######## block 1 ########
### Met3 routing, block 1

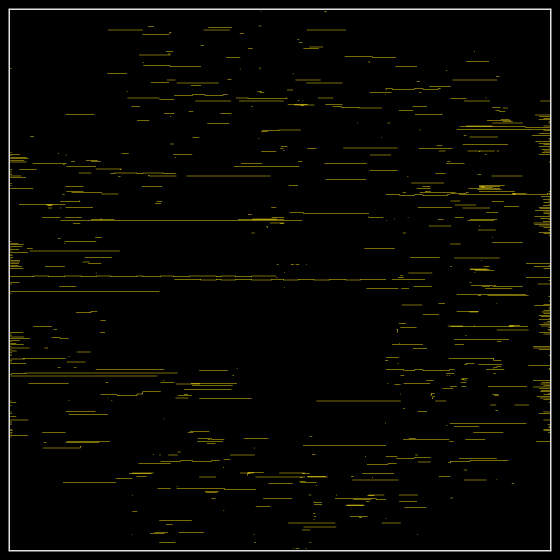

===== src/rtl/tu_rx_pkg.sv =====
// Shared constants, types and helpers for the TU receive demultiplexer.
package tu_rx_pkg;

  localparam int unsigned NCH_TUG3 = 21;  // TU-12s in a TUG-3
  localparam int unsigned NCH_VC4  = 63;  // TU-12s in a VC-4
  localparam int unsigned BYTE_W   = 8;

  // One channel's slice of the packed read-data bus.
  typedef logic [BYTE_W-1:0] tu_byte_t;

  // Ceiling log2; returns 0 for n <= 1.
  function automatic int unsigned clog2(input int unsigned n);
    int unsigned r;
    r = 0;
    for (int unsigned i = 0; i < 32; i++) begin
      if ((32'd1 << i) < n) r = i + 1;
    end
    return r;
  endfunction

endpackage


===== src/rtl/tu_chan_fifo.sv =====
// Single-channel elastic buffer with sticky overflow/underflow flags.
module tu_chan_fifo
  import tu_rx_pkg::*;
#(
  parameter int unsigned WIDTH = BYTE_W,
  parameter int unsigned DEPTH = 8
) (
  input  logic             clk,
  input  logic             rst,
  input  logic             push,
  input  logic [WIDTH-1:0] wdata,
  input  logic             pop,
  input  logic             flush,
  input  logic             clr,
  output logic [WIDTH-1:0] rdata,
  output logic             rvld,
  output logic             empty,
  output logic             full,
  output logic             ovf,
  output logic             unf
);

  localparam int unsigned AW = clog2(DEPTH);

  logic [AW:0]      wptr_q, rptr_q;
  logic [WIDTH-1:0] mem_q [DEPTH];
  logic [WIDTH-1:0] rdata_q;
  logic             rvld_q, ovf_q, unf_q;
  logic             do_push, do_pop, ovf_set, unf_set;

  // Status decode and push/pop qualification; a pop never sees a same-cycle push.
  always_comb begin
    empty   = (wptr_q == rptr_q);
    full    = (wptr_q[AW] != rptr_q[AW]) && (wptr_q[AW-1:0] == rptr_q[AW-1:0]);
    do_pop  = pop & ~flush & ~empty;
    do_push = push & ~flush & (~full | do_pop);
    ovf_set = push & ~flush & full & ~do_pop;
    unf_set = pop & ~flush & empty;
  end

  // Pointers; a disabled channel is held flushed.
  always_ff @(posedge clk or posedge rst) begin
    if (rst) begin
      wptr_q <= '0;
      rptr_q <= '0;
    end else if (flush) begin
      wptr_q <= '0;
      rptr_q <= '0;
    end else begin
      if (do_push) wptr_q <= wptr_q + 1'b1;
      if (do_pop)  rptr_q <= rptr_q + 1'b1;
    end
  end

  // Storage array; contents are don't-care while pointers say empty.
  always_ff @(posedge clk) begin
    if (do_push) mem_q[wptr_q[AW-1:0]] <= wdata;
  end

  // Read data register, pop strobe and sticky flags (set beats clear).
  always_ff @(posedge clk or posedge rst) begin
    if (rst) begin
      rdata_q <= '0;
      rvld_q  <= 1'b0;
      ovf_q   <= 1'b0;
      unf_q   <= 1'b0;
    end else begin
      rvld_q <= do_pop;
      if (do_pop) rdata_q <= mem_q[rptr_q[AW-1:0]];
      if (ovf_set)  ovf_q <= 1'b1;
      else if (clr) ovf_q <= 1'b0;
      if (unf_set)  unf_q <= 1'b1;
      else if (clr) unf_q <= 1'b0;
    end
  end

  assign rdata = rdata_q;
  assign rvld  = rvld_q;
  assign ovf   = ovf_q;
  assign unf   = unf_q;

endmodule


===== src/rtl/tu_demux_rx.sv =====
// Receive-side TU demultiplexer: round-robin byte distribution into NCH buffers.
module tu_demux_rx
  import tu_rx_pkg::*;
#(
  parameter int unsigned WIDTH = BYTE_W,
  parameter int unsigned NCH   = NCH_TUG3,
  parameter int unsigned DEPTH = 8
) (
  input  logic                 clk,
  input  logic                 rst,
  input  logic                 rxsof,
  input  logic [WIDTH-1:0]     datain,
  input  logic                 din_vld,
  input  logic [NCH-1:0]       chan_en,
  input  logic [NCH-1:0]       rd_en,
  input  logic [NCH-1:0]       clr_stat,
  output logic [NCH*WIDTH-1:0] dout,
  output logic [NCH-1:0]       dout_vld,
  output logic [NCH-1:0]       empty,
  output logic [NCH-1:0]       full,
  output logic [NCH-1:0]       ovf,
  output logic [NCH-1:0]       unf,
  output logic                 align_err
);

  localparam int unsigned    CW      = clog2(NCH);
  localparam logic [CW-1:0]  LAST_CH = CW'(NCH - 1);

  logic [CW-1:0]    ch_cnt_q, ch_cnt_d, cur_ch;
  logic [CW-1:0]    in_ch_q;
  logic [WIDTH-1:0] in_data_q;
  logic             in_vld_q;
  logic             sof_seen_q, align_q, align_d;
  logic [NCH-1:0]   push;

  // Channel for the current byte and next counter value; rxsof forces channel 0.
  always_comb begin
    cur_ch   = rxsof ? '0 : ch_cnt_q;
    ch_cnt_d = ch_cnt_q;
    if (rxsof) begin
      ch_cnt_d = din_vld ? CW'(1) : '0;
    end else if (din_vld) begin
      ch_cnt_d = (ch_cnt_q == LAST_CH) ? '0 : ch_cnt_q + 1'b1;
    end
    // The very first rxsof only establishes alignment.
    align_d = rxsof & sof_seen_q & (ch_cnt_q != '0);
  end

  // Channel counter, input stage and alignment pulse.
  always_ff @(posedge clk or posedge rst) begin
    if (rst) begin
      ch_cnt_q   <= '0;
      in_ch_q    <= '0;
      in_data_q  <= '0;
      in_vld_q   <= 1'b0;
      sof_seen_q <= 1'b0;
      align_q    <= 1'b0;
    end else begin
      ch_cnt_q  <= ch_cnt_d;
      in_ch_q   <= cur_ch;
      in_data_q <= datain;
      in_vld_q  <= din_vld;
      align_q   <= align_d;
      if (rxsof) sof_seen_q <= 1'b1;
    end
  end

  assign align_err = align_q;

  // One-hot write select from the registered input stage.
  always_comb begin
    push = '0;
    for (int c = 0; c < NCH; c++) begin
      push[c] = in_vld_q && (in_ch_q == CW'(c));
    end
  end

  for (genvar c = 0; c < NCH; c++) begin : g_chan
    tu_chan_fifo #(
      .WIDTH (WIDTH),
      .DEPTH (DEPTH)
    ) u_fifo (
      .clk   (clk),
      .rst   (rst),
      .push  (push[c]),
      .wdata (in_data_q),
      .pop   (rd_en[c]),
      .flush (~chan_en[c]),
      .clr   (clr_stat[c]),
      .rdata (dout[c*WIDTH +: WIDTH]),
      .rvld  (dout_vld[c]),
      .empty (empty[c]),
      .full  (full[c]),
      .ovf   (ovf[c]),
      .unf   (unf[c])
    );
  end

endmodule


===== config.mk =====
export PLATFORM = sky130hd
export DESIGN_NAME = tu_demux_rx
export DESIGN_NICKNAME = d
export VERILOG_FILES = /design/src/rtl/tu_rx_pkg.sv /design/src/rtl/tu_chan_fifo.sv /design/src/rtl/tu_demux_rx.sv
export SDC_FILE = /design/constraint.sdc
export NUM_CORES = 2
export LEC_CHECK = 0
export CORE_MARGIN = 5
export CORE_UTILIZATION = 35
export DETAILED_ROUTE_END_ITERATION = 12
export GPL_TIMING_DRIVEN = 0
export SYNTH_ARGS = -nofsm -noshare
export SYNTH_HDL_FRONTEND = slang
export SYNTH_HIERARCHICAL = 1
export SYNTH_SLANG_ARGS = --single-unit

===== constraint.sdc =====
create_clock -name clk -period 4.2 [get_ports clk]
set_clock_uncertainty 0.2 [all_clocks]
set_input_delay 0.63 -clock clk [delete_from_list [all_inputs] [get_ports clk]]
set_output_delay 0.63 -clock clk [all_outputs]
set_load 0.03 [all_outputs]

######## block 2 ########
--- config.mk ---
export PLATFORM = sky130hd
export DESIGN_NAME = qspi_seq_ctrl
export DESIGN_NICKNAME = d
export VERILOG_FILES = /design/src/rtl/qspi_seq_ctrl.sv
export SDC_FILE = /design/constraint.sdc
export NUM_CORES = 1
export LEC_CHECK = 0
export CAP_MARGIN = 20
export CORE_MARGIN = 2
export CORE_UTILIZATION = 50
export DETAILED_ROUTE_END_ITERATION = 8
export MAX_ROUTING_LAYER = met4
export PLACE_DENSITY = 0.9
export SETUP_SLACK_MARGIN = 0.3
export SLEW_MARGIN = 20
export SYNTH_ARGS = -nofsm -noshare
export SYNTH_HDL_FRONTEND = slang
export SYNTH_SLANG_ARGS = --single-unit
--- constraint.sdc ---
create_clock -name clk_i -period 7.6 [get_ports clk_i]
set_input_delay 1.52 -clock clk_i [delete_from_list [all_inputs] [get_ports clk_i]]
set_output_delay 1.52 -clock clk_i [all_outputs]
set_load 0.01 [all_outputs]
--- src/rtl/qspi_seq_ctrl.sv ---
// Quad-SPI transaction sequencer: cmd/addr/dummy/data phases on a 4-bit bus,
// drives the receive shifter's capture controls and returns its read word.
module qspi_seq_ctrl #(
   parameter int ADDR_W = 24
) (
   input  logic              clk_i,
   input  logic              rst_i,
   input  logic              start_i,
   input  logic [7:0]        cmd_i,
   input  logic              has_addr_i,
   input  logic [ADDR_W-1:0] addr_i,
   input  logic [3:0]        dummy_i,
   input  logic              rw_i,
   input  logic [5:0]        size_i,
   input  logic              lsb_i,
   input  logic [31:0]       wdata_i,
   input  logic [31:0]       rdata_i,
   output logic              ready_o,
   output logic              done_o,
   output logic [31:0]       rdata_o,
   output logic              cs_no,
   output logic              sck_en_o,
   output logic [3:0]        sdo_o,
   output logic [3:0]        sdo_oe_o,
   output logic              rx_busy_o,
   output logic [5:0]        rx_size_o,
   output logic              rx_lsb_o
);

   typedef enum logic [2:0] {
      S_IDLE, S_CMD, S_ADDR, S_DUMMY,
      S_WDATA, S_RPRIME, S_RDATA, S_DONE
   } state_e;

   localparam logic [5:0] ADDR_LAST = 6'(ADDR_W / 4 - 1);

   state_e            state_q, state_d;
   logic [5:0]        cnt_q, cnt_d;
   logic [7:0]        cmd_q, cmd_d;
   logic              has_addr_q, has_addr_d;
   logic [ADDR_W-1:0] addr_q, addr_d;
   logic [3:0]        dummy_q, dummy_d;
   logic              rw_q, rw_d;
   logic [5:0]        size_q, size_d;
   logic              lsb_q, lsb_d;
   logic [31:0]       wdata_q, wdata_d;

   logic              done_q, done_d;
   logic [31:0]       rdata_q, rdata_d;
   logic              cs_n_q, cs_n_d;
   logic              sck_en_q, sck_en_d;
   logic [3:0]        sdo_q, sdo_d;
   logic [3:0]        sdo_oe_q, sdo_oe_d;
   logic              rx_busy_q, rx_busy_d;
   logic [5:0]        rx_size_q, rx_size_d;
   logic              rx_lsb_q, rx_lsb_d;

   state_e            data_st, dum_st, adr_st;
   logic [5:0]        data_cnt, dum_cnt, adr_cnt;
   logic [5:0]        widx;

   // request latch; size is rounded down to nibbles and clamped to a word
   always_comb begin
      cmd_d      = cmd_q;
      has_addr_d = has_addr_q;
      addr_d     = addr_q;
      dummy_d    = dummy_q;
      rw_d       = rw_q;
      size_d     = size_q;
      lsb_d      = lsb_q;
      wdata_d    = wdata_q;
      if (state_q == S_IDLE && start_i) begin
         cmd_d      = cmd_i;
         has_addr_d = has_addr_i;
         addr_d     = addr_i;
         dummy_d    = dummy_i;
         rw_d       = rw_i;
         size_d     = (size_i > 6'd32) ? 6'd32 : {size_i[5:2], 2'b00};
         lsb_d      = lsb_i;
         wdata_d    = wdata_i;
      end
   end

   // successor phase of each optional stage, with counter reload value
   always_comb begin
      data_st  = S_DONE;
      data_cnt = '0;
      if (size_d != '0) begin
         if (rw_d) begin
            data_st  = S_WDATA;
            data_cnt = {2'b00, size_d[5:2]} - 6'd1;
         end else begin
            data_st = S_RPRIME;
         end
      end
      dum_st  = data_st;
      dum_cnt = data_cnt;
      if (dummy_d != '0) begin
         dum_st  = S_DUMMY;
         dum_cnt = {2'b00, dummy_d} - 6'd1;
      end
      adr_st  = dum_st;
      adr_cnt = dum_cnt;
      if (has_addr_d) begin
         adr_st  = S_ADDR;
         adr_cnt = ADDR_LAST;
      end
   end

   always_comb begin
      state_d = state_q;
      cnt_d   = (cnt_q != '0) ? cnt_q - 6'd1 : cnt_q;
      unique case (state_q)
         S_IDLE: begin
            if (start_i) begin
               state_d = S_CMD;
               cnt_d   = 6'd1;
            end
         end
         S_CMD: begin
            if (cnt_q == '0) begin
               state_d = adr_st;
               cnt_d   = adr_cnt;
            end
         end
         S_ADDR: begin
            if (cnt_q == '0) begin
               state_d = dum_st;
               cnt_d   = dum_cnt;
            end
         end
         S_DUMMY: begin
            if (cnt_q == '0) begin
               state_d = data_st;
               cnt_d   = data_cnt;
            end
         end
         S_WDATA, S_RDATA: begin
            if (cnt_q == '0) begin
               state_d = S_DONE;
               cnt_d   = '0;
            end
         end
         S_RPRIME: begin
            state_d = S_RDATA;
            cnt_d   = {2'b00, size_d[5:2]} - 6'd1;
         end
         S_DONE: begin
            state_d = S_IDLE;
            cnt_d   = '0;
         end
      endcase
   end

   // outputs are decoded from the next state so they register in step with it
   always_comb begin
      cs_n_d    = 1'b1;
      sck_en_d  = 1'b0;
      sdo_d     = '0;
      sdo_oe_d  = '0;
      rx_busy_d = 1'b0;
      rx_size_d = '0;
      rx_lsb_d  = 1'b0;
      widx      = lsb_d ? {2'b00, size_d[5:2]} - 6'd1 - cnt_d : cnt_d;
      if (state_d != S_IDLE) begin
         rx_size_d = size_d;
         rx_lsb_d  = lsb_d;
      end
      unique case (state_d)
         S_CMD: begin
            cs_n_d   = 1'b0;
            sck_en_d = 1'b1;
            sdo_oe_d = 4'hF;
            sdo_d    = cnt_d[0] ? cmd_d[7:4] : cmd_d[3:0];
         end
         S_ADDR: begin
            cs_n_d   = 1'b0;
            sck_en_d = 1'b1;
            sdo_oe_d = 4'hF;
            sdo_d    = 4'(32'(addr_d) >> {cnt_d, 2'b00});
         end
         S_DUMMY: begin
            cs_n_d   = 1'b0;
            sck_en_d = 1'b1;
         end
         S_WDATA: begin
            cs_n_d   = 1'b0;
            sck_en_d = 1'b1;
            sdo_oe_d = 4'hF;
            sdo_d    = 4'(wdata_d >> {widx, 2'b00});
         end
         S_RPRIME: begin
            cs_n_d    = 1'b0;
            rx_busy_d = 1'b1;
         end
         S_RDATA: begin
            cs_n_d    = 1'b0;
            sck_en_d  = 1'b1;
            rx_busy_d = 1'b1;
         end
         S_IDLE, S_DONE: begin
         end
      endcase
      done_d  = (state_q == S_DONE);
      rdata_d = (state_q == S_DONE && !rw_q) ? rdata_i : rdata_q;
   end

   always_ff @(posedge clk_i) begin
      if (rst_i) begin
         state_q    <= S_IDLE;
         cnt_q      <= '0;
         cmd_q      <= '0;
         has_addr_q <= 1'b0;
         addr_q     <= '0;
         dummy_q    <= '0;
         rw_q       <= 1'b0;
         size_q     <= '0;
         lsb_q      <= 1'b0;
         wdata_q    <= '0;
         done_q     <= 1'b0;
         rdata_q    <= '0;
         cs_n_q     <= 1'b1;
         sck_en_q   <= 1'b0;
         sdo_q      <= '0;
         sdo_oe_q   <= '0;
         rx_busy_q  <= 1'b0;
         rx_size_q  <= '0;
         rx_lsb_q   <= 1'b0;
      end else begin
         state_q    <= state_d;
         cnt_q      <= cnt_d;
         cmd_q      <= cmd_d;
         has_addr_q <= has_addr_d;
         addr_q     <= addr_d;
         dummy_q    <= dummy_d;
         rw_q       <= rw_d;
         size_q     <= size_d;
         lsb_q      <= lsb_d;
         wdata_q    <= wdata_d;
         done_q     <= done_d;
         rdata_q    <= rdata_d;
         cs_n_q     <= cs_n_d;
         sck_en_q   <= sck_en_d;
         sdo_q      <= sdo_d;
         sdo_oe_q   <= sdo_oe_d;
         rx_busy_q  <= rx_busy_d;
         rx_size_q  <= rx_size_d;
         rx_lsb_q   <= rx_lsb_d;
      end
   end

   assign ready_o   = (state_q == S_IDLE);
   assign done_o    = done_q;
   assign rdata_o   = rdata_q;
   assign cs_no     = cs_n_q;
   assign sck_en_o  = sck_en_q;
   assign sdo_o     = sdo_q;
   assign sdo_oe_o  = sdo_oe_q;
   assign rx_busy_o = rx_busy_q;
   assign rx_size_o = rx_size_q;
   assign rx_lsb_o  = rx_lsb_q;

endmodule
######## block 3 ########
## src/rtl/ab_chk_pkg.sv

```systemverilog
// Shared types and the reference response for the a/b sweep checker.
// Both the top and the expectation delay line import this package.
package ab_chk_pkg;

  typedef enum logic [1:0] {
    IDLE  = 2'd0,
    DRIVE = 2'd1,
    DRAIN = 2'd2,
    DONE  = 2'd3
  } state_t;

  localparam int VEC_PER_ROUND = 4;

  typedef struct packed {
    logic       valid;
    logic [1:0] ab;
    logic [2:0] exp;
  } dly_entry_t;

  // Expected {r0, r1, r2} for a given stimulus pair.
  function automatic logic [2:0] exp_resp(input logic a, input logic b);
    return {a & b, a & b, ~(a ^ b)};
  endfunction

endpackage

```

## src/rtl/ab_exp_delay.sv

```systemverilog
// LAT-deep shift register carrying the expected response of each driven vector
// so it lines up with the block's registered answer.
module ab_exp_delay
  import ab_chk_pkg::*;
#(
  parameter int LAT = 1
) (
  input  logic       clk,
  input  logic       rst,
  input  dly_entry_t i_entry,
  output dly_entry_t o_head,
  output logic       o_pending
);

  dly_entry_t r_stage [LAT];

  always_ff @(posedge clk or posedge rst) begin
    if (rst) begin
      for (int i = 0; i < LAT; i++) r_stage[i] <= '0;
    end else begin
      r_stage[0] <= i_entry;
      for (int i = 1; i < LAT; i++) r_stage[i] <= r_stage[i-1];
    end
  end

  assign o_head = r_stage[LAT-1];

  // Valid entries that will still be in flight after the head is consumed.
  always_comb begin
    o_pending = 1'b0;
    for (int i = 0; i < LAT - 1; i++) o_pending = o_pending | r_stage[i].valid;
  end

endmodule

```

## config.mk

```make
export PLATFORM = sky130hd
export DESIGN_NAME = ab_exp_delay
export DESIGN_NICKNAME = d
export VERILOG_FILES = /design/src/rtl/ab_chk_pkg.sv /design/src/rtl/ab_exp_delay.sv
export SDC_FILE = /design/constraint.sdc
export NUM_CORES = 1
export LEC_CHECK = 0
export CORE_AREA = 2 2 39 41
export CTS_CLUSTER_SIZE = 10
export DETAILED_ROUTE_END_ITERATION = 16
export DIE_AREA = 0 0 41 43
export SLEW_MARGIN = 25
export SYNTH_ARGS = -nofsm -noshare
export SYNTH_HDL_FRONTEND = slang
export SYNTH_SLANG_ARGS = --single-unit
```

## constraint.sdc

```tcl
create_clock -name clk -period 0.9 [get_ports clk]
set_input_delay 0.135 -clock clk [delete_from_list [all_inputs] [get_ports clk]]
set_output_delay 0.135 -clock clk [all_outputs]
set_load 0.01 [all_outputs]
```

######## block 4 ########
===== config.mk =====
export PLATFORM = sky130hd
export DESIGN_NAME = pc_ctrl
export DESIGN_NICKNAME = d
export VERILOG_FILES = /design/src/rtl/pc_ctrl.sv
export SDC_FILE = /design/constraint.sdc
export NUM_CORES = 1
export LEC_CHECK = 0
export CAP_MARGIN = 20
export CORE_ASPECT_RATIO = 0.8
export CORE_MARGIN = 5
export CORE_UTILIZATION = 43
export CTS_BUF_LIST = sky130_fd_sc_hd__clkbuf_8
export DETAILED_ROUTE_END_ITERATION = 8
export PLACE_DENSITY = 0.84
export SYNTH_ARGS = -nofsm -noshare
export SYNTH_HDL_FRONTEND = slang
export SYNTH_SLANG_ARGS = --single-unit

===== constraint.sdc =====
create_clock -name clk -period 2.27 [get_ports clk]
set_input_delay 0.454 -clock clk [delete_from_list [all_inputs] [get_ports clk]]
set_output_delay 0.454 -clock clk [all_outputs]
set_load 0.01 [all_outputs]

===== src/rtl/pc_ctrl.sv =====
// ---------------------------------------------------------------------------
// pc_ctrl -- program counter sequencer for a small instruction ROM.
//
// Once started, the block walks the ROM address from 0. Each RUN cycle it
// either holds (stall), finishes (halt), jumps (branch_en) or steps by one.
// Stepping past the last ROM address does not wrap. It stops in DONE with a
// sticky overrun flag and keeps the last address on pc.
//
// Parameters
//   PC_W   program counter width (ROM depth 2^PC_W)
//   CNT_W  cycle counter width
//
// Ports
//   clk          single clock, rising edge
//   reset        synchronous, active-high
//   start        one-cycle request to run from address 0 (IDLE/DONE only)
//   stall        hold pc and state this cycle
//   halt         decode saw a halt opcode at the current pc
//   branch_en    taken branch request
//   branch_tgt   absolute branch target
//   pc           registered ROM address
//   fetch_valid  pc is a live instruction address (RUN)
//   done         program finished, held until the next start
//   overrun      sticky, pc ran off the end of the ROM without a halt
//   cycle_cnt    cycles spent in RUN, saturating
//
// Build option
//   PC_CYCLE_CNT_EN  when defined, cycle_cnt counts every RUN cycle
//                    (stalled cycles included) and saturates at all-ones.
//                    When undefined, no counter is built and cycle_cnt is 0.
//
// state | meaning
// ------+--------------------------------------------------------------
// IDLE  | out of reset, waiting for start
// RUN   | fetching: pc is a live address, fetch_valid=1
// DONE  | halted or overran, pc/overrun/cycle_cnt frozen, done=1
// ---------------------------------------------------------------------------
module pc_ctrl #(
    parameter int PC_W  = 10,
    parameter int CNT_W = 16
) (
    input  logic             clk,
    input  logic             reset,
    input  logic             start,
    input  logic             stall,
    input  logic             halt,
    input  logic             branch_en,
    input  logic [PC_W-1:0]  branch_tgt,
    output logic [PC_W-1:0]  pc,
    output logic             fetch_valid,
    output logic             done,
    output logic             overrun,
    output logic [CNT_W-1:0] cycle_cnt
);

    typedef enum logic [1:0] {
        S_IDLE = 2'd0,
        S_RUN  = 2'd1,
        S_DONE = 2'd2
    } state_t;

    localparam logic [PC_W-1:0] PC_LAST = '1;

    state_t state;

    // Outputs are registered next to the state so fetch_valid and done
    // change on the same edge as the state they describe.
    always_ff @(posedge clk) begin
        if (reset) begin
            state       <= S_IDLE;
            pc          <= '0;
            fetch_valid <= 1'b0;
            done        <= 1'b0;
            overrun     <= 1'b0;
        end else begin
            case (state)
                S_IDLE, S_DONE: begin
                    if (start) begin
                        state       <= S_RUN;
                        pc          <= '0;
                        fetch_valid <= 1'b1;
                        done        <= 1'b0;
                        overrun     <= 1'b0;
                    end
                end
                S_RUN: begin
                    // A stall freezes everything, so halt and branch wait
                    // until decode presents them again on an unstalled cycle.
                    if (!stall) begin
                        if (halt) begin
                            state       <= S_DONE;
                            fetch_valid <= 1'b0;
                            done        <= 1'b1;
                        end else if (branch_en) begin
                            pc <= branch_tgt;
                        end else if (pc == PC_LAST) begin
                            // Running off the end: keep the last address
                            // visible for debug rather than wrapping to 0.
                            state       <= S_DONE;
                            fetch_valid <= 1'b0;
                            done        <= 1'b1;
                            overrun     <= 1'b1;
                        end else begin
                            pc <= pc + PC_W'(1);
                        end
                    end
                end
                default: begin
                    state       <= S_IDLE;
                    pc          <= '0;
                    fetch_valid <= 1'b0;
                    done        <= 1'b0;
                    overrun     <= 1'b0;
                end
            endcase
        end
    end

`ifdef PC_CYCLE_CNT_EN
    localparam logic [CNT_W-1:0] CNT_MAX = '1;

    // Counts on the edge that ends each RUN cycle, so the halt cycle and
    // stalled cycles are all included. It clears on the start edge.
    always_ff @(posedge clk) begin
        if (reset) begin
            cycle_cnt <= '0;
        end else if (state != S_RUN) begin
            if (start) begin
                cycle_cnt <= '0;
            end
        end else if (cycle_cnt != CNT_MAX) begin
            cycle_cnt <= cycle_cnt + CNT_W'(1);
        end
    end
`else
    assign cycle_cnt = '0;
`endif

endmodule



==> screenshots <==
Met3 routing.
panel A
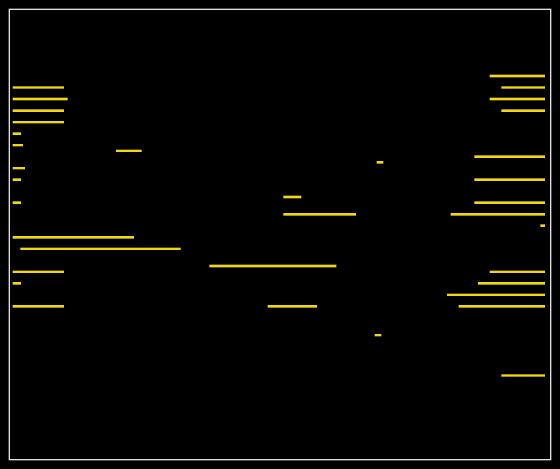
panel B
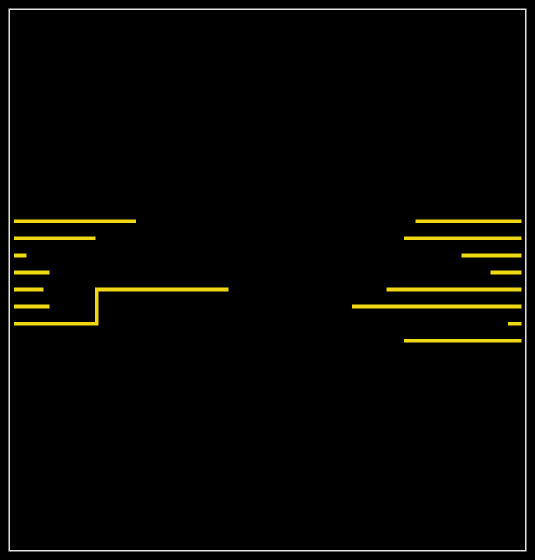
panel C
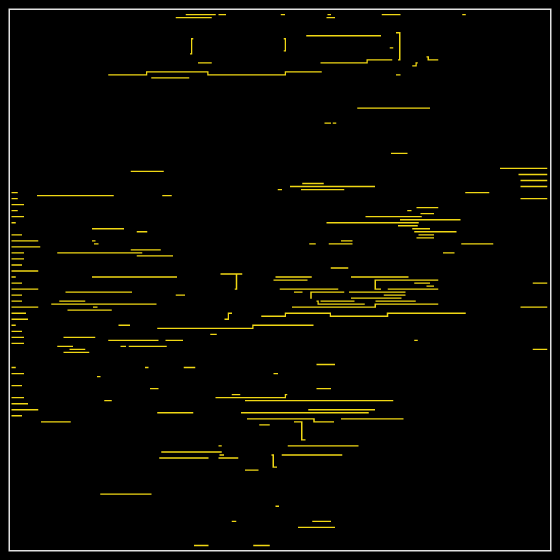
- block 4 = panel A
- block 3 = panel B
- block 2 = panel C

Key to panel C:
share of all routed wire: 5.9%
main direction: horizontal
nets with wire on the layer: 123
wire length on this layer: 1140 µm
longest straight run: 33.1 µm

### Routing congestion map, block 4

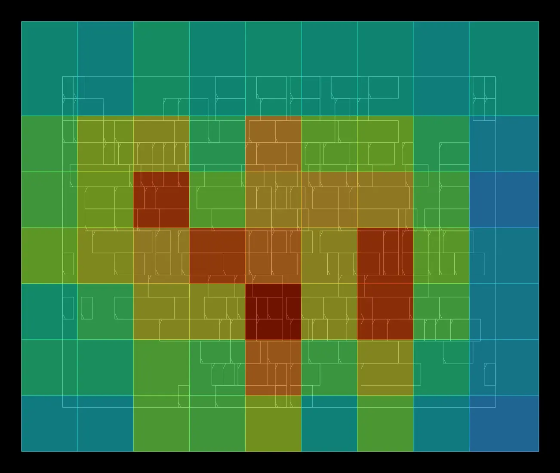
met3 GRT Util: 5.096%
global-route usage over all layers: 15.01%
global routing met2 resource utilization: 24.66%

### Register map, names as in the netlist, block 4

Bar = 20 µm. Other sequential cells in the stronger gray, the rest of the logic in the fainter gray.
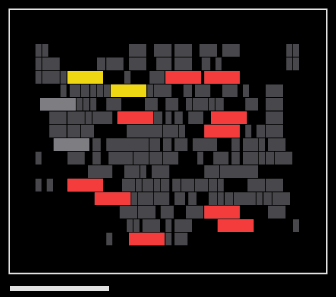
[yellow] state | flops: 2
[red] pc | flops: 10
not colored: 2

==> qor.csv, block 4 <==
stage,metric,value,unit
outcome,status,"finished, final reports clean",
layout,clk_share,3.201,%
cts,clockBufferDepth,2,
sta,clock_skew,0.0006792,ns
routing,highest_layer,met4,
sta,setup_tns,0,ns
sta,timing.hold.ws,0.5136,ns
worst_setup_path,cp-endpoint,pc[8],
synth,postSynthSeqShare,28.18,%
cts,hold_buffers,0,
layout,nFillCells,192,
power_and_ir_drop,swShare,26.40,%
sta,rsz0062_at_grt,false,
layout,regArea,280.3,µm²
synth,ys_warn_count,0,
layout,clock_buffer_count,3,
place,place.gp.congestion,0.8847,
cts,numCtsBuffers,3,
grt,grt_max_degree,15,
layout,reg_top3,"pc: 10 flops, state: 2 flops",
worst_setup_path,cp_num_buf_inv,1,
worst_setup_path,crit_path_max_incr_delay,0.50,ns
layout,antenna_cells,0,
cts,cts.sinks,14,
worst_setup_path,worstPathRequired,2.40,ns
grt,grt_pass1_vias,901,
routing,vias,958,
synth,synthFlopType,dfxtp_1,
routing,viasPerCell,5.412,
worst_setup_path,r2r-end,pc[8],
synth,synthTopCellsByCount,"buf_4, dfxtp_1, nor2_1",
sta,hold_viol,0,
grt,grt_first_pass_wirelength,4050,µm
synth,top_cells_by_area,"dfxtp_1, buf_4, nor2_1",
worst_setup_path,path_cells,clkdlybuf4s50_1 > and4b_1 > or3b_1 > nand4b_4 > nor2_1 > a211o_1,
worst_setup_path,critPathCaptureType,register,
synth,synth-seq-cells,14,
worst_setup_path,cp.depth,6,
cts,cts_resized,0,
power_and_ir_drop,leakage,0.0005084,µW
routing,wl_met3,203,µm
floorplanning,die_y,53.02,µm
synth,syn-cell-area,994.7,µm²
place,dp_slack,-0.003058,ns
grt,met1_usage,17.85,%
synth,synth_dominant_cell_count,buf_4,
layout,dominant_cells,combinational gates,
cts,post_cts_buffers,0,
layout,layout_top_cell,clkdlybuf4s50_1,
synth,mux_area_share,2.138,%
place,placed_cell_area,0.001249,mm²
floorplanning,tap_cells,25,
layout,nonClkBufAreaFrac,24.64,%
cts,cts_root_buf,clkbuf_8,
layout,logic_area,604.3,µm²
power_and_ir_drop,p_switching,152.9,µW
routing,drc,0,
layout,logic_gates,98,
layout,syn2layout_area_growth,29.69,%
floorplanning,die_w,63.78,µm
routing,m1WireLength,1039,µm
synth,ys_sh_xor,4.403,%
sta,final-setup-viol-count,0,
min_path,hp-class,reg -> reg,
layout,stdcell_count,177,
### Metal layers overlaid, block 3

Bar = 10 µm. Two of the layers only.
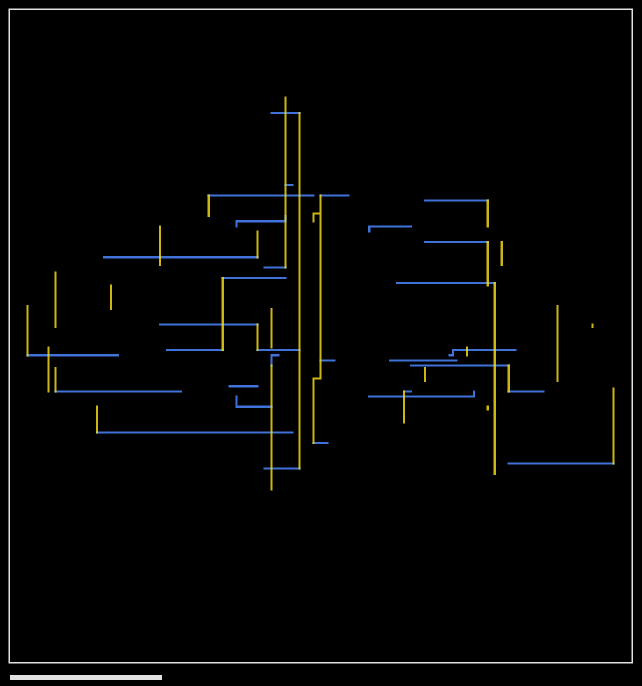
[yellow] met2 | wire length: 124 µm
[blue] met1 | wire length: 131 µm

==> qor.csv, block 3 <==
stage,metric,value,unit
outcome,status,"finished, final reports clean",
power_and_ir_drop,pg_seq,288,µW
layout,layout-drive-gt1-share,37.50,%
cts,cts.sinks,6,
floorplanning,core_area,0.001384,mm²
grt,grt_pass1_vias,141,
synth,yosys_cells,9,
synth,synth-async-reset-ratio,100.0,%
power_and_ir_drop,p_switching,107.2,µW
layout,comb_area_share,1.250,%
floorplanning,core_util_floorplan,11.93,%
power_and_ir_drop,power.total,577.2,µW
cts,cts_resized,24,
worst_setup_path,path_cells,buf_2,
worst_setup_path,critPathKind,reg -> out,
routing,wl_met3,100,µm
worst_setup_path,path_max_fanout,1,
sta,hold_viol,0,
synth,fp_nets,17,
cts,clockBufferDepth,2,
synth,edf_count,0,
routing,vias,118,
cts,h-tree-depth,1,
layout,syn2layout_area_growth,81.82,%
worst_setup_path,startpoint,o_head[3],
cts,cts.clk_slew.worst_paths,0.04,ns
synth,top_cells_by_area,"dfrtp_1, buf_4, conb_1",
floorplanning,pin_count,15,
synth,synth-seq-cells,6,
power_and_ir_drop,ir_drop,0.4113,mV
worst_setup_path,crit_path_top_delay_cell,dfrtp_1,
synth,syn_inst,9,
grt,gr-max-usage-layer,met4,
layout,layout_top_cell,clkdlybuf4s50_1,
routing,m1WireLength,130,µm
layout,largest_reg_flops,6,
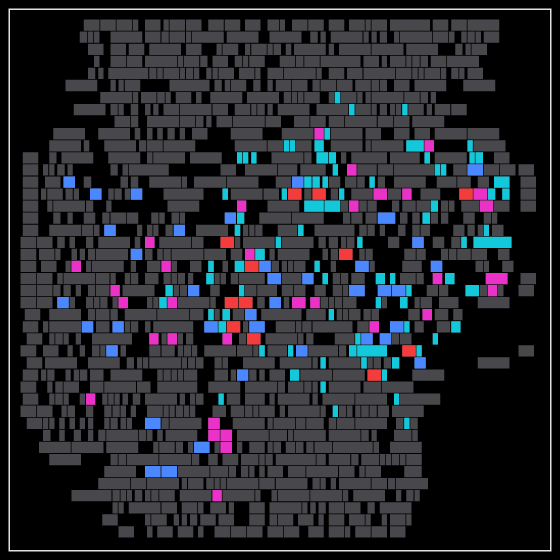
*Selected gate families, block 2*
[red] XOR/XNOR gates | cells: 12 | where: center
[magenta] AND and OR gates | cells: 32
[cyan] NOR gates | cells: 81
[blue] AND-OR and OR-AND gates | cells: 38
multi-input combinational area share: 42.98%
Layout Cells excl Fill: 1207
Commonest Layout Cell: nand2_1

==> qor.csv, block 2 <==
stage,metric,value,unit
synth,edf_count,0,
sta,relSlewSlack,42.29,%
power_and_ir_drop,comb_power_share,58.4,%
power_and_ir_drop,pg_seq,912,µW
min_path,min_to,rdata_o[0],
power_and_ir_drop,power_frac_clock,18.3,%
worst_setup_path,r2r-start,state_q[2],
layout,inverters,14,
routing,totalWireLength,19460,µm
synth,syn-cell-area,0.006932,mm²
min_path,hp-class,reg -> reg,
cts,cts_resized,0,
floorplanning,die_w,121.7,µm
sta,fmax,0.1511,GHz
min_path,hold-path-cell-count,2,
layout,clock_buffer_count,23,
worst_setup_path,start_kind,input pin,
min_path,hp-start,rdata_o[0],
routing,dr.pass1.iters,5,
grt,antenna_found_initial,0,
grt,track_usage,26.85,%
sta,fin_crit,6.618,ns
outcome,status,"finished, final reports clean",
synth,synth-compound-area-share,23.25,%
floorplanning,die_y,121.7,µm
place,dp_slack,0.6684,ns
grt,grt_use_met2,42.70,%
cts,cts_root_buf,clkbuf_16,
grt,grtUsageMet3,4.916,%
cts,clkLatencyLatePin,0.42,ns
worst_setup_path,startpoint,start_i,
synth,synthAdderAreaFrac,2.419,%
layout,antenna_cells,0,
layout,syn2layout_area_growth,30.67,%
layout,seq_cells,134,
synth,top_cells_by_area,"dfxtp_1, nand2_1, a21oi_1",
synth,yosysTopAreaCell,dfxtp_1,
routing,final_antenna_net_count,0,
synth,synth-seq-cells,134,
grt,gr-max-usage-layer,met2,
power_and_ir_drop,p_int,2155,µW
worst_setup_path,worstPathRequired,7.89,ns
worst_setup_path,cp.depth,17,
worst_setup_path,r2r_slack,1.78,ns
power_and_ir_drop,pg_comb,2280,µW
layout,nonClkBufAreaFrac,18.76,%
place,place.gp.congestion,0.9986,
sta,setup_ws,0.9819,ns
sta,setup_tns,0,ns
place,dp_hpwl,13280,µm
layout,nFillCells,1137,
power_and_ir_drop,p_switching,1752,µW
layout,seq_share,29.62,%
layout,clk_share,5.581,%
layout,buffers,173,
sta,slew_viol_final,0,
layout,regArea,0.002683,mm²
cts,cts.clk_slew.worst_paths,0.05,ns
worst_setup_path,crit_path_max_incr_delay,0.49,ns
routing,viasPerCell,5.717,
place,placed_cells,1179,
### The metal 2 layer, block 1

Bar = 100 µm.
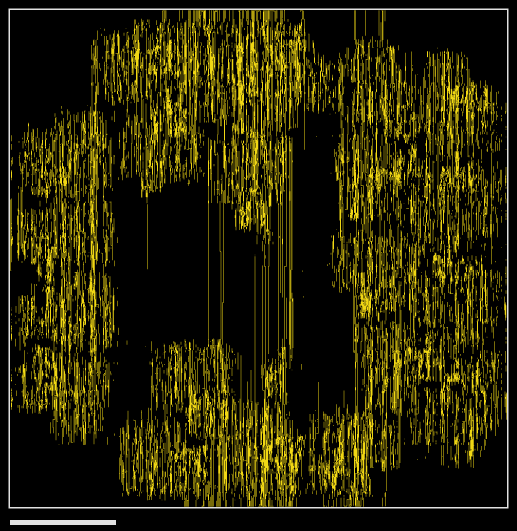
share of all routed wire: 48%
wire length on this layer: 83.3 mm

## Picture notes: 'Met3 routing' of block 1
longest straight run: 210 µm
wire length on this layer: 9080 µm
nets with wire on the layer: 433
main direction: horizontal

==> qor.csv, block 1 <==
stage,metric,value,unit
outcome,status,"finished, final reports clean",
layout,clock_buffer_count,242,
routing,dr.pass1.iters,5,
floorplanning,dieArea,0.2208,mm²
worst_setup_path,r2r_slack,0.30,ns
layout,fin_nets,5185,
synth,synth-seq-cells,1764,
power_and_ir_drop,leakage,0.03107,µW
layout,clk_share,7.354,%
place,place.gp.congestion,0.8023,
grt,grt_max_degree,81,
sta,period_used_share,97.56,%
routing,totalWireLength,172500,µm
routing,wl_per_cell,21.46,µm
sta,rsz0062_at_grt,false,
routing,first_iter_violations,2942,
routing,wl_met3,9083,µm
worst_setup_path,cp-endpoint,empty[1],
layout,comb_area_share,24.28,%
layout,final_cell_mix,"edfxtp_1, dfrtp_1, clkdlybuf4s50_1",
power_and_ir_drop,power.group.top,sequential cells,
floorplanning,pin_count,349,
synth,synth-async-reset-ratio,23.81,%
cts,hold_buffers,13,
cts,cts.clk_slew.worst_paths,0.06,ns
worst_setup_path,cp.depth,4,
cts,cts_tree,done,
place,placed_cell_area,0.08226,mm²
routing,drc,0,
worst_setup_path,path_max_fanout,10,
sta,fin_crit,4.097,ns
synth,postSynthSeqShare,68.73,%
worst_setup_path,start_kind,register,
grt,grt_pass1_vias,42300,
worst_setup_path,startpoint,g_chan[1].u_fifo/rptr_q[1],
synth,yosysTopAreaCell,edfxtp_1,
layout,layout_top_cell,edfxtp_1,
layout,dominant_cells,sequential cells,
power_and_ir_drop,pg_seq,19900,µW
cts,h-tree-depth,4,
sta,relSlewSlack,11.06,%
sta,slew_viol_final,0,
floorplanning,core_util_floorplan,35.25,%
place,dp_slack,-0.03566,ns

######## block 5 ########
### Register map, names as in the netlist, block 5

Bar = 20 µm. Other sequential cells in the stronger gray, the rest of the logic in the fainter gray.
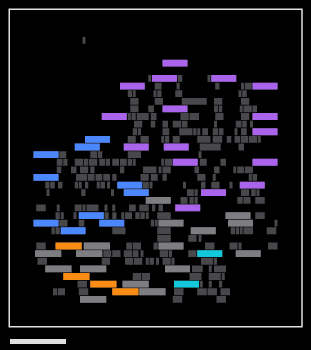

<file path="src/rtl/keypad_pkg.sv">
// keypad_pkg: shared types, sizes and helpers for the keypad scanner.
package keypad_pkg;
  typedef enum logic [1:0] {SCAN, PRESS_DB, HELD, REL_DB} state_e;
  localparam int ROWS = 4;
  localparam int COLS = 4;
  localparam int KEY_W = 4;
  localparam int PENDING_BIT = 7;
  localparam int OVERFLOW_BIT = 6;
  // Lowest-index low column wins when several are pressed.
  function automatic logic [1:0] col_enc(input logic [COLS-1:0] c);
    return !c[0] ? 2'd0 : !c[1] ? 2'd1 : !c[2] ? 2'd2 : 2'd3;
  endfunction
endpackage

</file>
<file path="src/rtl/col_synchronizer.sv">
// col_synchronizer: generic two-flop synchroniser with async active-low reset.
module col_synchronizer #(
  parameter int WIDTH = 4,
  parameter logic [WIDTH-1:0] RST_VAL = '1
) (
  input  logic             clk,
  input  logic             rst_n,
  input  logic [WIDTH-1:0] d_i,
  output logic [WIDTH-1:0] q_o
);
  logic [WIDTH-1:0] meta_q, sync_q;
  always_ff @(posedge clk or negedge rst_n) begin
    if (!rst_n) begin
      meta_q <= RST_VAL;
      sync_q <= RST_VAL;
    end else begin
      meta_q <= d_i;
      sync_q <= meta_q;
    end
  end
  assign q_o = sync_q;
endmodule

</file>
<file path="src/rtl/keypad_scanner.sv">
// keypad_scanner: 4x4 matrix scan, debounce and single-entry keypress register.
module keypad_scanner
  import keypad_pkg::*;
#(
  parameter int SCAN_DIV = 1000,
  parameter int DEBOUNCE_CYCLES = 50000
) (
  input  logic            clk,
  input  logic            reset,
  input  logic [COLS-1:0] cols,
  output logic [ROWS-1:0] rows,
  input  logic            rd_ack,
  output logic [7:0]      filtered_out,
  output logic            key_down
);
  localparam int DW = $clog2(SCAN_DIV);
  localparam int BW = $clog2(DEBOUNCE_CYCLES);
  localparam int RW = $clog2(ROWS);
  localparam logic [DW-1:0] DWELL_END = DW'(SCAN_DIV - 1);
  localparam logic [BW-1:0] DB_END = BW'(DEBOUNCE_CYCLES - 1);
  localparam logic [COLS-1:0] IDLE = '1;
  state_e state_q, state_d;
  logic [RW-1:0] row_q, row_d;
  logic [DW-1:0] dwell_q, dwell_d;
  logic [BW-1:0] db_q, db_d;
  logic [COLS-1:0] cand_q, cand_d, cols_s;
  logic [KEY_W-1:0] code_q, code_d;
  logic pend_q, pend_d, ovf_q, ovf_d, accept;
  col_synchronizer #(.WIDTH(COLS), .RST_VAL(4'hF)) u_sync (
    .clk(clk), .rst_n(reset), .d_i(cols), .q_o(cols_s)
  );
  always_comb begin
    state_d = state_q;
    row_d = row_q;
    dwell_d = dwell_q;
    db_d = db_q;
    cand_d = cand_q;
    accept = 1'b0;
    case (state_q)
      SCAN: begin
        dwell_d = (dwell_q == DWELL_END) ? '0 : dwell_q + 1'b1;
        if (dwell_q == DWELL_END && cols_s == IDLE) row_d = row_q + 1'b1;
        if (dwell_q == DWELL_END && cols_s != IDLE) begin
          cand_d = cols_s;
          db_d = '0;
          state_d = PRESS_DB;
        end
      end
      PRESS_DB: begin
        accept = (cols_s == cand_q) && (db_q == DB_END);
        db_d = (cols_s == cand_q && !accept) ? db_q + 1'b1 : db_q;
        dwell_d = '0;
        state_d = (cols_s != cand_q) ? SCAN : accept ? HELD : PRESS_DB;
      end
      HELD: begin
        db_d = '0;
        state_d = (cols_s == IDLE) ? REL_DB : HELD;
      end
      REL_DB: begin
        db_d = db_q + 1'b1;
        if (cols_s != IDLE) state_d = HELD;
        else if (db_q == DB_END) begin
          state_d = SCAN;
          row_d = row_q + 1'b1;
          dwell_d = '0;
        end
      end
      default: state_d = SCAN;
    endcase
  end
  // An accept in the same cycle as rd_ack wins and never flags overflow.
  always_comb begin
    code_d = accept ? {row_q, col_enc(cand_q)} : code_q;
    pend_d = accept | (pend_q & ~rd_ack);
    ovf_d = accept ? (pend_q & ~rd_ack) : (ovf_q & ~rd_ack);
  end
  always_ff @(posedge clk or negedge reset) begin
    if (!reset) begin
      state_q <= SCAN;
      row_q <= '0;
      dwell_q <= '0;
      db_q <= '0;
      cand_q <= IDLE;
      code_q <= '0;
      pend_q <= 1'b0;
      ovf_q <= 1'b0;
    end else begin
      state_q <= state_d;
      row_q <= row_d;
      dwell_q <= dwell_d;
      db_q <= db_d;
      cand_q <= cand_d;
      code_q <= code_d;
      pend_q <= pend_d;
      ovf_q <= ovf_d;
    end
  end
  always_comb begin
    filtered_out = '0;
    filtered_out[PENDING_BIT] = pend_q;
    filtered_out[OVERFLOW_BIT] = ovf_q;
    filtered_out[KEY_W-1:0] = code_q;
  end
  assign rows = ~(4'b0001 << row_q);
  assign key_down = (state_q == HELD) || (state_q == REL_DB);
endmodule

</file>
<file path="config.mk">
export PLATFORM = sky130hd
export DESIGN_NAME = keypad_scanner
export DESIGN_NICKNAME = d
export VERILOG_FILES = /design/src/rtl/keypad_pkg.sv /design/src/rtl/col_synchronizer.sv /design/src/rtl/keypad_scanner.sv
export SDC_FILE = /design/constraint.sdc
export NUM_CORES = 1
export LEC_CHECK = 0
export CORE_ASPECT_RATIO = 1.1
export CORE_MARGIN = 8
export CORE_UTILIZATION = 30
export DETAILED_ROUTE_END_ITERATION = 7
export PLACE_DENSITY = 0.47
export SETUP_SLACK_MARGIN = 0.15
export SLEW_MARGIN = 20
export SYNTH_ARGS = -nofsm -noshare
export SYNTH_HDL_FRONTEND = slang
export SYNTH_HIERARCHICAL = 1
export SYNTH_SLANG_ARGS = --single-unit
</file>
<file path="constraint.sdc">
create_clock -name clk -period 5.17 [get_ports clk]
set_clock_uncertainty 0.2 [all_clocks]
set_input_delay 0.7755 -clock clk [delete_from_list [all_inputs] [get_ports clk]]
set_output_delay 0.7755 -clock clk [all_outputs]
set_load 0.02 [all_outputs]
</file>
######## block 6 ########
[src/rtl/muldiv_unit_if.sv]
// muldiv_unit_if: request/response bundle between the EX stage and the
// iterative multiply/divide unit.
//   start       : request, sampled by the unit only while idle
//   op          : RV32M operation select (MUL..REMU)
//   a, b        : rs1 / rs2 operands
//   flush       : abandon the in-flight operation
//   busy        : operation in progress
//   done        : one-cycle result-valid pulse
//   result      : registered result, held until the next done
//   div_by_zero : qualified by done, divide/remainder with b == 0
interface muldiv_unit_if #(
    parameter int WIDTH = 32
);
    logic             start;
    logic [2:0]       op;
    logic [WIDTH-1:0] a;
    logic [WIDTH-1:0] b;
    logic             flush;
    logic             busy;
    logic             done;
    logic [WIDTH-1:0] result;
    logic             div_by_zero;

    modport master (
        output start, op, a, b, flush,
        input  busy, done, result, div_by_zero
    );

    modport slave (
        input  start, op, a, b, flush,
        output busy, done, result, div_by_zero
    );
endinterface

[src/rtl/muldiv_unit.sv]
// muldiv_unit: iterative RV32M multiply/divide unit, fixed latency WIDTH+2
// cycles from the start edge to done for every op and operand value.
//   clk1  : processor clock, rising edge
//   rst_n : asynchronous active-low reset
//   bus   : muldiv_unit_if slave (start/op/a/b/flush in,
//           busy/done/result/div_by_zero out)
//
// state | meaning
// IDLE  | waiting for start; operands captured on start
// PREP  | record signs, load magnitudes and iteration counter
// ITER  | one shift-add (mul) or restoring (div) step per cycle, WIDTH steps
// FIX   | apply signs, select result, pulse done
module muldiv_unit #(
    parameter int WIDTH = 32
) (
    input logic          clk1,
    input logic          rst_n,
    muldiv_unit_if.slave bus
);
    localparam int CW = $clog2(WIDTH);

    typedef enum logic [1:0] {IDLE, PREP, ITER, FIX} state_t;

    state_t             state;
    logic [2:0]         op_r;
    logic [WIDTH-1:0]   a_r;
    logic [WIDTH-1:0]   b_r;
    logic [WIDTH-1:0]   mag_a;
    logic [WIDTH-1:0]   mag_b;
    logic               sign_a;
    logic               sign_b;
    logic [2*WIDTH-1:0] work;
    logic [CW-1:0]      cnt;

    logic               a_neg;
    logic               b_neg;
    logic [WIDTH-1:0]   abs_a;
    logic [WIDTH-1:0]   abs_b;
    logic [WIDTH:0]     mul_sum;
    logic [WIDTH:0]     rem_sh;
    logic [WIDTH:0]     div_diff;
    logic [WIDTH-1:0]   new_rem;
    logic [2*WIDTH-1:0] work_step;
    logic [2*WIDTH-1:0] prod;
    logic [WIDTH-1:0]   quo;
    logic [WIDTH-1:0]   rem;
    logic [WIDTH-1:0]   fix_res;
    logic               fix_dbz;

    // a is signed for MUL/MULH/MULHSU/DIV/REM, b for MUL/MULH/DIV/REM
    always_comb begin
        a_neg = 1'b0;
        b_neg = 1'b0;
        if (op_r[2]) begin
            a_neg = ~op_r[0] & a_r[WIDTH-1];
            b_neg = ~op_r[0] & b_r[WIDTH-1];
        end else begin
            a_neg = (op_r[1:0] != 2'b11) & a_r[WIDTH-1];
            b_neg = ~op_r[1] & b_r[WIDTH-1];
        end
        abs_a = a_neg ? -a_r : a_r;
        abs_b = b_neg ? -b_r : b_r;
    end

    // work holds {acc, multiplier} for multiply and {remainder, quotient}
    // for divide; both shift one bit per ITER cycle.
    always_comb begin
        mul_sum  = {1'b0, work[2*WIDTH-1:WIDTH]} + (work[0] ? {1'b0, mag_a} : '0);
        rem_sh   = work[2*WIDTH-1:WIDTH-1];
        div_diff = rem_sh - {1'b0, mag_b};
        new_rem  = div_diff[WIDTH] ? rem_sh[WIDTH-1:0] : div_diff[WIDTH-1:0];
        if (op_r[2])
            work_step = {new_rem, work[WIDTH-2:0], ~div_diff[WIDTH]};
        else
            work_step = {mul_sum, work[WIDTH-1:1]};
    end

    always_comb begin
        prod    = (sign_a ^ sign_b) ? -work : work;
        quo     = work[WIDTH-1:0];
        rem     = work[2*WIDTH-1:WIDTH];
        fix_res = prod[WIDTH-1:0];
        fix_dbz = 1'b0;
        case (op_r)
            3'b000: fix_res = prod[WIDTH-1:0];
            3'b001, 3'b010, 3'b011: fix_res = prod[2*WIDTH-1:WIDTH];
            3'b100, 3'b101: begin
                if (b_r == '0) begin
                    fix_res = '1;
                    fix_dbz = 1'b1;
                end else begin
                    fix_res = (sign_a ^ sign_b) ? -quo : quo;
                end
            end
            default: begin
                if (b_r == '0) begin
                    // remainder returns the raw dividend, not its magnitude
                    fix_res = a_r;
                    fix_dbz = 1'b1;
                end else begin
                    fix_res = sign_a ? -rem : rem;
                end
            end
        endcase
    end

    always_ff @(posedge clk1 or negedge rst_n) begin
        if (!rst_n) begin
            state           <= IDLE;
            op_r            <= '0;
            a_r             <= '0;
            b_r             <= '0;
            mag_a           <= '0;
            mag_b           <= '0;
            sign_a          <= 1'b0;
            sign_b          <= 1'b0;
            work            <= '0;
            cnt             <= '0;
            bus.busy        <= 1'b0;
            bus.done        <= 1'b0;
            bus.result      <= '0;
            bus.div_by_zero <= 1'b0;
        end else begin
            bus.done <= 1'b0;
            if (bus.flush) begin
                // also drops a start presented in IDLE
                state    <= IDLE;
                bus.busy <= 1'b0;
            end else begin
                case (state)
                    IDLE: begin
                        if (bus.start) begin
                            op_r     <= bus.op;
                            a_r      <= bus.a;
                            b_r      <= bus.b;
                            bus.busy <= 1'b1;
                            state    <= PREP;
                        end
                    end
                    PREP: begin
                        sign_a <= a_neg;
                        sign_b <= b_neg;
                        mag_a  <= abs_a;
                        mag_b  <= abs_b;
                        work   <= {{WIDTH{1'b0}}, (op_r[2] ? abs_a : abs_b)};
                        cnt    <= CW'(WIDTH - 1);
                        state  <= ITER;
                    end
                    ITER: begin
                        work <= work_step;
                        if (cnt == '0)
                            state <= FIX;
                        else
                            cnt <= cnt - 1'b1;
                    end
                    FIX: begin
                        bus.result      <= fix_res;
                        bus.div_by_zero <= fix_dbz;
                        bus.done        <= 1'b1;
                        bus.busy        <= 1'b0;
                        state           <= IDLE;
                    end
                    default: state <= IDLE;
                endcase
            end
        end
    end
endmodule

[src/flat_wrapper.sv]
// flat-port wrapper written by rule: the top's interface ports become plain ports
module muldiv_unit_flat 
#(
    parameter int WIDTH = 32
)
  (clk1, rst_n, bus_start, bus_op, bus_a, bus_b, bus_flush, bus_busy, bus_done, bus_result, bus_div_by_zero);
  muldiv_unit_if #(.WIDTH(WIDTH)) bus_i ();
  input logic clk1;
  input logic rst_n;
  input wire logic [$bits(bus_i.start)-1:0] bus_start;
  input wire logic [$bits(bus_i.op)-1:0] bus_op;
  input wire logic [$bits(bus_i.a)-1:0] bus_a;
  input wire logic [$bits(bus_i.b)-1:0] bus_b;
  input wire logic [$bits(bus_i.flush)-1:0] bus_flush;
  output wire logic [$bits(bus_i.busy)-1:0] bus_busy;
  output wire logic [$bits(bus_i.done)-1:0] bus_done;
  output wire logic [$bits(bus_i.result)-1:0] bus_result;
  output wire logic [$bits(bus_i.div_by_zero)-1:0] bus_div_by_zero;
  assign bus_i.start = bus_start;
  assign bus_i.op = bus_op;
  assign bus_i.a = bus_a;
  assign bus_i.b = bus_b;
  assign bus_i.flush = bus_flush;
  assign bus_busy = bus_i.busy;
  assign bus_done = bus_i.done;
  assign bus_result = bus_i.result;
  assign bus_div_by_zero = bus_i.div_by_zero;
  muldiv_unit #(.WIDTH(WIDTH)) u_core (.clk1(clk1), .rst_n(rst_n), .bus(bus_i));
endmodule
[config.mk]
export PLATFORM = sky130hd
export DESIGN_NAME = muldiv_unit_flat
export DESIGN_NICKNAME = d
export VERILOG_FILES = /design/src/rtl/muldiv_unit_if.sv /design/src/rtl/muldiv_unit.sv /design/src/flat_wrapper.sv
export SDC_FILE = /design/constraint.sdc
export NUM_CORES = 1
export LEC_CHECK = 0
export CAP_MARGIN = 20
export CORE_MARGIN = 5
export CORE_UTILIZATION = 41
export CTS_CLUSTER_DIAMETER = 50
export CTS_CLUSTER_SIZE = 30
export DETAILED_ROUTE_END_ITERATION = 10
export PLACE_DENSITY = 0.7
export SETUP_SLACK_MARGIN = 0.15
export SYNTH_ARGS = -nofsm -noshare
export SYNTH_HDL_FRONTEND = slang
export SYNTH_SLANG_ARGS = --single-unit
[constraint.sdc]
create_clock -name clk1 -period 3.73 [get_ports clk1]
set_input_delay 0.9325 -clock clk1 [delete_from_list [all_inputs] [get_ports clk1]]
set_output_delay 0.9325 -clock clk1 [all_outputs]
set_load 0.01 [all_outputs]
######## block 7 ########
**src/rtl/fcpu_pkg.sv**
```systemverilog
// Shared CPU types: common data bus entry layout and arbiter defaults.
// Latency: n/a (types and constants only).
// Backpressure: n/a.
package fcpu_pkg;

  localparam int RSV_ID_W      = 6;
  localparam int DATA_W        = 32;
  localparam int CDB_W         = RSV_ID_W + DATA_W;
  localparam int CDB_ARB_UNITS = 4;

  // rob_id sits in the upper bits, matching the flat u_data/cdb slices.
  typedef struct packed {
    logic [RSV_ID_W-1:0] rob_id;
    logic [DATA_W-1:0]   data;
  } cdb_entry_t;

endpackage

```
**src/rtl/cdb_unit_queue.sv**
```systemverilog
// Per-unit result queue feeding the CDB arbiter.
// Latency: entry written at an edge is visible at head after that edge.
// Backpressure: ready drops when full (no same-cycle pass-through); held low in reset.
// Ports: clk, rst (async, active-high), flush (sync clear), push/push_data/ready,
//        pop/head/empty, count (registered occupancy).
module cdb_unit_queue
  import fcpu_pkg::*;
#(
  parameter int QDEPTH = 2
) (
  input  logic                         clk,
  input  logic                         rst,
  input  logic                         flush,
  input  logic                         push,
  input  cdb_entry_t                   push_data,
  output logic                         ready,
  input  logic                         pop,
  output cdb_entry_t                   head,
  output logic                         empty,
  output logic [$clog2(QDEPTH+1)-1:0]  count
);

  localparam int AW = (QDEPTH > 1) ? $clog2(QDEPTH) : 1;
  localparam int CW = $clog2(QDEPTH + 1);

  cdb_entry_t     mem [QDEPTH];
  logic [AW-1:0]  wr_ptr;
  logic [AW-1:0]  rd_ptr;
  logic           push_ok;
  logic           pop_ok;

  function automatic logic [AW-1:0] next_ptr(input logic [AW-1:0] p);
    return (p == AW'(QDEPTH - 1)) ? '0 : p + 1'b1;
  endfunction

  // Ready comes from the registered count only, so a full queue stays
  // not-ready even in a cycle where it is being popped.
  assign ready   = (count < CW'(QDEPTH)) & ~rst;
  assign empty   = (count == '0);
  assign push_ok = push & ready;
  assign pop_ok  = pop & ~empty;
  assign head    = mem[rd_ptr];

  always_ff @(posedge clk or posedge rst) begin
    if (rst) begin
      wr_ptr <= '0;
      rd_ptr <= '0;
      count  <= '0;
    end else if (flush) begin
      wr_ptr <= '0;
      rd_ptr <= '0;
      count  <= '0;
    end else begin
      if (push_ok) wr_ptr <= next_ptr(wr_ptr);
      if (pop_ok)  rd_ptr <= next_ptr(rd_ptr);
      case ({push_ok, pop_ok})
        2'b10:   count <= count + 1'b1;
        2'b01:   count <= count - 1'b1;
        default: count <= count;
      endcase
    end
  end

  // Storage needs no reset; only pointers/count define validity.
  always_ff @(posedge clk) begin
    if (push_ok && !flush) mem[wr_ptr] <= push_data;
  end

endmodule

```
**src/rtl/cdb_arbiter.sv**
```systemverilog
// Round-robin sharing of the common data bus among N_UNITS result queues.
// Latency: push at edge t appears on cdb after edge t+1 when uncontended; 1 result/cycle.
// Backpressure: per-unit u_ready from queue occupancy; CDB itself is never stalled.
// Ports: clk, rst (async, active-high), flush, u_valid/u_data/u_ready per unit,
//        cdb_valid/cdb/cdb_grant (registered broadcast), busy (any queue non-empty).
module cdb_arbiter
  import fcpu_pkg::*;
#(
  parameter int N_UNITS = CDB_ARB_UNITS,
  parameter int QDEPTH  = 2
) (
  input  logic                          clk,
  input  logic                          rst,
  input  logic                          flush,
  input  logic [N_UNITS-1:0]            u_valid,
  input  logic [N_UNITS*CDB_W-1:0]      u_data,
  output logic [N_UNITS-1:0]            u_ready,
  output logic                          cdb_valid,
  output logic [CDB_W-1:0]              cdb,
  output logic [$clog2(N_UNITS)-1:0]    cdb_grant,
  output logic                          busy
);

  localparam int GW = $clog2(N_UNITS);
  localparam int CW = $clog2(QDEPTH + 1);

  if ($bits(cdb_entry_t) != CDB_W) begin : g_width_check
    $error("cdb_entry_t width does not match CDB_W");
  end

  cdb_entry_t          heads [N_UNITS];
  logic [CW-1:0]       counts [N_UNITS];
  logic [N_UNITS-1:0]  empty;
  logic [N_UNITS-1:0]  req;
  logic [N_UNITS-1:0]  pop;
  logic [GW-1:0]       rr_ptr;
  logic                win_vld;
  logic [GW-1:0]       win_idx;

  // Rotate requests so rr_ptr lands at bit 0, take the lowest set bit,
  // then map the offset back to an absolute unit index (mod N_UNITS).
  function automatic logic [GW:0] rr_pick(input logic [N_UNITS-1:0] r,
                                          input logic [GW-1:0]      ptr);
    logic [2*N_UNITS-1:0] dbl;
    logic [N_UNITS-1:0]   rot;
    logic                 found;
    logic [GW:0]          off;
    logic [GW:0]          sum;
    dbl   = {r, r} >> ptr;
    rot   = dbl[N_UNITS-1:0];
    found = 1'b0;
    off   = '0;
    for (int k = N_UNITS - 1; k >= 0; k--) begin
      if (rot[k]) begin
        found = 1'b1;
        off   = (GW + 1)'(k);
      end
    end
    sum = {1'b0, ptr} + off;
    if (sum >= (GW + 1)'(N_UNITS)) sum = sum - (GW + 1)'(N_UNITS);
    return {found, sum[GW-1:0]};
  endfunction

  for (genvar i = 0; i < N_UNITS; i++) begin : g_q
    cdb_unit_queue #(.QDEPTH(QDEPTH)) u_q (
      .clk       (clk),
      .rst       (rst),
      .flush     (flush),
      .push      (u_valid[i] & ~flush),
      .push_data (u_data[i*CDB_W +: CDB_W]),
      .ready     (u_ready[i]),
      .pop       (pop[i]),
      .head      (heads[i]),
      .empty     (empty[i]),
      .count     (counts[i])
    );
  end

  assign req = ~empty;

  always_comb begin
    {win_vld, win_idx} = rr_pick(req, rr_ptr);
    pop  = '0;
    busy = 1'b0;
    for (int i = 0; i < N_UNITS; i++) begin
      pop[i] = win_vld & (win_idx == GW'(i)) & ~flush;
      busy   = busy | (counts[i] != '0);
    end
  end

  always_ff @(posedge clk or posedge rst) begin
    if (rst) begin
      cdb_valid <= 1'b0;
      cdb       <= '0;
      cdb_grant <= '0;
      rr_ptr    <= '0;
    end else if (flush) begin
      // cdb/cdb_grant intentionally hold; only the valid is killed.
      cdb_valid <= 1'b0;
      rr_ptr    <= '0;
    end else if (win_vld) begin
      cdb_valid <= 1'b1;
      cdb       <= heads[win_idx];
      cdb_grant <= win_idx;
      rr_ptr    <= (win_idx == GW'(N_UNITS - 1)) ? '0 : win_idx + 1'b1;
    end else begin
      cdb_valid <= 1'b0;
    end
  end

endmodule

```
**config.mk**
```make
export PLATFORM = sky130hd
export DESIGN_NAME = cdb_arbiter
export DESIGN_NICKNAME = d
export VERILOG_FILES = /design/src/rtl/fcpu_pkg.sv /design/src/rtl/cdb_unit_queue.sv /design/src/rtl/cdb_arbiter.sv
export SDC_FILE = /design/constraint.sdc
export NUM_CORES = 1
export LEC_CHECK = 0
export CELL_PAD_IN_SITES_DETAIL_PLACEMENT = 1
export CELL_PAD_IN_SITES_GLOBAL_PLACEMENT = 1
export CORE_ASPECT_RATIO = 1.5
export CORE_MARGIN = 2
export CORE_UTILIZATION = 45
export CTS_CLUSTER_DIAMETER = 50
export DETAILED_ROUTE_END_ITERATION = 6
export HOLD_SLACK_MARGIN = 0.08
export PLACE_DENSITY = 0.87
export SLEW_MARGIN = 20
export SYNTH_ARGS = -nofsm -noshare
export SYNTH_HDL_FRONTEND = slang
export SYNTH_SLANG_ARGS = --single-unit
```
**constraint.sdc**
```tcl
create_clock -name clk -period 6.3 [get_ports clk]
set_clock_uncertainty 0.2 [all_clocks]
set_input_delay 0.945 -clock clk [delete_from_list [all_inputs] [get_ports clk]]
set_output_delay 0.945 -clock clk [all_outputs]
set_load 0.02 [all_outputs]
```
######## block 8 ########
`src/rtl/load_store_unit_pkg.sv`:
```
// Shared constants and types for the load/store unit: RISC-V funct3 access
// encodings and the LSU sequencing states.
package load_store_unit_pkg;

  localparam logic [2:0] F3_B  = 3'b000;
  localparam logic [2:0] F3_H  = 3'b001;
  localparam logic [2:0] F3_W  = 3'b010;
  localparam logic [2:0] F3_BU = 3'b100;
  localparam logic [2:0] F3_HU = 3'b101;

  typedef enum logic [1:0] {
    IDLE = 2'd0,
    BUSY = 2'd1,
    DONE = 2'd2
  } lsuState_t;

  // Stores have no unsigned variants, so BU/HU are only legal on loads.
  function automatic logic isStoreSizeLegal(input logic [2:0] f3);
    return (f3 == F3_B) || (f3 == F3_H) || (f3 == F3_W);
  endfunction

endpackage

```
`src/rtl/load_store_unit_if.sv`:
```
// Data-memory request/acknowledge bus between the LSU (master) and the memory (slave).
interface load_store_unit_if;

  logic        mem_req;
  logic        mem_we;
  logic [31:0] mem_addr;
  logic [3:0]  mem_be;
  logic [31:0] mem_wdata;
  logic [31:0] mem_rdata;
  logic        mem_ack;

  modport master (
    output mem_req, mem_we, mem_addr, mem_be, mem_wdata,
    input  mem_rdata, mem_ack
  );

  modport slave (
    input  mem_req, mem_we, mem_addr, mem_be, mem_wdata,
    output mem_rdata, mem_ack
  );

endinterface

```
`src/rtl/load_store_unit_align.sv`:
```
// Combinational byte-lane steering: store lane replication/enables with misalign
// detection, and load byte/half selection with sign or zero extension.
module lsu_align
  import load_store_unit_pkg::*;
(
  input  logic [2:0]  funct3,
  input  logic [1:0]  offset,
  input  logic [31:0] storeData,
  output logic [3:0]  be,
  output logic [31:0] wdata,
  output logic        misalign,

  input  logic [31:0] rdata,
  input  logic [2:0]  loadFunct3,
  input  logic [1:0]  loadOffset,
  output logic [31:0] loadData
);

  logic [7:0]  byteSel;
  logic [15:0] halfSel;

  // misalign also flags encodings that are not a valid access size at all.
  always_comb begin
    be       = 4'b0000;
    wdata    = storeData;
    misalign = 1'b0;
    case (funct3)
      F3_B, F3_BU: begin
        be    = 4'b0001 << offset;
        wdata = {4{storeData[7:0]}};
      end
      F3_H, F3_HU: begin
        be       = offset[1] ? 4'b1100 : 4'b0011;
        wdata    = {2{storeData[15:0]}};
        misalign = offset[0];
      end
      F3_W: begin
        be       = 4'b1111;
        wdata    = storeData;
        misalign = (offset != 2'b00);
      end
      default: misalign = 1'b1;
    endcase
  end

  always_comb begin
    byteSel = rdata[7:0];
    case (loadOffset)
      2'd0: byteSel = rdata[7:0];
      2'd1: byteSel = rdata[15:8];
      2'd2: byteSel = rdata[23:16];
      2'd3: byteSel = rdata[31:24];
      default: byteSel = rdata[7:0];
    endcase
  end

  assign halfSel = loadOffset[1] ? rdata[31:16] : rdata[15:0];

  always_comb begin
    loadData = rdata;
    case (loadFunct3)
      F3_B:    loadData = {{24{byteSel[7]}}, byteSel};
      F3_BU:   loadData = {24'd0, byteSel};
      F3_H:    loadData = {{16{halfSel[15]}}, halfSel};
      F3_HU:   loadData = {16'd0, halfSel};
      default: loadData = rdata;
    endcase
  end

endmodule

```
`src/rtl/load_store_unit.sv`:
```
// Data-memory access stage: one req/ack transaction per load or store, stalling
// the core until the access retires with a result, a fault or a bus error.
module load_store_unit
  import load_store_unit_pkg::*;
#(
  parameter int TIMEOUT = 15
) (
  input  logic                      clk,
  input  logic                      rst_n,
  input  logic                      mem_read,
  input  logic                      mem_write,
  input  logic [2:0]                funct3,
  input  logic [31:0]               addr,
  input  logic [31:0]               store_data,
  load_store_unit_if.master         mem,
  output logic                      stall,
  output logic [31:0]               load_data,
  output logic                      fault,
  output logic                      bus_err
);

  lsuState_t   state;
  logic [7:0]  counter;
  logic [2:0]  funct3Q;
  logic [1:0]  offsetQ;
  logic        op;
  logic        badAccess;
  logic [3:0]  storeBe;
  logic [31:0] storeWdata;
  logic        misalign;
  logic [31:0] extLoad;

  lsu_align u_align (
    .funct3     (funct3),
    .offset     (addr[1:0]),
    .storeData  (store_data),
    .be         (storeBe),
    .wdata      (storeWdata),
    .misalign   (misalign),
    .rdata      (mem.mem_rdata),
    .loadFunct3 (funct3Q),
    .loadOffset (offsetQ),
    .loadData   (extLoad)
  );

  assign op        = mem_read | mem_write;
  assign badAccess = misalign
                   | (mem_read & mem_write)
                   | (mem_write & ~isStoreSizeLegal(funct3));

  // Request follows the BUSY state so a reset drops it with the state register.
  assign mem.mem_req = (state == BUSY);
  assign stall       = ((state == IDLE) && op) || (state == BUSY);

  always_ff @(posedge clk or negedge rst_n) begin
    if (!rst_n) begin
      state         <= IDLE;
      counter       <= 8'd0;
      funct3Q       <= 3'd0;
      offsetQ       <= 2'd0;
      mem.mem_we    <= 1'b0;
      mem.mem_addr  <= 32'd0;
      mem.mem_be    <= 4'd0;
      mem.mem_wdata <= 32'd0;
      load_data     <= 32'd0;
      fault         <= 1'b0;
      bus_err       <= 1'b0;
    end else begin
      fault   <= 1'b0;
      bus_err <= 1'b0;
      case (state)
        IDLE: begin
          counter <= 8'd0;
          if (op) begin
            mem.mem_addr  <= {addr[31:2], 2'b00};
            mem.mem_we    <= mem_write;
            mem.mem_be    <= mem_write ? storeBe : 4'b1111;
            mem.mem_wdata <= storeWdata;
            funct3Q       <= funct3;
            offsetQ       <= addr[1:0];
            if (badAccess) begin
              fault <= 1'b1;
              state <= DONE;
            end else begin
              state <= BUSY;
            end
          end
        end
        BUSY: begin
          counter <= counter + 8'd1;
          if (mem.mem_ack) begin
            load_data <= extLoad;
            state     <= DONE;
          end else if (counter == 8'(TIMEOUT - 1)) begin
            load_data <= 32'd0;
            bus_err   <= 1'b1;
            state     <= DONE;
          end
        end
        DONE: state <= IDLE;
        default: state <= IDLE;
      endcase
    end
  end

endmodule

```
`src/flat_wrapper.sv`:
```
// flat-port wrapper written by rule: the top's interface ports become plain ports
module load_store_unit_flat import load_store_unit_pkg::*;
#(
  parameter int TIMEOUT = 15
)
  (clk, rst_n, mem_read, mem_write, funct3, addr, store_data, stall, load_data, fault, bus_err, mem_mem_req, mem_mem_we, mem_mem_addr, mem_mem_be, mem_mem_wdata, mem_mem_rdata, mem_mem_ack);
  load_store_unit_if mem_i ();
  input  logic clk;
  input  logic rst_n;
  input  logic mem_read;
  input  logic mem_write;
  input  logic [2:0] funct3;
  input  logic [31:0] addr;
  input  logic [31:0] store_data;
  output logic stall;
  output logic [31:0] load_data;
  output logic fault;
  output logic bus_err;
  output wire logic [$bits(mem_i.mem_req)-1:0] mem_mem_req;
  output wire logic [$bits(mem_i.mem_we)-1:0] mem_mem_we;
  output wire logic [$bits(mem_i.mem_addr)-1:0] mem_mem_addr;
  output wire logic [$bits(mem_i.mem_be)-1:0] mem_mem_be;
  output wire logic [$bits(mem_i.mem_wdata)-1:0] mem_mem_wdata;
  input wire logic [$bits(mem_i.mem_rdata)-1:0] mem_mem_rdata;
  input wire logic [$bits(mem_i.mem_ack)-1:0] mem_mem_ack;
  assign mem_mem_req = mem_i.mem_req;
  assign mem_mem_we = mem_i.mem_we;
  assign mem_mem_addr = mem_i.mem_addr;
  assign mem_mem_be = mem_i.mem_be;
  assign mem_mem_wdata = mem_i.mem_wdata;
  assign mem_i.mem_rdata = mem_mem_rdata;
  assign mem_i.mem_ack = mem_mem_ack;
  load_store_unit #(.TIMEOUT(TIMEOUT)) u_core (.clk(clk), .rst_n(rst_n), .mem_read(mem_read), .mem_write(mem_write), .funct3(funct3), .addr(addr), .store_data(store_data), .mem(mem_i), .stall(stall), .load_data(load_data), .fault(fault), .bus_err(bus_err));
endmodule
```
`config.mk`:
```
export PLATFORM = sky130hd
export DESIGN_NAME = load_store_unit_flat
export DESIGN_NICKNAME = d
export VERILOG_FILES = /design/src/rtl/load_store_unit_pkg.sv /design/src/rtl/load_store_unit_if.sv /design/src/rtl/load_store_unit_align.sv /design/src/rtl/load_store_unit.sv /design/src/flat_wrapper.sv
export SDC_FILE = /design/constraint.sdc
export NUM_CORES = 1
export LEC_CHECK = 0
export ABC_AREA = 1
export CAP_MARGIN = 20
export CORE_MARGIN = 3
export CORE_UTILIZATION = 40
export CTS_CLUSTER_DIAMETER = 150
export DETAILED_ROUTE_END_ITERATION = 6
export PLACE_DENSITY = 0.74
export SLEW_MARGIN = 15
export SYNTH_ARGS = -nofsm -noshare
export SYNTH_HDL_FRONTEND = slang
export SYNTH_SLANG_ARGS = --single-unit
```
`constraint.sdc`:
```
create_clock -name clk -period 1.3 [get_ports clk]
set_input_delay 0.13 -clock clk [delete_from_list [all_inputs] [get_ports clk]]
set_output_delay 0.13 -clock clk [all_outputs]
set_load 0.01 [all_outputs]
```
### Selected gate families, block 8

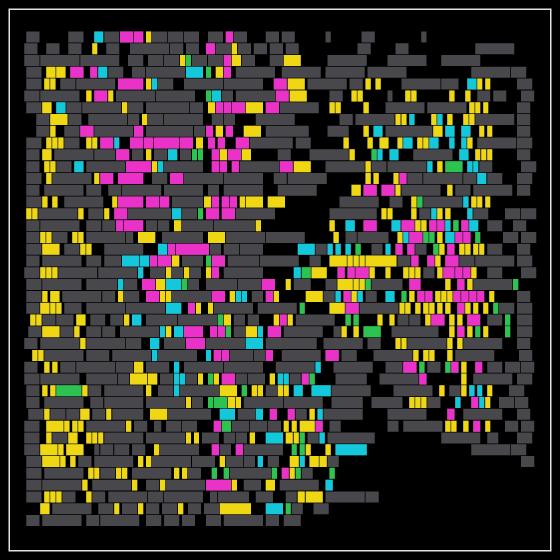
[green] inverters | cells: 49
[yellow] NAND gates | cells: 312 | where: all over the die
[cyan] NOR gates | cells: 86
[magenta] inverting AOI/OAI gates | cells: 126

==> qor.csv, block 8 <==
stage,metric,value,unit
synth,ys_sh_xor,0,%
outcome,status,"complete, but fails checks",
sta,setup_ws,-0.2192,ns
worst_setup_path,r2r-start,u_core.state[0],
grt,antenna_found_initial,0,
grt,grt_use_met2,40.11,%
layout,comb_area_share,28.93,%
synth,yosysTopAreaCellShare,51.66,%
synth,syn_inst,725,
min_path,hp-class,in -> async,
layout,post-route-util,74.63,%
synth,mux_area_share,0,%
outcome,violations,setup timing,
layout,reg_top3,"u_core.load_data: 32 flops, u_core.mem.mem_wdata: 32 flops, u_core.mem.mem_addr: 30 flops",
routing,highest_layer,met4,
routing,m1WireLength,8396,µm
synth,ys_warn_count,0,
synth,synthAdderAreaFrac,0.4453,%
layout,fin_nets,1121,
floorplanning,die_w,124.5,µm
cts,cts.clk_slew.worst_paths,0.06,ns
worst_setup_path,start_kind,register,
power_and_ir_drop,pg_seq,6500,µW
layout,layout-drive-gt1-share,27.43,%
grt,met1_usage,29.61,%
synth,edf_count,0,
power_and_ir_drop,comb_power_share,51.3,%
routing,vias,6257,
layout,regArea,0.002907,mm²
cts,cts_tree,done,
routing,first_iter_violations,483,
cts,cts.sinks,116,
worst_setup_path,path_max_fanout,6,
worst_setup_path,r2r_slack,-0.22,ns
layout,nonClkBufAreaFrac,31.29,%
power_and_ir_drop,power.total,24080,µW
worst_setup_path,r2r-end,u_core.funct3Q[0],
cts,cts_resized,179,
worst_setup_path,reg2reg_depth,7,
synth,synthFlopType,dfrtp_1,
worst_setup_path,cpLargestDelayFamily,buffers and inverters,
sta,fin_crit,1.519,ns
grt,grt_pass1_vias,6119,
layout,clk_share,6.554,%
worst_setup_path,path_cells,buf_6 > nor2_4 > o21ai_4 > buf_4 > buf_16 > bufbuf_16 > o21ai_1,
grt,gr-max-usage-layer,met2,
layout,nFillCells,936,
routing,viasPerCell,5.197,
synth,simple_gate_share,28.86,%
routing,final_antenna_net_count,0,
power_and_ir_drop,pwr-share-seq,27.0,%
cts,post_cts_buffers,11,
layout,logic_area,0.002917,mm²
worst_setup_path,arrival,1.85,ns
worst_setup_path,worstPathRequired,1.63,ns
sta,setup_tns,-14.75,ns
floorplanning,rows,42,
power_and_ir_drop,power-per-cell-area,2389,mW/mm²
power_and_ir_drop,swShare,38.53,%
sta,final-setup-viol-count,109,
layout,dominant_cells,buffers,
routing,drc,0,
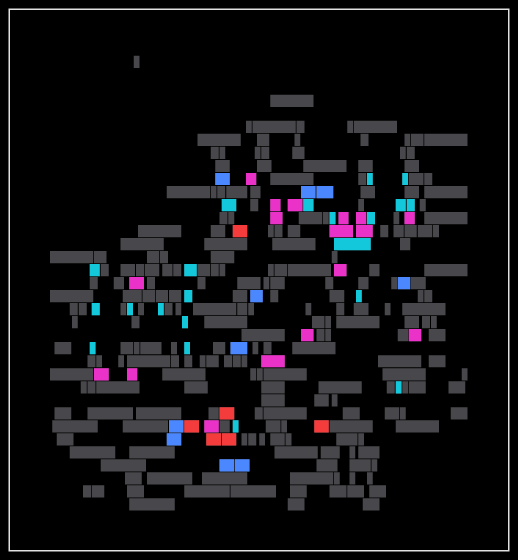
*Selected gate families, block 5*
[magenta] AND and OR gates | cells: 17
[cyan] NOR gates | cells: 21
[blue] AND-OR and OR-AND gates | cells: 10
[red] XOR/XNOR gates | cells: 6 | where: south

Notes on 'Register map, names as in the netlist' of block 5 above:
[purple] db_q | flops: 16
[blue] dwell_q | flops: 10
[cyan] row_q | flops: 2
[orange] u_sync/q_o | flops: 4 | where: south-west
not colored: 16

==> qor.csv, block 5 <==
stage,metric,value,unit
layout,regArea,0.001216,mm²
place,placed_cells,383,
worst_setup_path,path_max_fanout,12,
layout,final_cell_mix,"nand2_1, dfrtp_1, nand3_1",
power_and_ir_drop,p_int,525.9,µW
layout,stdcell_area,0.002924,mm²
synth,syn-cell-area,0.002557,mm²
worst_setup_path,arrival,2.67,ns
worst_setup_path,path_cells,or4b_4 > nor4_4 > a31oi_1 > o21ai_0 > o41ai_1,
layout,comb_area_share,41.98,%
synth,ys_chip_area,0.002557,mm²
synth,yosys_cells,266,
power_and_ir_drop,ir_drop,0.1103,mV
power_and_ir_drop,swShare,22.12,%
synth,synthAdderAreaFrac,2.935,%
place,dp_slack,2.501,ns
worst_setup_path,cp.depth,5,
power_and_ir_drop,power.total,675.2,µW
power_and_ir_drop,power_frac_clock,40.6,%
grt,gr-max-usage-layer,met2,
grt,grt_use_met2,16.10,%
grt,grtUsageMet3,1.876,%
power_and_ir_drop,leakage,0.001172,µW
synth,syn_inst,266,
power_and_ir_drop,p_switching,149.3,µW
routing,m1WireLength,2767,µm
place,place.gp.congestion,0.7677,
synth,ys_types,54,
grt,grt_pass1_vias,1953,
min_path,hold-path-cell-count,0,
synth,synthFlopType,dfrtp_1,
job,maxCapViolCount,0,
cts,cts_resized,0,
worst_setup_path,critPathKind,reg -> reg,
floorplanning,core_area,0.008320,mm²
synth,synth-seq-cells,48,
synth,synthTopCellsByCount,"nand2_1, dfrtp_1, nand3_1",
sta,slew_viol_final,0,
synth,ys_sh_xor,2.055,%
layout,nonClkBufAreaFrac,6.162,%
synth,ys_warn_count,6,
layout,logic_gates,193,
worst_setup_path,r2r_slack,2.46,ns
synth,synth-compound-area-share,15.75,%
floorplanning,rows,35,
synth,yosysTopAreaCell,dfrtp_1,
routing,dr.pass1.iters,4,
cts,clockBufferDepth,2,
floorplanning,die_y,112.8,µm
floorplanning,core_util_floorplan,30.74,%
cts,h-tree-depth,2,
routing,vias,1997,
routing,totalWireLength,5568,µm
grt,overflow,0,
power_and_ir_drop,power.group.top,sequential cells,
outcome,status,"finished, final reports clean",
worst_setup_path,crit_path_top_delay_cell,or4b_4,
min_path,min_to,u_sync/q_o[3],
floorplanning,die_w,104.0,µm
routing,wl_met2,2637,µm
power_and_ir_drop,pwr-share-seq,56.8,%
synth,yosysTopAreaCellShare,35.23,%
layout,seq_share,41.59,%
cts,cts.sinks,48,
worst_setup_path,worstPathRequired,5.13,ns
routing,first_iter_violations,90,
sta,final-setup-viol-count,0,
job,warnings,29,
sta,hold_viol,0,
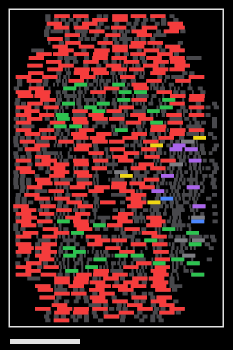
*Register map, names as in the netlist, block 7*
Bar = 50 µm. Other sequential cells in the stronger gray, the rest of the logic in the fainter gray.
[green] cdb | flops: 38
[purple] g_q.u_q.count | flops: 8 | where: east
[red] g_q.u_q.mem | flops: 304 | where: all over the die
[yellow] g_q.u_q.wr_ptr | flops: 4
[blue] rr_ptr | flops: 2
not colored: 7

==> qor.csv, block 7 <==
stage,metric,value,unit
layout,antenna_cells,1,
place,dp_hpwl,26590,µm
outcome,status,"finished, final reports clean",
grt,met1_usage,25.24,%
sta,fin_crit,4.353,ns
power_and_ir_drop,swShare,43.17,%
layout,nFillCells,3075,
routing,vias,9075,
sta,setup_ws,1.947,ns
worst_setup_path,cp.depth,15,
grt,overflow,0,
power_and_ir_drop,leakage,0.006180,µW
routing,totalWireLength,40390,µm
worst_setup_path,critPathKind,reg -> reg,
cts,cts_root_buf,clkbuf_16,
power_and_ir_drop,p_int,5643,µW
layout,regArea,0.01061,mm²
synth,yosysTopAreaCell,edfxtp_1,
floorplanning,die_y,226.1,µm
worst_setup_path,cp-endpoint,g_q[2].u_q.count[0],
synth,postSynthSeqShare,71.67,%
grt,grt_use_met2,44.48,%
sta,fmax,0.2297,GHz
power_and_ir_drop,power.group.top,combinational logic,
worst_setup_path,worstPathRequired,6.49,ns
layout,seq_share,57.89,%
synth,ys_chip_area,0.01480,mm²
sta,hold_viol,0,
cts,cts.sinks,363,
### The metal 2 layer, block 6

Bar = 50 µm.
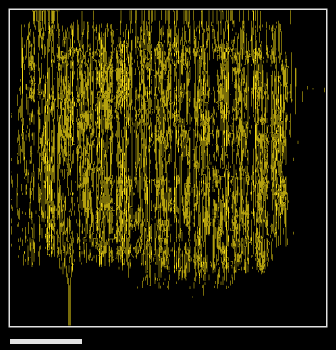
main direction: vertical
nets with wire on the layer: 1983
share of all routed wire: 45%
wire length on this layer: 28.4 mm

==> qor.csv, block 6 <==
stage,metric,value,unit
outcome,status,"finished, final reports clean",
power_and_ir_drop,clk-power,3640,µW
power_and_ir_drop,pg_comb,12600,µW
place,place.gp.congestion,0.9319,
routing,wl_met2,28410,µm
layout,seq_share,27.30,%
worst_setup_path,cp_num_buf_inv,1,
grt,track_usage,25.23,%
cts,cts.sinks,239,
sta,final-setup-viol-count,0,
layout,nFillCells,4214,
layout,syn2layout_area_growth,20.20,%
cts,clkLatencyLatePin,0.57,ns
synth,ys_types,84,
floorplanning,core_area,0.04412,mm²
cts,hold_buffers,0,
worst_setup_path,crit_path_max_incr_delay,0.45,ns
layout,largest_reg_flops,64,
synth,yosysTopAreaCellShare,32.80,%
layout,buffers,221,
layout,final_cell_mix,"dfrtp_1, nand2_1, nor2_1",
power_and_ir_drop,leakage,0.009592,µW
worst_setup_path,crit_path_top_delay_cell,dfrtp_2,
routing,final_antenna_net_count,0,
floorplanning,rows,77,
synth,ys_chip_area,0.01823,mm²
power_and_ir_drop,comb_power_share,59.3,%
layout,post-route-util,49.67,%
synth,yosys_cells,2105,
grt,grt_max_degree,73,
sta,setup_tns,0,ns
power_and_ir_drop,power-per-cell-area,966.3,mW/mm²
layout,regArea,0.005983,mm²
power_and_ir_drop,p_switching,10130,µW
floorplanning,core_util_floorplan,41.32,%
synth,synth-seq-cells,239,
synth,yosysTopAreaCell,dfrtp_1,
synth,syn-cell-area,0.01823,mm²
floorplanning,die_y,220.9,µm
layout,clock_buffer_count,43,
routing,viasPerCell,5.933,
floorplanning,pin_count,106,
sta,setup_ws,0.2520,ns
grt,grtUsageMet3,5.036,%

######## block 9 ########
### Selected gate families, block 9

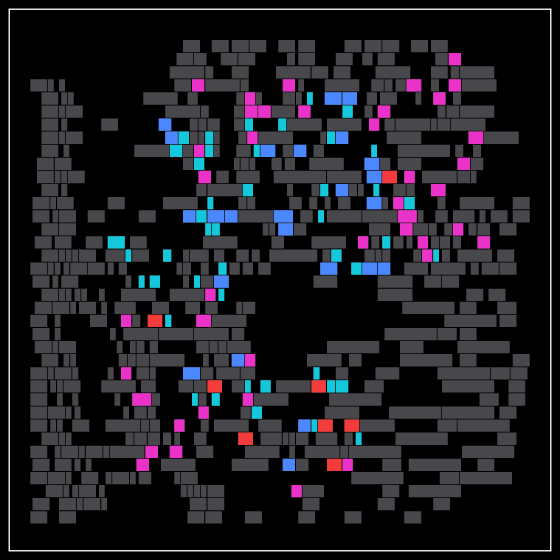

`config.mk`:
```
export PLATFORM = sky130hd
export DESIGN_NAME = run_sequencer
export DESIGN_NICKNAME = d
export VERILOG_FILES = /design/src/rtl/arisc_pkg.sv /design/src/rtl/skid_fifo.sv /design/src/rtl/run_sequencer.sv
export SDC_FILE = /design/constraint.sdc
export NUM_CORES = 1
export LEC_CHECK = 0
export CORE_MARGIN = 4
export CORE_UTILIZATION = 35
export CTS_CLUSTER_SIZE = 25
export DETAILED_ROUTE_END_ITERATION = 8
export GPL_TIMING_DRIVEN = 1
export PLACE_DENSITY = 0.66
export REMOVE_ABC_BUFFERS = 1
export SKIP_LAST_GASP = 1
export SLEW_MARGIN = 20
export SYNTH_ARGS = -nofsm -noshare
export SYNTH_HDL_FRONTEND = slang
export SYNTH_SLANG_ARGS = --single-unit
export TNS_END_PERCENT = 30
```
`constraint.sdc`:
```
create_clock -name clk -period 3.4 [get_ports clk]
set_input_delay 0.85 -clock clk [delete_from_list [all_inputs] [get_ports clk]]
set_output_delay 0.85 -clock clk [all_outputs]
set_load 0.005 [all_outputs]
```
`src/rtl/arisc_pkg.sv`:
```
// Shared types for the run sequencer: FSM states, host command encoding and
// the width of the run-cycle counter.
package arisc_pkg;

    localparam int unsigned RunCyclesW = 32;

    typedef enum logic [2:0] {
        StIdle,
        StLoadI,
        StLoadD,
        StStart,
        StArm,
        StRun,
        StDump
    } seq_state_e;

    typedef enum logic [1:0] {
        CmdLoadI = 2'd0,
        CmdLoadD = 2'd1,
        CmdRun   = 2'd2,
        CmdDump  = 2'd3
    } seq_cmd_e;

endpackage

```
`src/rtl/skid_fifo.sv`:
```
// Two-entry FIFO with a registered head; a push into a full FIFO is taken
// only when the same cycle also pops.
module skid_fifo #(
    parameter int unsigned Width = 8
) (
    input  logic             clk,
    input  logic             rst,
    input  logic             push_i,
    input  logic [Width-1:0] data_i,
    input  logic             pop_i,
    output logic [Width-1:0] data_o,
    output logic             valid_o,
    output logic [1:0]       count_o
);

    logic [Width-1:0] mem_q [2];
    logic [Width-1:0] mem_d [2];
    logic             wr_ptr_q, wr_ptr_d;
    logic             rd_ptr_q, rd_ptr_d;
    logic [1:0]       count_q, count_d;
    logic             do_push, do_pop;

    always_comb begin
        do_pop   = pop_i && (count_q != 2'd0);
        do_push  = push_i && ((count_q != 2'd2) || do_pop);
        mem_d    = mem_q;
        wr_ptr_d = wr_ptr_q;
        rd_ptr_d = rd_ptr_q;
        count_d  = count_q;
        // When full, the slot being written is the one being popped this cycle.
        if (do_push) begin
            mem_d[wr_ptr_q] = data_i;
            wr_ptr_d        = ~wr_ptr_q;
        end
        if (do_pop) begin
            rd_ptr_d = ~rd_ptr_q;
        end
        case ({do_push, do_pop})
            2'b10:   count_d = count_q + 2'd1;
            2'b01:   count_d = count_q - 2'd1;
            default: count_d = count_q;
        endcase
    end

    always_ff @(posedge clk) begin
        if (rst) begin
            wr_ptr_q <= 1'b0;
            rd_ptr_q <= 1'b0;
            count_q  <= 2'd0;
        end else begin
            wr_ptr_q <= wr_ptr_d;
            rd_ptr_q <= rd_ptr_d;
            count_q  <= count_d;
            mem_q    <= mem_d;
        end
    end

    assign data_o  = mem_q[rd_ptr_q];
    assign valid_o = (count_q != 2'd0);
    assign count_o = count_q;

endmodule

```
`src/rtl/run_sequencer.sv`:
```
// Host-side sequencer: loads IRAM/DRAM from a stream, starts and times a CPU
// run, and dumps DRAM back out through a small read-ahead FIFO.
module run_sequencer
    import arisc_pkg::*;
#(
    parameter int unsigned W         = 8,
    parameter int unsigned IW        = 16,
    parameter int unsigned RAM_DEPTH = 256
) (
    input  logic                  clk,
    input  logic                  rst,
    input  logic                  cmd_valid,
    output logic                  cmd_ready,
    input  logic [1:0]            cmd,
    input  logic                  s_valid,
    output logic                  s_ready,
    input  logic                  s_last,
    input  logic [IW-1:0]         s_data,
    output logic                  m_valid,
    input  logic                  m_ready,
    output logic                  m_last,
    output logic [W-1:0]          m_data,
    output logic                  start,
    input  logic                  idle,
    input  logic [W-1:0]          cpu_iram_addr,
    input  logic [W-1:0]          cpu_dram_addr,
    input  logic [W-1:0]          cpu_dram_din,
    input  logic                  cpu_dram_write,
    output logic                  iram_write,
    output logic [W-1:0]          iram_addr,
    output logic [IW-1:0]         iram_din,
    output logic                  dram_write,
    output logic [W-1:0]          dram_addr,
    output logic [W-1:0]          dram_din,
    input  logic [W-1:0]          dram_dout,
    output logic                  busy,
    output logic [RunCyclesW-1:0] run_cycles
);

    localparam logic [W-1:0] LastAddr = W'(RAM_DEPTH - 1);

    seq_state_e            state_q, state_d;
    logic [W:0]            ptr_q, ptr_d;
    logic [RunCyclesW-1:0] run_cycles_q, run_cycles_d, run_cycles_inc;
    logic                  rd_pend_q, rd_pend_d;
    logic                  rd_last_q, rd_last_d;
    logic                  rd_issue;
    logic                  at_last;
    logic                  cpu_owns;
    logic [2:0]            committed;

    logic [W:0]            fifo_data;
    logic                  fifo_valid;
    logic [1:0]            fifo_count;
    logic                  fifo_pop;

    assign at_last        = (ptr_q[W-1:0] == LastAddr);
    assign fifo_pop       = fifo_valid && m_ready;
    assign run_cycles_inc = (&run_cycles_q) ? run_cycles_q : run_cycles_q + 1'b1;
    // Entries that will still occupy the FIFO after this cycle's pop.
    assign committed      = {1'b0, fifo_count} + {2'b00, rd_pend_q} - {2'b00, fifo_pop};

    always_comb begin
        state_d      = state_q;
        ptr_d        = ptr_q;
        run_cycles_d = run_cycles_q;
        rd_issue     = 1'b0;
        unique case (state_q)
            StIdle: begin
                if (cmd_valid) begin
                    ptr_d = '0;
                    unique case (seq_cmd_e'(cmd))
                        CmdLoadI: state_d = StLoadI;
                        CmdLoadD: state_d = StLoadD;
                        CmdRun: begin
                            state_d      = StStart;
                            run_cycles_d = '0;
                        end
                        CmdDump:  state_d = StDump;
                    endcase
                end
            end
            StLoadI, StLoadD: begin
                if (s_valid) begin
                    ptr_d = ptr_q + 1'b1;
                    if (s_last || at_last) begin
                        state_d = StIdle;
                    end
                end
            end
            StStart: state_d = StArm;
            StArm: begin
                run_cycles_d = run_cycles_inc;
                if (!idle) begin
                    state_d = StRun;
                end
            end
            StRun: begin
                run_cycles_d = run_cycles_inc;
                if (idle) begin
                    state_d = StIdle;
                end
            end
            StDump: begin
                rd_issue = !ptr_q[W] && (committed < 3'd2);
                if (rd_issue) begin
                    ptr_d = ptr_q + 1'b1;
                end
                if (fifo_pop && fifo_data[W]) begin
                    state_d = StIdle;
                end
            end
            default: state_d = StIdle;
        endcase
        rd_pend_d = rd_issue;
        rd_last_d = rd_issue && at_last;
    end

    always_ff @(posedge clk) begin
        if (rst) begin
            state_q      <= StIdle;
            ptr_q        <= '0;
            run_cycles_q <= '0;
            rd_pend_q    <= 1'b0;
            rd_last_q    <= 1'b0;
        end else begin
            state_q      <= state_d;
            ptr_q        <= ptr_d;
            run_cycles_q <= run_cycles_d;
            rd_pend_q    <= rd_pend_d;
            rd_last_q    <= rd_last_d;
        end
    end

    always_comb begin
        cpu_owns   = (state_q == StStart) || (state_q == StArm) || (state_q == StRun);
        cmd_ready  = (state_q == StIdle);
        busy       = (state_q != StIdle);
        s_ready    = (state_q == StLoadI) || (state_q == StLoadD);
        start      = (state_q == StStart);
        iram_write = (state_q == StLoadI) && s_valid;
        iram_addr  = cpu_owns ? cpu_iram_addr : ptr_q[W-1:0];
        iram_din   = s_data;
        dram_write = cpu_owns ? cpu_dram_write : ((state_q == StLoadD) && s_valid);
        dram_addr  = cpu_owns ? cpu_dram_addr : ptr_q[W-1:0];
        dram_din   = cpu_owns ? cpu_dram_din : s_data[W-1:0];
    end

    // Read data returns one cycle after issue; tag it with its last-word flag.
    skid_fifo #(
        .Width(W + 1)
    ) u_dump_fifo (
        .clk    (clk),
        .rst    (rst),
        .push_i (rd_pend_q),
        .data_i ({rd_last_q, dram_dout}),
        .pop_i  (fifo_pop),
        .data_o (fifo_data),
        .valid_o(fifo_valid),
        .count_o(fifo_count)
    );

    assign m_valid    = fifo_valid;
    assign m_data     = fifo_data[W-1:0];
    assign m_last     = fifo_valid && fifo_data[W];
    assign run_cycles = run_cycles_q;

endmodule

```
######## block 10 ########
`config.mk`:
```
export PLATFORM = sky130hd
export DESIGN_NAME = sint_limb_adder_seq
export DESIGN_NICKNAME = d
export VERILOG_FILES = /design/src/rtl/sint_limb_adder_seq.sv
export SDC_FILE = /design/constraint.sdc
export NUM_CORES = 1
export LEC_CHECK = 0
export CAP_MARGIN = 20
export CORE_UTILIZATION = 45
export CTS_BUF_LIST = sky130_fd_sc_hd__clkbuf_16
export CTS_CLUSTER_DIAMETER = 200
export DETAILED_ROUTE_END_ITERATION = 12
export GPL_TIMING_DRIVEN = 0
export PLACE_DENSITY = 0.72
export REMOVE_ABC_BUFFERS = 1
export SETUP_SLACK_MARGIN = 0.15
export SLEW_MARGIN = 20
export SYNTH_ARGS = -nofsm -noshare
export SYNTH_HDL_FRONTEND = slang
export SYNTH_SLANG_ARGS = --single-unit
```
`constraint.sdc`:
```
create_clock -name CLK -period 2.5 [get_ports CLK]
set_input_delay 0.25 -clock CLK [delete_from_list [all_inputs] [get_ports CLK]]
set_output_delay 0.25 -clock CLK [all_outputs]
set_load 0.01 [all_outputs]
```
`src/rtl/sint_limb_adder_seq.sv`:
```
`default_nettype none
// ============================================================================
// Module   : sint_limb_adder_seq
// Brief    : Serial LIMBS x WIDTH signed adder, one add-with-carry limb per cycle.
//            Optional: define SINT_LIMB_ADDER_STICKY_OVF_EN for OVF_STICKY.
// Revision : 1.0 - initial release
// ============================================================================
module sint_limb_adder_seq #(
    parameter int WIDTH = 7,
    parameter int LIMBS = 4
) (
    input  logic                     CLK,
    input  logic                     ASYNCRESETN,
    input  logic                     in_valid,
    output logic                     in_ready,
    input  logic [WIDTH*LIMBS-1:0]   I0,
    input  logic [WIDTH*LIMBS-1:0]   I1,
    input  logic                     CIN,
    output logic                     out_valid,
    input  logic                     out_ready,
    output logic [WIDTH*LIMBS-1:0]   O,
    output logic                     COUT,
`ifdef SINT_LIMB_ADDER_STICKY_OVF_EN
    output logic                     OVF_STICKY,
`endif
    output logic                     OVF
);

    localparam int N  = WIDTH * LIMBS;
    localparam int KW = (LIMBS > 1) ? $clog2(LIMBS) : 1;
    localparam logic [KW-1:0] c_last_k = KW'(LIMBS - 1);

    typedef enum logic [1:0] {
        S_IDLE = 2'd0,
        S_RUN  = 2'd1,
        S_DONE = 2'd2
    } state_t;

    state_t r_state;
    state_t w_state_next;

    logic [N-1:0]     r_a;
    logic [N-1:0]     r_b;
    logic [N-1:0]     r_o;
    logic [KW-1:0]    r_k;
    logic             r_carry;
    logic             r_cout;
    logic             r_ovf;

    logic             w_last;
    logic [WIDTH:0]   w_usum;
    logic [WIDTH:0]   w_ssum;
    logic [WIDTH-1:0] w_limb_sum;
    logic [N-1:0]     w_o_next;

    // Operands are shifted down each RUN cycle, so the active limb is always the LSBs.
    assign w_last = (r_k == c_last_k);
    assign w_usum = {1'b0, r_a[WIDTH-1:0]} + {1'b0, r_b[WIDTH-1:0]}
                  + {{WIDTH{1'b0}}, r_carry};
    assign w_ssum = {r_a[WIDTH-1], r_a[WIDTH-1:0]} + {r_b[WIDTH-1], r_b[WIDTH-1:0]}
                  + {{WIDTH{1'b0}}, r_carry};
    assign w_limb_sum = w_last ? w_ssum[WIDTH-1:0] : w_usum[WIDTH-1:0];

    always_comb begin
        w_o_next = r_o;
        for (int i = 0; i < LIMBS; i++) begin
            if (r_k == KW'(i)) begin
                w_o_next[i*WIDTH +: WIDTH] = w_limb_sum;
            end
        end
    end

    always_ff @(posedge CLK or negedge ASYNCRESETN) begin
        if (!ASYNCRESETN) begin
            r_state <= S_IDLE;
        end else begin
            r_state <= w_state_next;
        end
    end

    always_comb begin
        w_state_next = r_state;
        in_ready     = 1'b0;
        out_valid    = 1'b0;
        case (r_state)
            S_IDLE: begin
                in_ready = 1'b1;
                if (in_valid) begin
                    w_state_next = S_RUN;
                end
            end
            S_RUN: begin
                if (w_last) begin
                    w_state_next = S_DONE;
                end
            end
            S_DONE: begin
                out_valid = 1'b1;
                if (out_ready) begin
                    w_state_next = S_IDLE;
                end
            end
            default: begin
                w_state_next = S_IDLE;
            end
        endcase
    end

    always_ff @(posedge CLK or negedge ASYNCRESETN) begin
        if (!ASYNCRESETN) begin
            r_a     <= '0;
            r_b     <= '0;
            r_o     <= '0;
            r_k     <= '0;
            r_carry <= 1'b0;
            r_cout  <= 1'b0;
            r_ovf   <= 1'b0;
        end else begin
            case (r_state)
                S_IDLE: begin
                    if (in_valid) begin
                        r_a     <= I0;
                        r_b     <= I1;
                        r_carry <= CIN;
                        r_k     <= '0;
                    end
                end
                S_RUN: begin
                    r_o <= w_o_next;
                    r_a <= r_a >> WIDTH;
                    r_b <= r_b >> WIDTH;
                    if (w_last) begin
                        r_cout <= w_ssum[WIDTH];
                        r_ovf  <= w_ssum[WIDTH] ^ w_ssum[WIDTH-1];
                    end else begin
                        r_carry <= w_usum[WIDTH];
                        r_k     <= r_k + KW'(1);
                    end
                end
                default: begin
                end
            endcase
        end
    end

`ifdef SINT_LIMB_ADDER_STICKY_OVF_EN
    logic r_ovf_sticky;

    always_ff @(posedge CLK or negedge ASYNCRESETN) begin
        if (!ASYNCRESETN) begin
            r_ovf_sticky <= 1'b0;
        end else if ((r_state == S_DONE) && out_ready && r_ovf) begin
            r_ovf_sticky <= 1'b1;
        end
    end

    assign OVF_STICKY = r_ovf_sticky;
`endif

    assign O    = r_o;
    assign COUT = r_cout;
    assign OVF  = r_ovf;

endmodule
`default_nettype wire

```
######## block 11 ########
[src/rtl/bpu_pkg.sv]
// Shared types for the branch resolver slice.
// Holds the prediction entry, resolver state and instruction size.
package bpu_pkg;

  localparam int INSTR_BYTES = 4;
  // Entry fields are sized for the widest supported PC (WIDTH <= 64).
  localparam int PC_MAX_W = 64;

  typedef enum logic {
    RUN,
    FLUSH
  } bres_state_t;

  typedef struct packed {
    logic [PC_MAX_W-1:0] pc;
    logic                taken;
    logic [PC_MAX_W-1:0] target;
  } pred_entry_t;

endpackage

[src/rtl/pred_fifo.sv]
// In-flight prediction queue: push/pop/clear, full/empty, head.
// Ports: clk, rst (async low), push, pop, clear, din, full, empty, head.
module pred_fifo
  import bpu_pkg::*;
#(
  parameter int DEPTH = 4
) (
  input  logic        clk,
  input  logic        rst,
  input  logic        push,
  input  logic        pop,
  input  logic        clear,
  input  pred_entry_t din,
  output logic        full,
  output logic        empty,
  output pred_entry_t head
);

  localparam int AW = $clog2(DEPTH);

  pred_entry_t   mem [DEPTH];
  logic [AW-1:0] wr_ptr;
  logic [AW-1:0] rd_ptr;
  logic [AW:0]   count;
  logic          do_push;
  logic          do_pop;

  assign full  = (count == (AW+1)'(DEPTH));
  assign empty = (count == '0);
  assign head  = mem[rd_ptr];

  // A full queue still takes a push when the head leaves this cycle.
  assign do_push = push && !clear && (!full || do_pop);
  assign do_pop  = pop && !clear && !empty;

  always_ff @(posedge clk) begin
    if (do_push) mem[wr_ptr] <= din;
  end

  always_ff @(posedge clk or negedge rst) begin
    if (!rst) begin
      wr_ptr <= '0;
      rd_ptr <= '0;
      count  <= '0;
    end else if (clear) begin
      wr_ptr <= '0;
      rd_ptr <= '0;
      count  <= '0;
    end else begin
      wr_ptr <= wr_ptr + AW'(do_push);
      rd_ptr <= rd_ptr + AW'(do_pop);
      unique case ({do_push, do_pop})
        2'b10:   count <= count + 1'b1;
        2'b01:   count <= count - 1'b1;
        default: count <= count;
      endcase
    end
  end

endmodule

[src/rtl/branch_resolver.sv]
// Checks resolved control flow against queued predictions; flushes on miss.
// Ports: pred_* push, res_* resolve, flush/redirect_pc, upd_* training, err;
// stat_branches/stat_mispredicts exist only when BRES_STATS_EN is defined.
module branch_resolver
  import bpu_pkg::*;
#(
  parameter int WIDTH = 32,
  parameter int DEPTH = 4
) (
  input  logic             clk,
  input  logic             rst,
  input  logic             pred_valid,
  input  logic [WIDTH-1:0] pred_pc,
  input  logic             pred_taken,
  input  logic [WIDTH-1:0] pred_target,
  output logic             pred_ready,
  input  logic             res_valid,
  input  logic [WIDTH-1:0] res_pc,
  input  logic             res_branch,
  input  logic             res_eq,
  input  logic [WIDTH-1:0] res_target,
  output logic             flush,
  output logic [WIDTH-1:0] redirect_pc,
  output logic             upd_valid,
  output logic [WIDTH-1:0] upd_pc,
  output logic             upd_taken,
  output logic [WIDTH-1:0] upd_target,
  output logic             err
`ifdef BRES_STATS_EN
  ,
  output logic [15:0]      stat_branches,
  output logic [15:0]      stat_mispredicts
`endif
);

  bres_state_t      state;
  bres_state_t      state_nxt;
  pred_entry_t      din;
  pred_entry_t      head;
  logic             full;
  logic             empty;
  logic             run;
  logic             res_fire;
  logic             res_orphan;
  logic             taken;
  logic [WIDTH-1:0] next_pc;
  logic             pc_bad;
  logic             mispredict;
  logic             push;

  assign run        = (state == RUN);
  assign res_fire   = run && res_valid && !empty;
  assign res_orphan = run && res_valid && empty;

  assign taken   = res_branch && res_eq;
  assign next_pc = taken ? res_target
                         : res_pc + WIDTH'(INSTR_BYTES);

  assign pc_bad     = (head.pc != PC_MAX_W'(res_pc));
  assign mispredict = res_fire && (pc_bad
                    || (head.taken != taken)
                    || (taken && head.target != PC_MAX_W'(res_target)));

  // Younger push behind a miss is on the wrong path: drop it.
  assign push       = pred_valid && run && !mispredict;
  assign pred_ready = run && !full;
  assign flush      = (state == FLUSH);

  assign din.pc     = PC_MAX_W'(pred_pc);
  assign din.taken  = pred_taken;
  assign din.target = PC_MAX_W'(pred_target);

  pred_fifo #(
    .DEPTH (DEPTH)
  ) u_fifo (
    .clk   (clk),
    .rst   (rst),
    .push  (push),
    .pop   (res_fire),
    .clear (flush),
    .din   (din),
    .full  (full),
    .empty (empty),
    .head  (head)
  );

  always_ff @(posedge clk or negedge rst) begin
    if (!rst) state <= RUN;
    else      state <= state_nxt;
  end

  always_comb begin
    state_nxt = state;
    unique case (1'b1)
      flush:      state_nxt = RUN;
      mispredict: state_nxt = FLUSH;
      default:    state_nxt = state;
    endcase
  end

  always_ff @(posedge clk or negedge rst) begin
    if (!rst) begin
      redirect_pc <= '0;
      upd_valid   <= 1'b0;
      upd_pc      <= '0;
      upd_taken   <= 1'b0;
      upd_target  <= '0;
      err         <= 1'b0;
    end else begin
      if (mispredict) redirect_pc <= next_pc;
      upd_valid <= res_fire && res_branch;
      if (res_fire && res_branch) begin
        upd_pc     <= res_pc;
        upd_taken  <= taken;
        upd_target <= res_target;
      end
      if (res_orphan || (res_fire && pc_bad)) err <= 1'b1;
    end
  end

`ifdef BRES_STATS_EN
  always_ff @(posedge clk or negedge rst) begin
    if (!rst) begin
      stat_branches    <= '0;
      stat_mispredicts <= '0;
    end else begin
      if (res_fire && res_branch && stat_branches != 16'hFFFF)
        stat_branches <= stat_branches + 16'd1;
      if (mispredict && stat_mispredicts != 16'hFFFF)
        stat_mispredicts <= stat_mispredicts + 16'd1;
    end
  end
`endif

endmodule

[config.mk]
export PLATFORM = sky130hd
export DESIGN_NAME = branch_resolver
export DESIGN_NICKNAME = d
export VERILOG_FILES = /design/src/rtl/bpu_pkg.sv /design/src/rtl/pred_fifo.sv /design/src/rtl/branch_resolver.sv
export SDC_FILE = /design/constraint.sdc
export NUM_CORES = 1
export LEC_CHECK = 0
export CAP_MARGIN = 20
export CORE_ASPECT_RATIO = 0.75
export CORE_MARGIN = 1.5
export CORE_UTILIZATION = 58
export DETAILED_ROUTE_END_ITERATION = 7
export PLACE_DENSITY = 0.95
export RECOVER_POWER = 50
export SYNTH_ARGS = -nofsm -noshare
export SYNTH_HDL_FRONTEND = slang
export SYNTH_SLANG_ARGS = --single-unit
[constraint.sdc]
create_clock -name clk -period 9.1 [get_ports clk]
set_clock_uncertainty 0.1 [all_clocks]
set_input_delay 1.82 -clock clk [delete_from_list [all_inputs] [get_ports clk]]
set_output_delay 1.82 -clock clk [all_outputs]
set_load 0.01 [all_outputs]
######## block 12 ########
===== src/rtl/node_merge_sync.sv =====
// 4-way controlled merge: one control token selects which input is forwarded.
// The selected input token is pushed into a small registered output FIFO.
module node_merge_sync #(
    parameter int W     = 11,
    parameter int CW    = 3,
    parameter int DEPTH = 2
) (
    input  logic          clk,
    input  logic          reset,
    input  logic          ctrl_valid,
    input  logic [CW-1:0] ctrl_data,
    output logic          ctrl_ready,
    input  logic          in1_valid,
    input  logic [W-1:0]  in1_data,
    output logic          in1_ready,
    input  logic          in2_valid,
    input  logic [W-1:0]  in2_data,
    output logic          in2_ready,
    input  logic          in3_valid,
    input  logic [W-1:0]  in3_data,
    output logic          in3_ready,
    input  logic          in4_valid,
    input  logic [W-1:0]  in4_data,
    output logic          in4_ready,
    output logic          out_valid,
    output logic [W-1:0]  out_data,
    input  logic          out_ready
);

    localparam int AW = (DEPTH > 1) ? $clog2(DEPTH) : 1;
    localparam logic [AW:0] FULL_CNT = (AW+1)'(DEPTH);

    logic [W-1:0]  mem_q [DEPTH];
    logic [AW-1:0] wr_q, wr_d;
    logic [AW-1:0] rd_q, rd_d;
    logic [AW:0]   cnt_q, cnt_d;

    logic [1:0]   sel;
    logic [3:0]   in_valid;
    logic [3:0]   in_rdy;
    logic [W-1:0] sel_data;
    logic         full;
    logic         fire;
    logic         pop;
    logic         unused_ctrl;

    // Upper control bits only alias; they never affect selection.
    assign unused_ctrl = ^ctrl_data;

    assign sel      = ctrl_data[1:0];
    assign in_valid = {in4_valid, in3_valid, in2_valid, in1_valid};
    assign full     = (cnt_q == FULL_CNT);

    always_comb begin
        sel_data = '0;
        unique case (sel)
            2'd0: sel_data = in1_data;
            2'd1: sel_data = in2_data;
            2'd2: sel_data = in3_data;
            2'd3: sel_data = in4_data;
        endcase
    end

    // Full is judged before any pop, so out_ready never reaches the readies.
    assign fire = ~reset & ctrl_valid & in_valid[sel] & ~full;
    assign pop  = ~reset & out_valid & out_ready;

    assign in_rdy     = fire ? (4'b0001 << sel) : 4'b0000;
    assign ctrl_ready = fire;
    assign in1_ready  = in_rdy[0];
    assign in2_ready  = in_rdy[1];
    assign in3_ready  = in_rdy[2];
    assign in4_ready  = in_rdy[3];

    assign out_valid = (cnt_q != '0);
    assign out_data  = mem_q[rd_q];

    always_comb begin
        wr_d  = wr_q;
        rd_d  = rd_q;
        cnt_d = cnt_q;
        if (fire) begin
            wr_d = wr_q + AW'(1);
        end
        if (pop) begin
            rd_d = rd_q + AW'(1);
        end
        cnt_d = cnt_q + (AW+1)'(fire) - (AW+1)'(pop);
    end

    always_ff @(posedge clk) begin
        if (reset) begin
            wr_q  <= '0;
            rd_q  <= '0;
            cnt_q <= '0;
            for (int i = 0; i < DEPTH; i++) begin
                mem_q[i] <= '0;
            end
        end else begin
            wr_q  <= wr_d;
            rd_q  <= rd_d;
            cnt_q <= cnt_d;
            if (fire) begin
                mem_q[wr_q] <= sel_data;
            end
        end
    end

endmodule


===== config.mk =====
export PLATFORM = sky130hd
export DESIGN_NAME = node_merge_sync
export DESIGN_NICKNAME = d
export VERILOG_FILES = /design/src/rtl/node_merge_sync.sv
export SDC_FILE = /design/constraint.sdc
export NUM_CORES = 1
export LEC_CHECK = 0
export ABC_AREA = 1
export CORE_ASPECT_RATIO = 0.75
export CORE_UTILIZATION = 40
export CTS_CLUSTER_SIZE = 8
export DETAILED_ROUTE_END_ITERATION = 12
export PLACE_DENSITY = 0.89
export RECOVER_POWER = 25
export SETUP_SLACK_MARGIN = 0.3
export SYNTH_ARGS = -nofsm -noshare
export SYNTH_HDL_FRONTEND = slang
export SYNTH_SLANG_ARGS = --single-unit

===== constraint.sdc =====
create_clock -name clk -period 2.04 [get_ports clk]
set_clock_uncertainty 0.2 [all_clocks]
set_input_delay 0.408 -clock clk [delete_from_list [all_inputs] [get_ports clk]]
set_output_delay 0.408 -clock clk [all_outputs]
set_load 0.02 [all_outputs]

### The metal 2 layer, block 12

Bar = 20 µm.
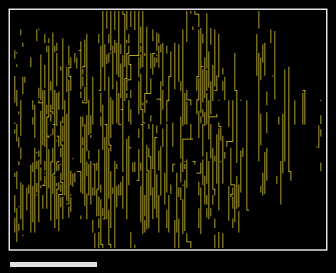
longest straight run: 28.6 µm
main direction: vertical
share of all routed wire: 52%
nets with wire on the layer: 287
wire length on this layer: 2400 µm
via count: 1605
global routing met2 resource utilization: 41.90%
Final Routed Wirelength: 4659 µm

==> qor.csv, block 12 <==
stage,metric,value,unit
synth,yosysTopAreaCellShare,44.04,%
layout,antenna_cells,0,
worst_setup_path,worst_path_most_repeated_cell,nand2_1,
synth,ys_sh_xor,1.168,%
layout,layout_top_cell,nand2_1,
grt,track_usage,22.39,%
floorplanning,die_y,55.04,µm
sta,worst_pin_slew,0.4386,ns
layout,nonClkBufAreaFrac,35.75,%
cts,post_cts_buffers,2,
layout,nFillCells,219,
layout,comb_area_share,28.51,%
layout,dominant_cells,buffers,
outcome,status,"finished, final reports clean",
sta,fin_crit,1.871,ns
worst_setup_path,critPathKind,in -> out,
sta,setup_tns,0,ns
layout,syn2layout_area_growth,80.82,%
cts,hold_buffers,0,
sta,relSlewSlack,70.73,%
place,placed_cells,310,
grt,gr-max-usage-layer,met2,
floorplanning,core_area,0.003423,mm²
power_and_ir_drop,power.group.top,sequential cells,
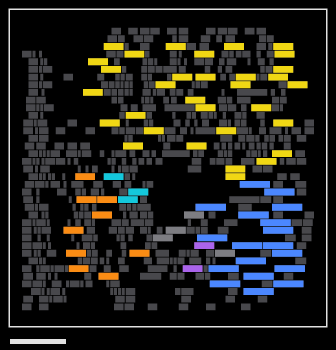
*Register map, names as in the netlist, block 9*
Bar = 20 µm. Other sequential cells in the stronger gray, the rest of the logic in the fainter gray.
[cyan] state_q | flops: 3
[blue] u_dump_fifo.mem_q | flops: 18 | where: south-east
[purple] u_dump_fifo.count_o | flops: 2
[orange] ptr_q | flops: 9
[yellow] run_cycles | flops: 32
not colored: 4

Notes on 'Selected gate families' of block 9 above:
[blue] AND-OR and OR-AND gates | cells: 24
[red] XOR/XNOR gates | cells: 8
[cyan] NOR gates | cells: 44
[magenta] AND and OR gates | cells: 41
multi-input combinational area share: 37.18%
Commonest Layout Cell: clkdlybuf4s50_1

==> qor.csv, block 9 <==
stage,metric,value,unit
outcome,status,"finished, final reports clean",
sta,clock_skew,0.009407,ns
layout,layout-drive-gt1-share,10.57,%
worst_setup_path,crit_path_max_incr_delay,0.55,ns
grt,antenna_found_initial,0,
sta,slew_viol_final,0,
worst_setup_path,r2r-start,u_dump_fifo.count_o[1],
synth,synthFlopType,dfxtp_1,
sta,setup_ws,0.2298,ns
floorplanning,die_y,112.2,µm
worst_setup_path,arrival,2.32,ns
worst_setup_path,worst_path_most_repeated_cell,nand2_1,
synth,yosysTopAreaCellShare,26.32,%
synth,synth-async-reset-ratio,0,%
place,dp_slack,-0.3828,ns
power_and_ir_drop,pwr-share-seq,33.9,%
routing,totalWireLength,10870,µm
worst_setup_path,critPathKind,reg -> out,
layout,stdcell_area,0.005492,mm²
grt,grt_pass1_vias,3722,
grt,grt_use_met2,27.89,%
worst_setup_path,cp.depth,6,
synth,simple_gate_share,26.92,%
synth,syn-cell-area,0.003802,mm²
power_and_ir_drop,p_switching,814.3,µW
place,placed_cells,696,
sta,setup_tns,0,ns
sta,relSlewSlack,47.22,%
layout,clock_buffer_count,9,
layout,logic_area,0.002042,mm²
synth,synth_dominant_cell_count,nand2_1,
worst_setup_path,r2r_slack,0.44,ns
sta,hold_viol,0,
power_and_ir_drop,comb_power_share,34.4,%
sta,worst_pin_slew,0.7850,ns
synth,ys_types,56,
layout,syn2layout_area_growth,44.42,%
routing,m1WireLength,4650,µm
synth,synth-compound-area-share,18.16,%
cts,cts.clk_slew.worst_paths,0.08,ns
layout,buffers,147,
routing,dr.pass1.iters,4,
grt,grtUsageMet3,5.013,%
worst_setup_path,cp-endpoint,dram_addr[6],
routing,final_antenna_net_count,0,
cts,hold_buffers,0,
cts,clkLatencyLatePin,0.35,ns
power_and_ir_drop,power.group.top,combinational logic,
layout,fin_nets,635,
routing,wl_per_cell,15.24,µm
cts,numCtsBuffers,9,
worst_setup_path,crit_path_top_delay_cell,nor2_2,
worst_setup_path,path_max_fanout,16,
floorplanning,pin_count,146,
grt,overflow,0,
routing,highest_layer,met4,
sta,rsz0062_at_grt,false,
worst_setup_path,path_cells,inv_1 > and3_1 > nor2_2 > nand2_1 > nand2_1 > clkdlybuf4s50_1,
layout,seq_cells,68,
power_and_ir_drop,power.total,2624,µW
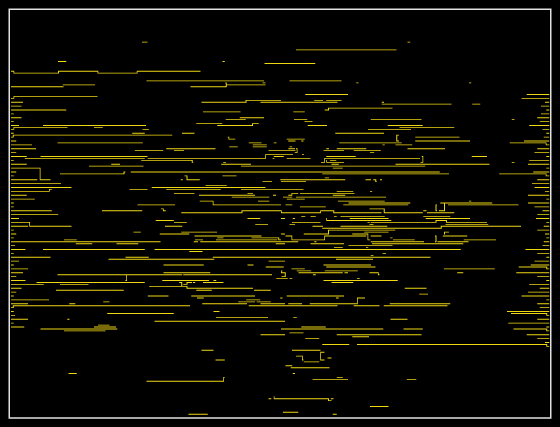
*Met3 routing, block 11*
wire length on this layer: 4690 µm
longest straight run: 108 µm

### The metal 2 layer, block 11

Bar = 50 µm.
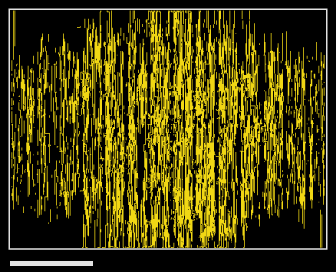
nets with wire on the layer: 1179
main direction: vertical
share of all routed wire: 48%
wire length on this layer: 19900 µm
longest straight run: 71.4 µm

==> qor.csv, block 11 <==
stage,metric,value,unit
power_and_ir_drop,leakage,0.006523,µW
sta,fin_crit,6.145,ns
worst_setup_path,critPathCaptureType,register,
cts,post_cts_buffers,0,
sta,relSlewSlack,-83.15,%
place,place.gp.congestion,0.8092,
synth,yosysTopAreaCellShare,51.60,%
synth,yosysTopAreaCell,edfxtp_1,
power_and_ir_drop,p_switching,1676,µW
layout,antenna_cells,9,
outcome,status,"complete, but fails checks",
sta,setup_tns,0,ns
cts,cts.sinks,367,
grt,grt_pass1_vias,9492,
place,placed_cell_area,0.01780,mm²
layout,largest-register,u_fifo.mem,
power_and_ir_drop,power_frac_clock,24.5,%
synth,top_logic_kind,multiplexers,
worst_setup_path,path_max_fanout,45,
place,port_buffers,235,
worst_setup_path,path_cells,buf_4 > mux4_2 > xnor2_1 > nand4_1 > nor4_1 > a31oi_1 > o21ai_4 > and4_2 > buf_4,
layout,nFillCells,1421,
power_and_ir_drop,pg_comb,1780,µW
place,dp_slack,2.432,ns
routing,final_antenna_net_count,0,
cts,cts_root_buf,clkbuf_16,
grt,grtUsageMet3,8.626,%
worst_setup_path,start_kind,register,
synth,syn-cell-area,0.01513,mm²
floorplanning,die_y,142.9,µm
outcome,violations,"capacitance limit, slew limit",
layout,regArea,0.01049,mm²
grt,grt_max_degree,68,
routing,viasPerCell,6.319,
worst_setup_path,reg2reg_depth,9,
grt,gr-max-usage-layer,met2,
grt,grt_first_pass_wirelength,59560,µm
floorplanning,core_util_floorplan,59.86,%
synth,synth-compound-area-share,1.489,%
floorplanning,core_area,0.02527,mm²
floorplanning,rows,50,
sta,slew_viol_final,49,
worst_setup_path,crit_path_max_incr_delay,1.01,ns
layout,largest_reg_flops,260,
grt,track_usage,30.62,%
job,maxCapViolCount,1,
sta,hold_viol,0,
layout,logic_area,0.004452,mm²
min_path,hp-start,err,
synth,fp_nets,990,
routing,vias,9282,
power_and_ir_drop,power.group.top,sequential cells,
### Register map, names as in the netlist, block 10

Bar = 20 µm. Other sequential cells in the stronger gray, the rest of the logic in the fainter gray.
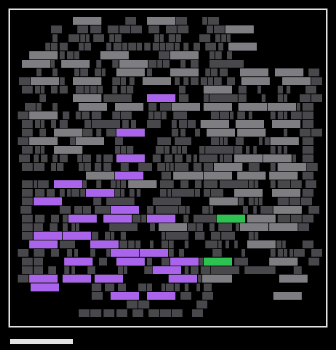
[green] r_k | flops: 2
[purple] r_b | flops: 28
flop share of the area: 40.32%
Sequential Area: 0.002280 mm²

### Met3 routing, block 10

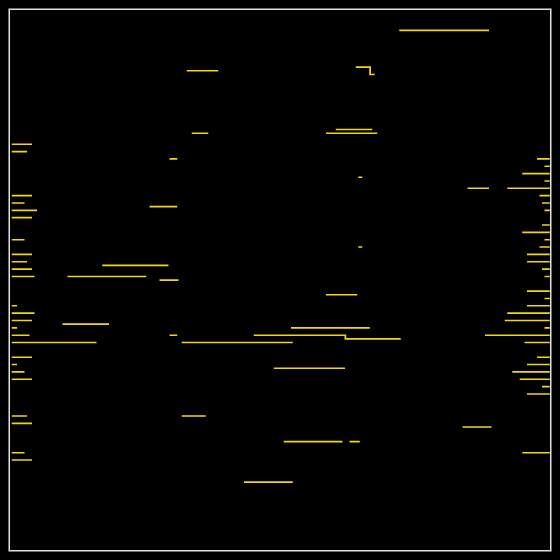
longest straight run: 20.2 µm
nets with wire on the layer: 70
main direction: horizontal
via count: 3555
met3 GRT Util: 2.925%
Final Routed Wirelength: 9958 µm

==> qor.csv, block 10 <==
stage,metric,value,unit
sta,worst_pin_slew,1.015,ns
sta,slew_viol_final,0,
power_and_ir_drop,power.total,6802,µW
outcome,status,"finished, final reports clean",
sta,period_used_share,87.90,%
layout,layout_top_cell,clkdlybuf4s50_1,
grt,track_usage,21.34,%
layout,logic_area,0.001896,mm²
floorplanning,die_w,100,µm
sta,timing.hold.ws,0.4396,ns
sta,setup_tns,0,ns
synth,synth-seq-cells,91,
synth,ys_chip_area,0.004322,mm²
worst_setup_path,r2r-start,r_b[0],
place,placed_cell_area,0.005343,mm²
synth,synth-compound-area-share,25.54,%
worst_setup_path,startpoint,r_b[0],
layout,stdcell_area,0.005654,mm²
cts,numCtsBuffers,9,
worst_setup_path,r2r_slack,0.30,ns
place,dp_hpwl,6602,µm
worst_setup_path,worstPathRequired,2.70,ns
power_and_ir_drop,pg_comb,2930,µW

==> screenshots <==
Routing congestion map.
image #1
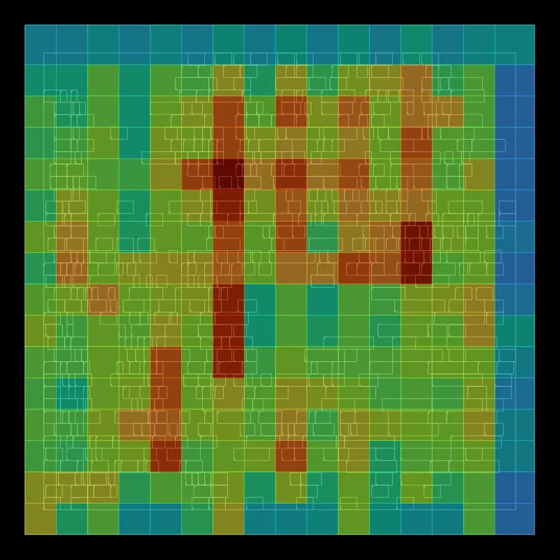
image #2
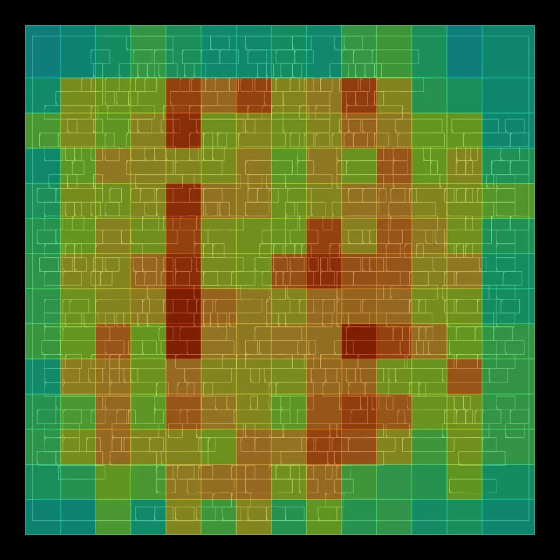
image #3
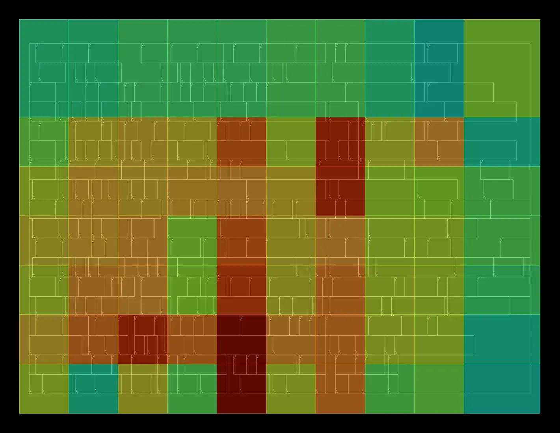
image #4
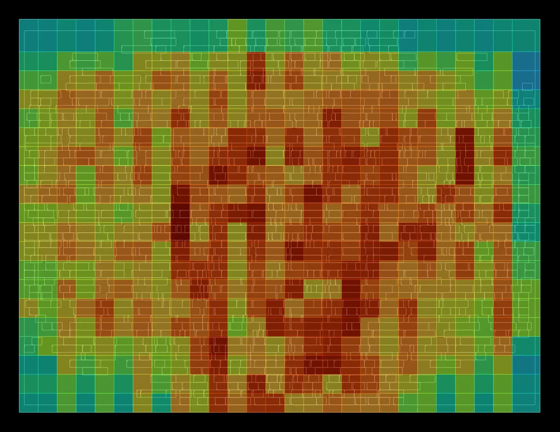
Image #2 comes from block 10.
Image #4 comes from block 11.
Image #3 comes from block 12.
Image #1 comes from block 9.
The one with the highest track usage is image #4.
The one with the most wire per cell is image #4.



==> notes/layouts.md <==
Pictures saved along the way, in no particular order.

Routing congestion map.
(a)
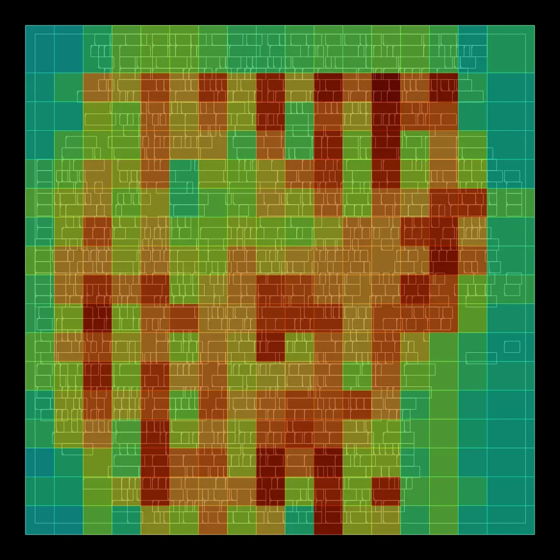
(b)
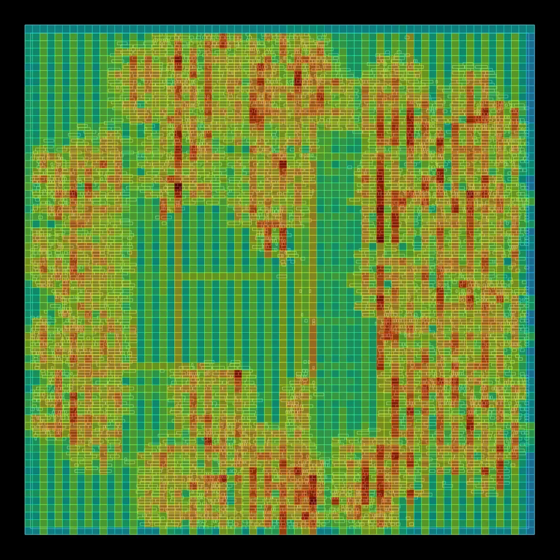
(c)
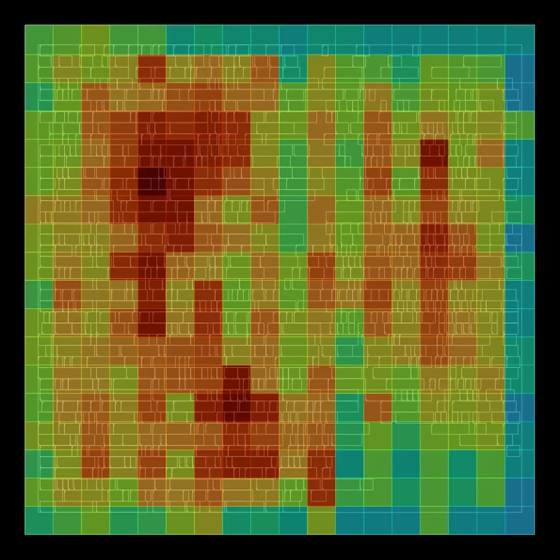
(d)
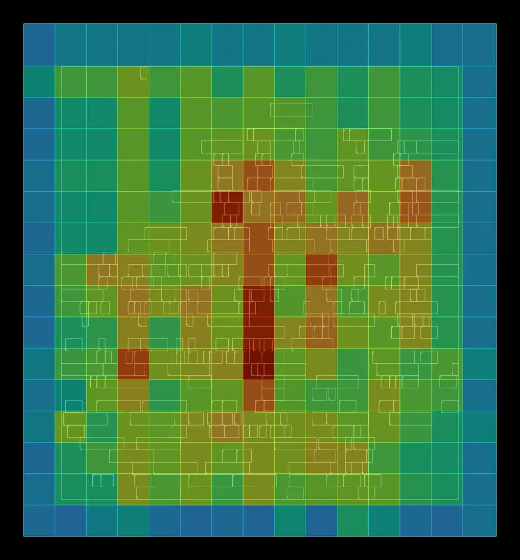
(e)
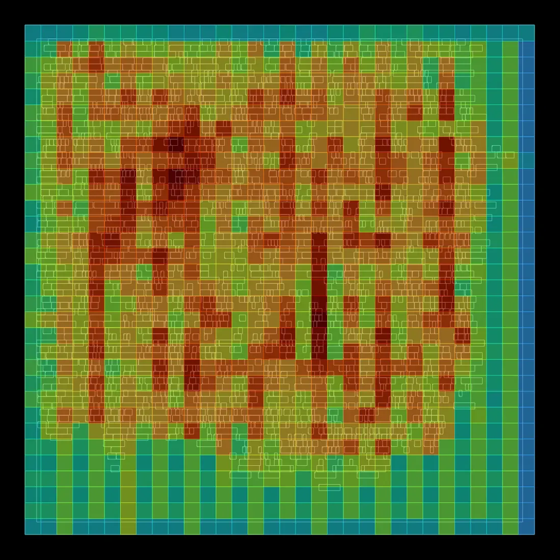
(f)
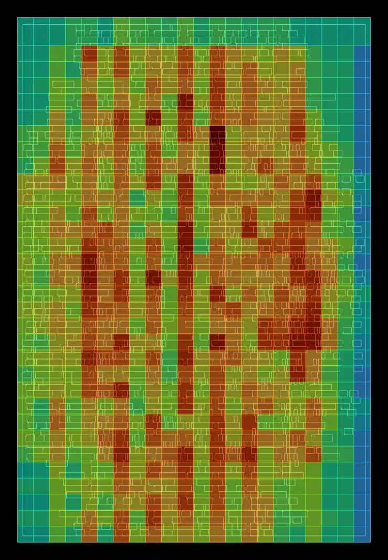
(c) is block 8.
(f) is block 7.
(b) is block 1.
(a) is block 2.
(d) is block 5.
(e) is block 6.
The one with the lowest track usage is (d).


## Gallery

Register map, names as in the netlist.
picture 1
Bar = 100 µm. Other sequential cells in the stronger gray, the rest of the logic in the fainter gray.
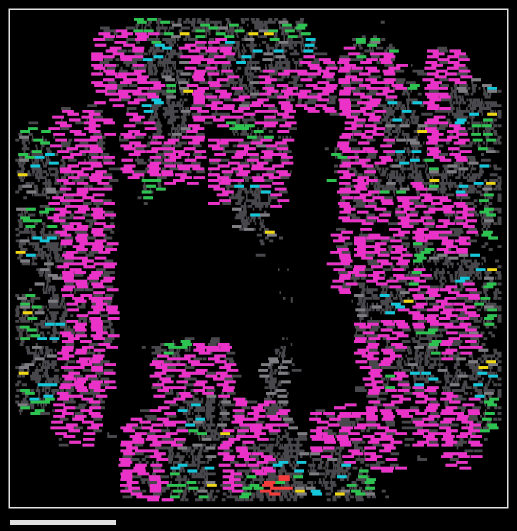
picture 2
Bar = 50 µm. Other sequential cells in the stronger gray, the rest of the logic in the fainter gray.
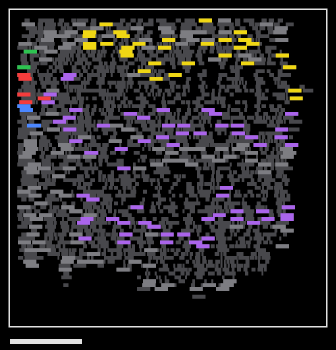
picture 3
Bar = 20 µm. Other sequential cells in the stronger gray, the rest of the logic in the fainter gray.
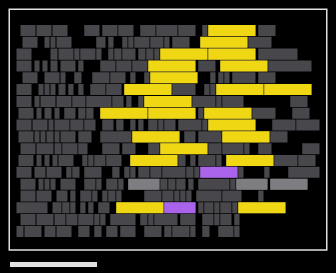
picture 4
Bar = 20 µm. Other sequential cells in the stronger gray, the rest of the logic in the fainter gray.
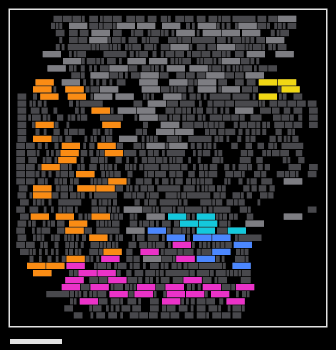
picture 5
Bar = 50 µm. Other sequential cells in the stronger gray, the rest of the logic in the fainter gray.
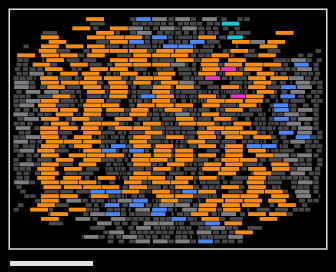
picture 6
Bar = 20 µm. Other sequential cells in the stronger gray, the rest of the logic in the fainter gray.
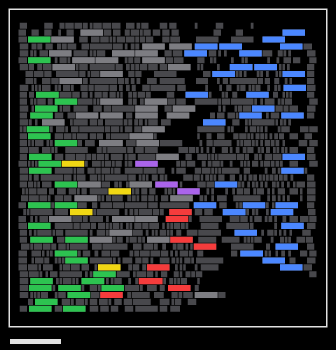
- block 11 = picture 5
- block 2 = picture 4
- block 12 = picture 3
- block 1 = picture 1
- block 8 = picture 6
- block 6 = picture 2

Key to picture 5:
[blue] redirect_pc | flops: 32
[magenta] u_fifo.count | flops: 3
[cyan] u_fifo.rd_ptr | flops: 2
[orange] u_fifo.mem | flops: 260

Power figures rest on the tool's default switching activity, not on a simulated workload.
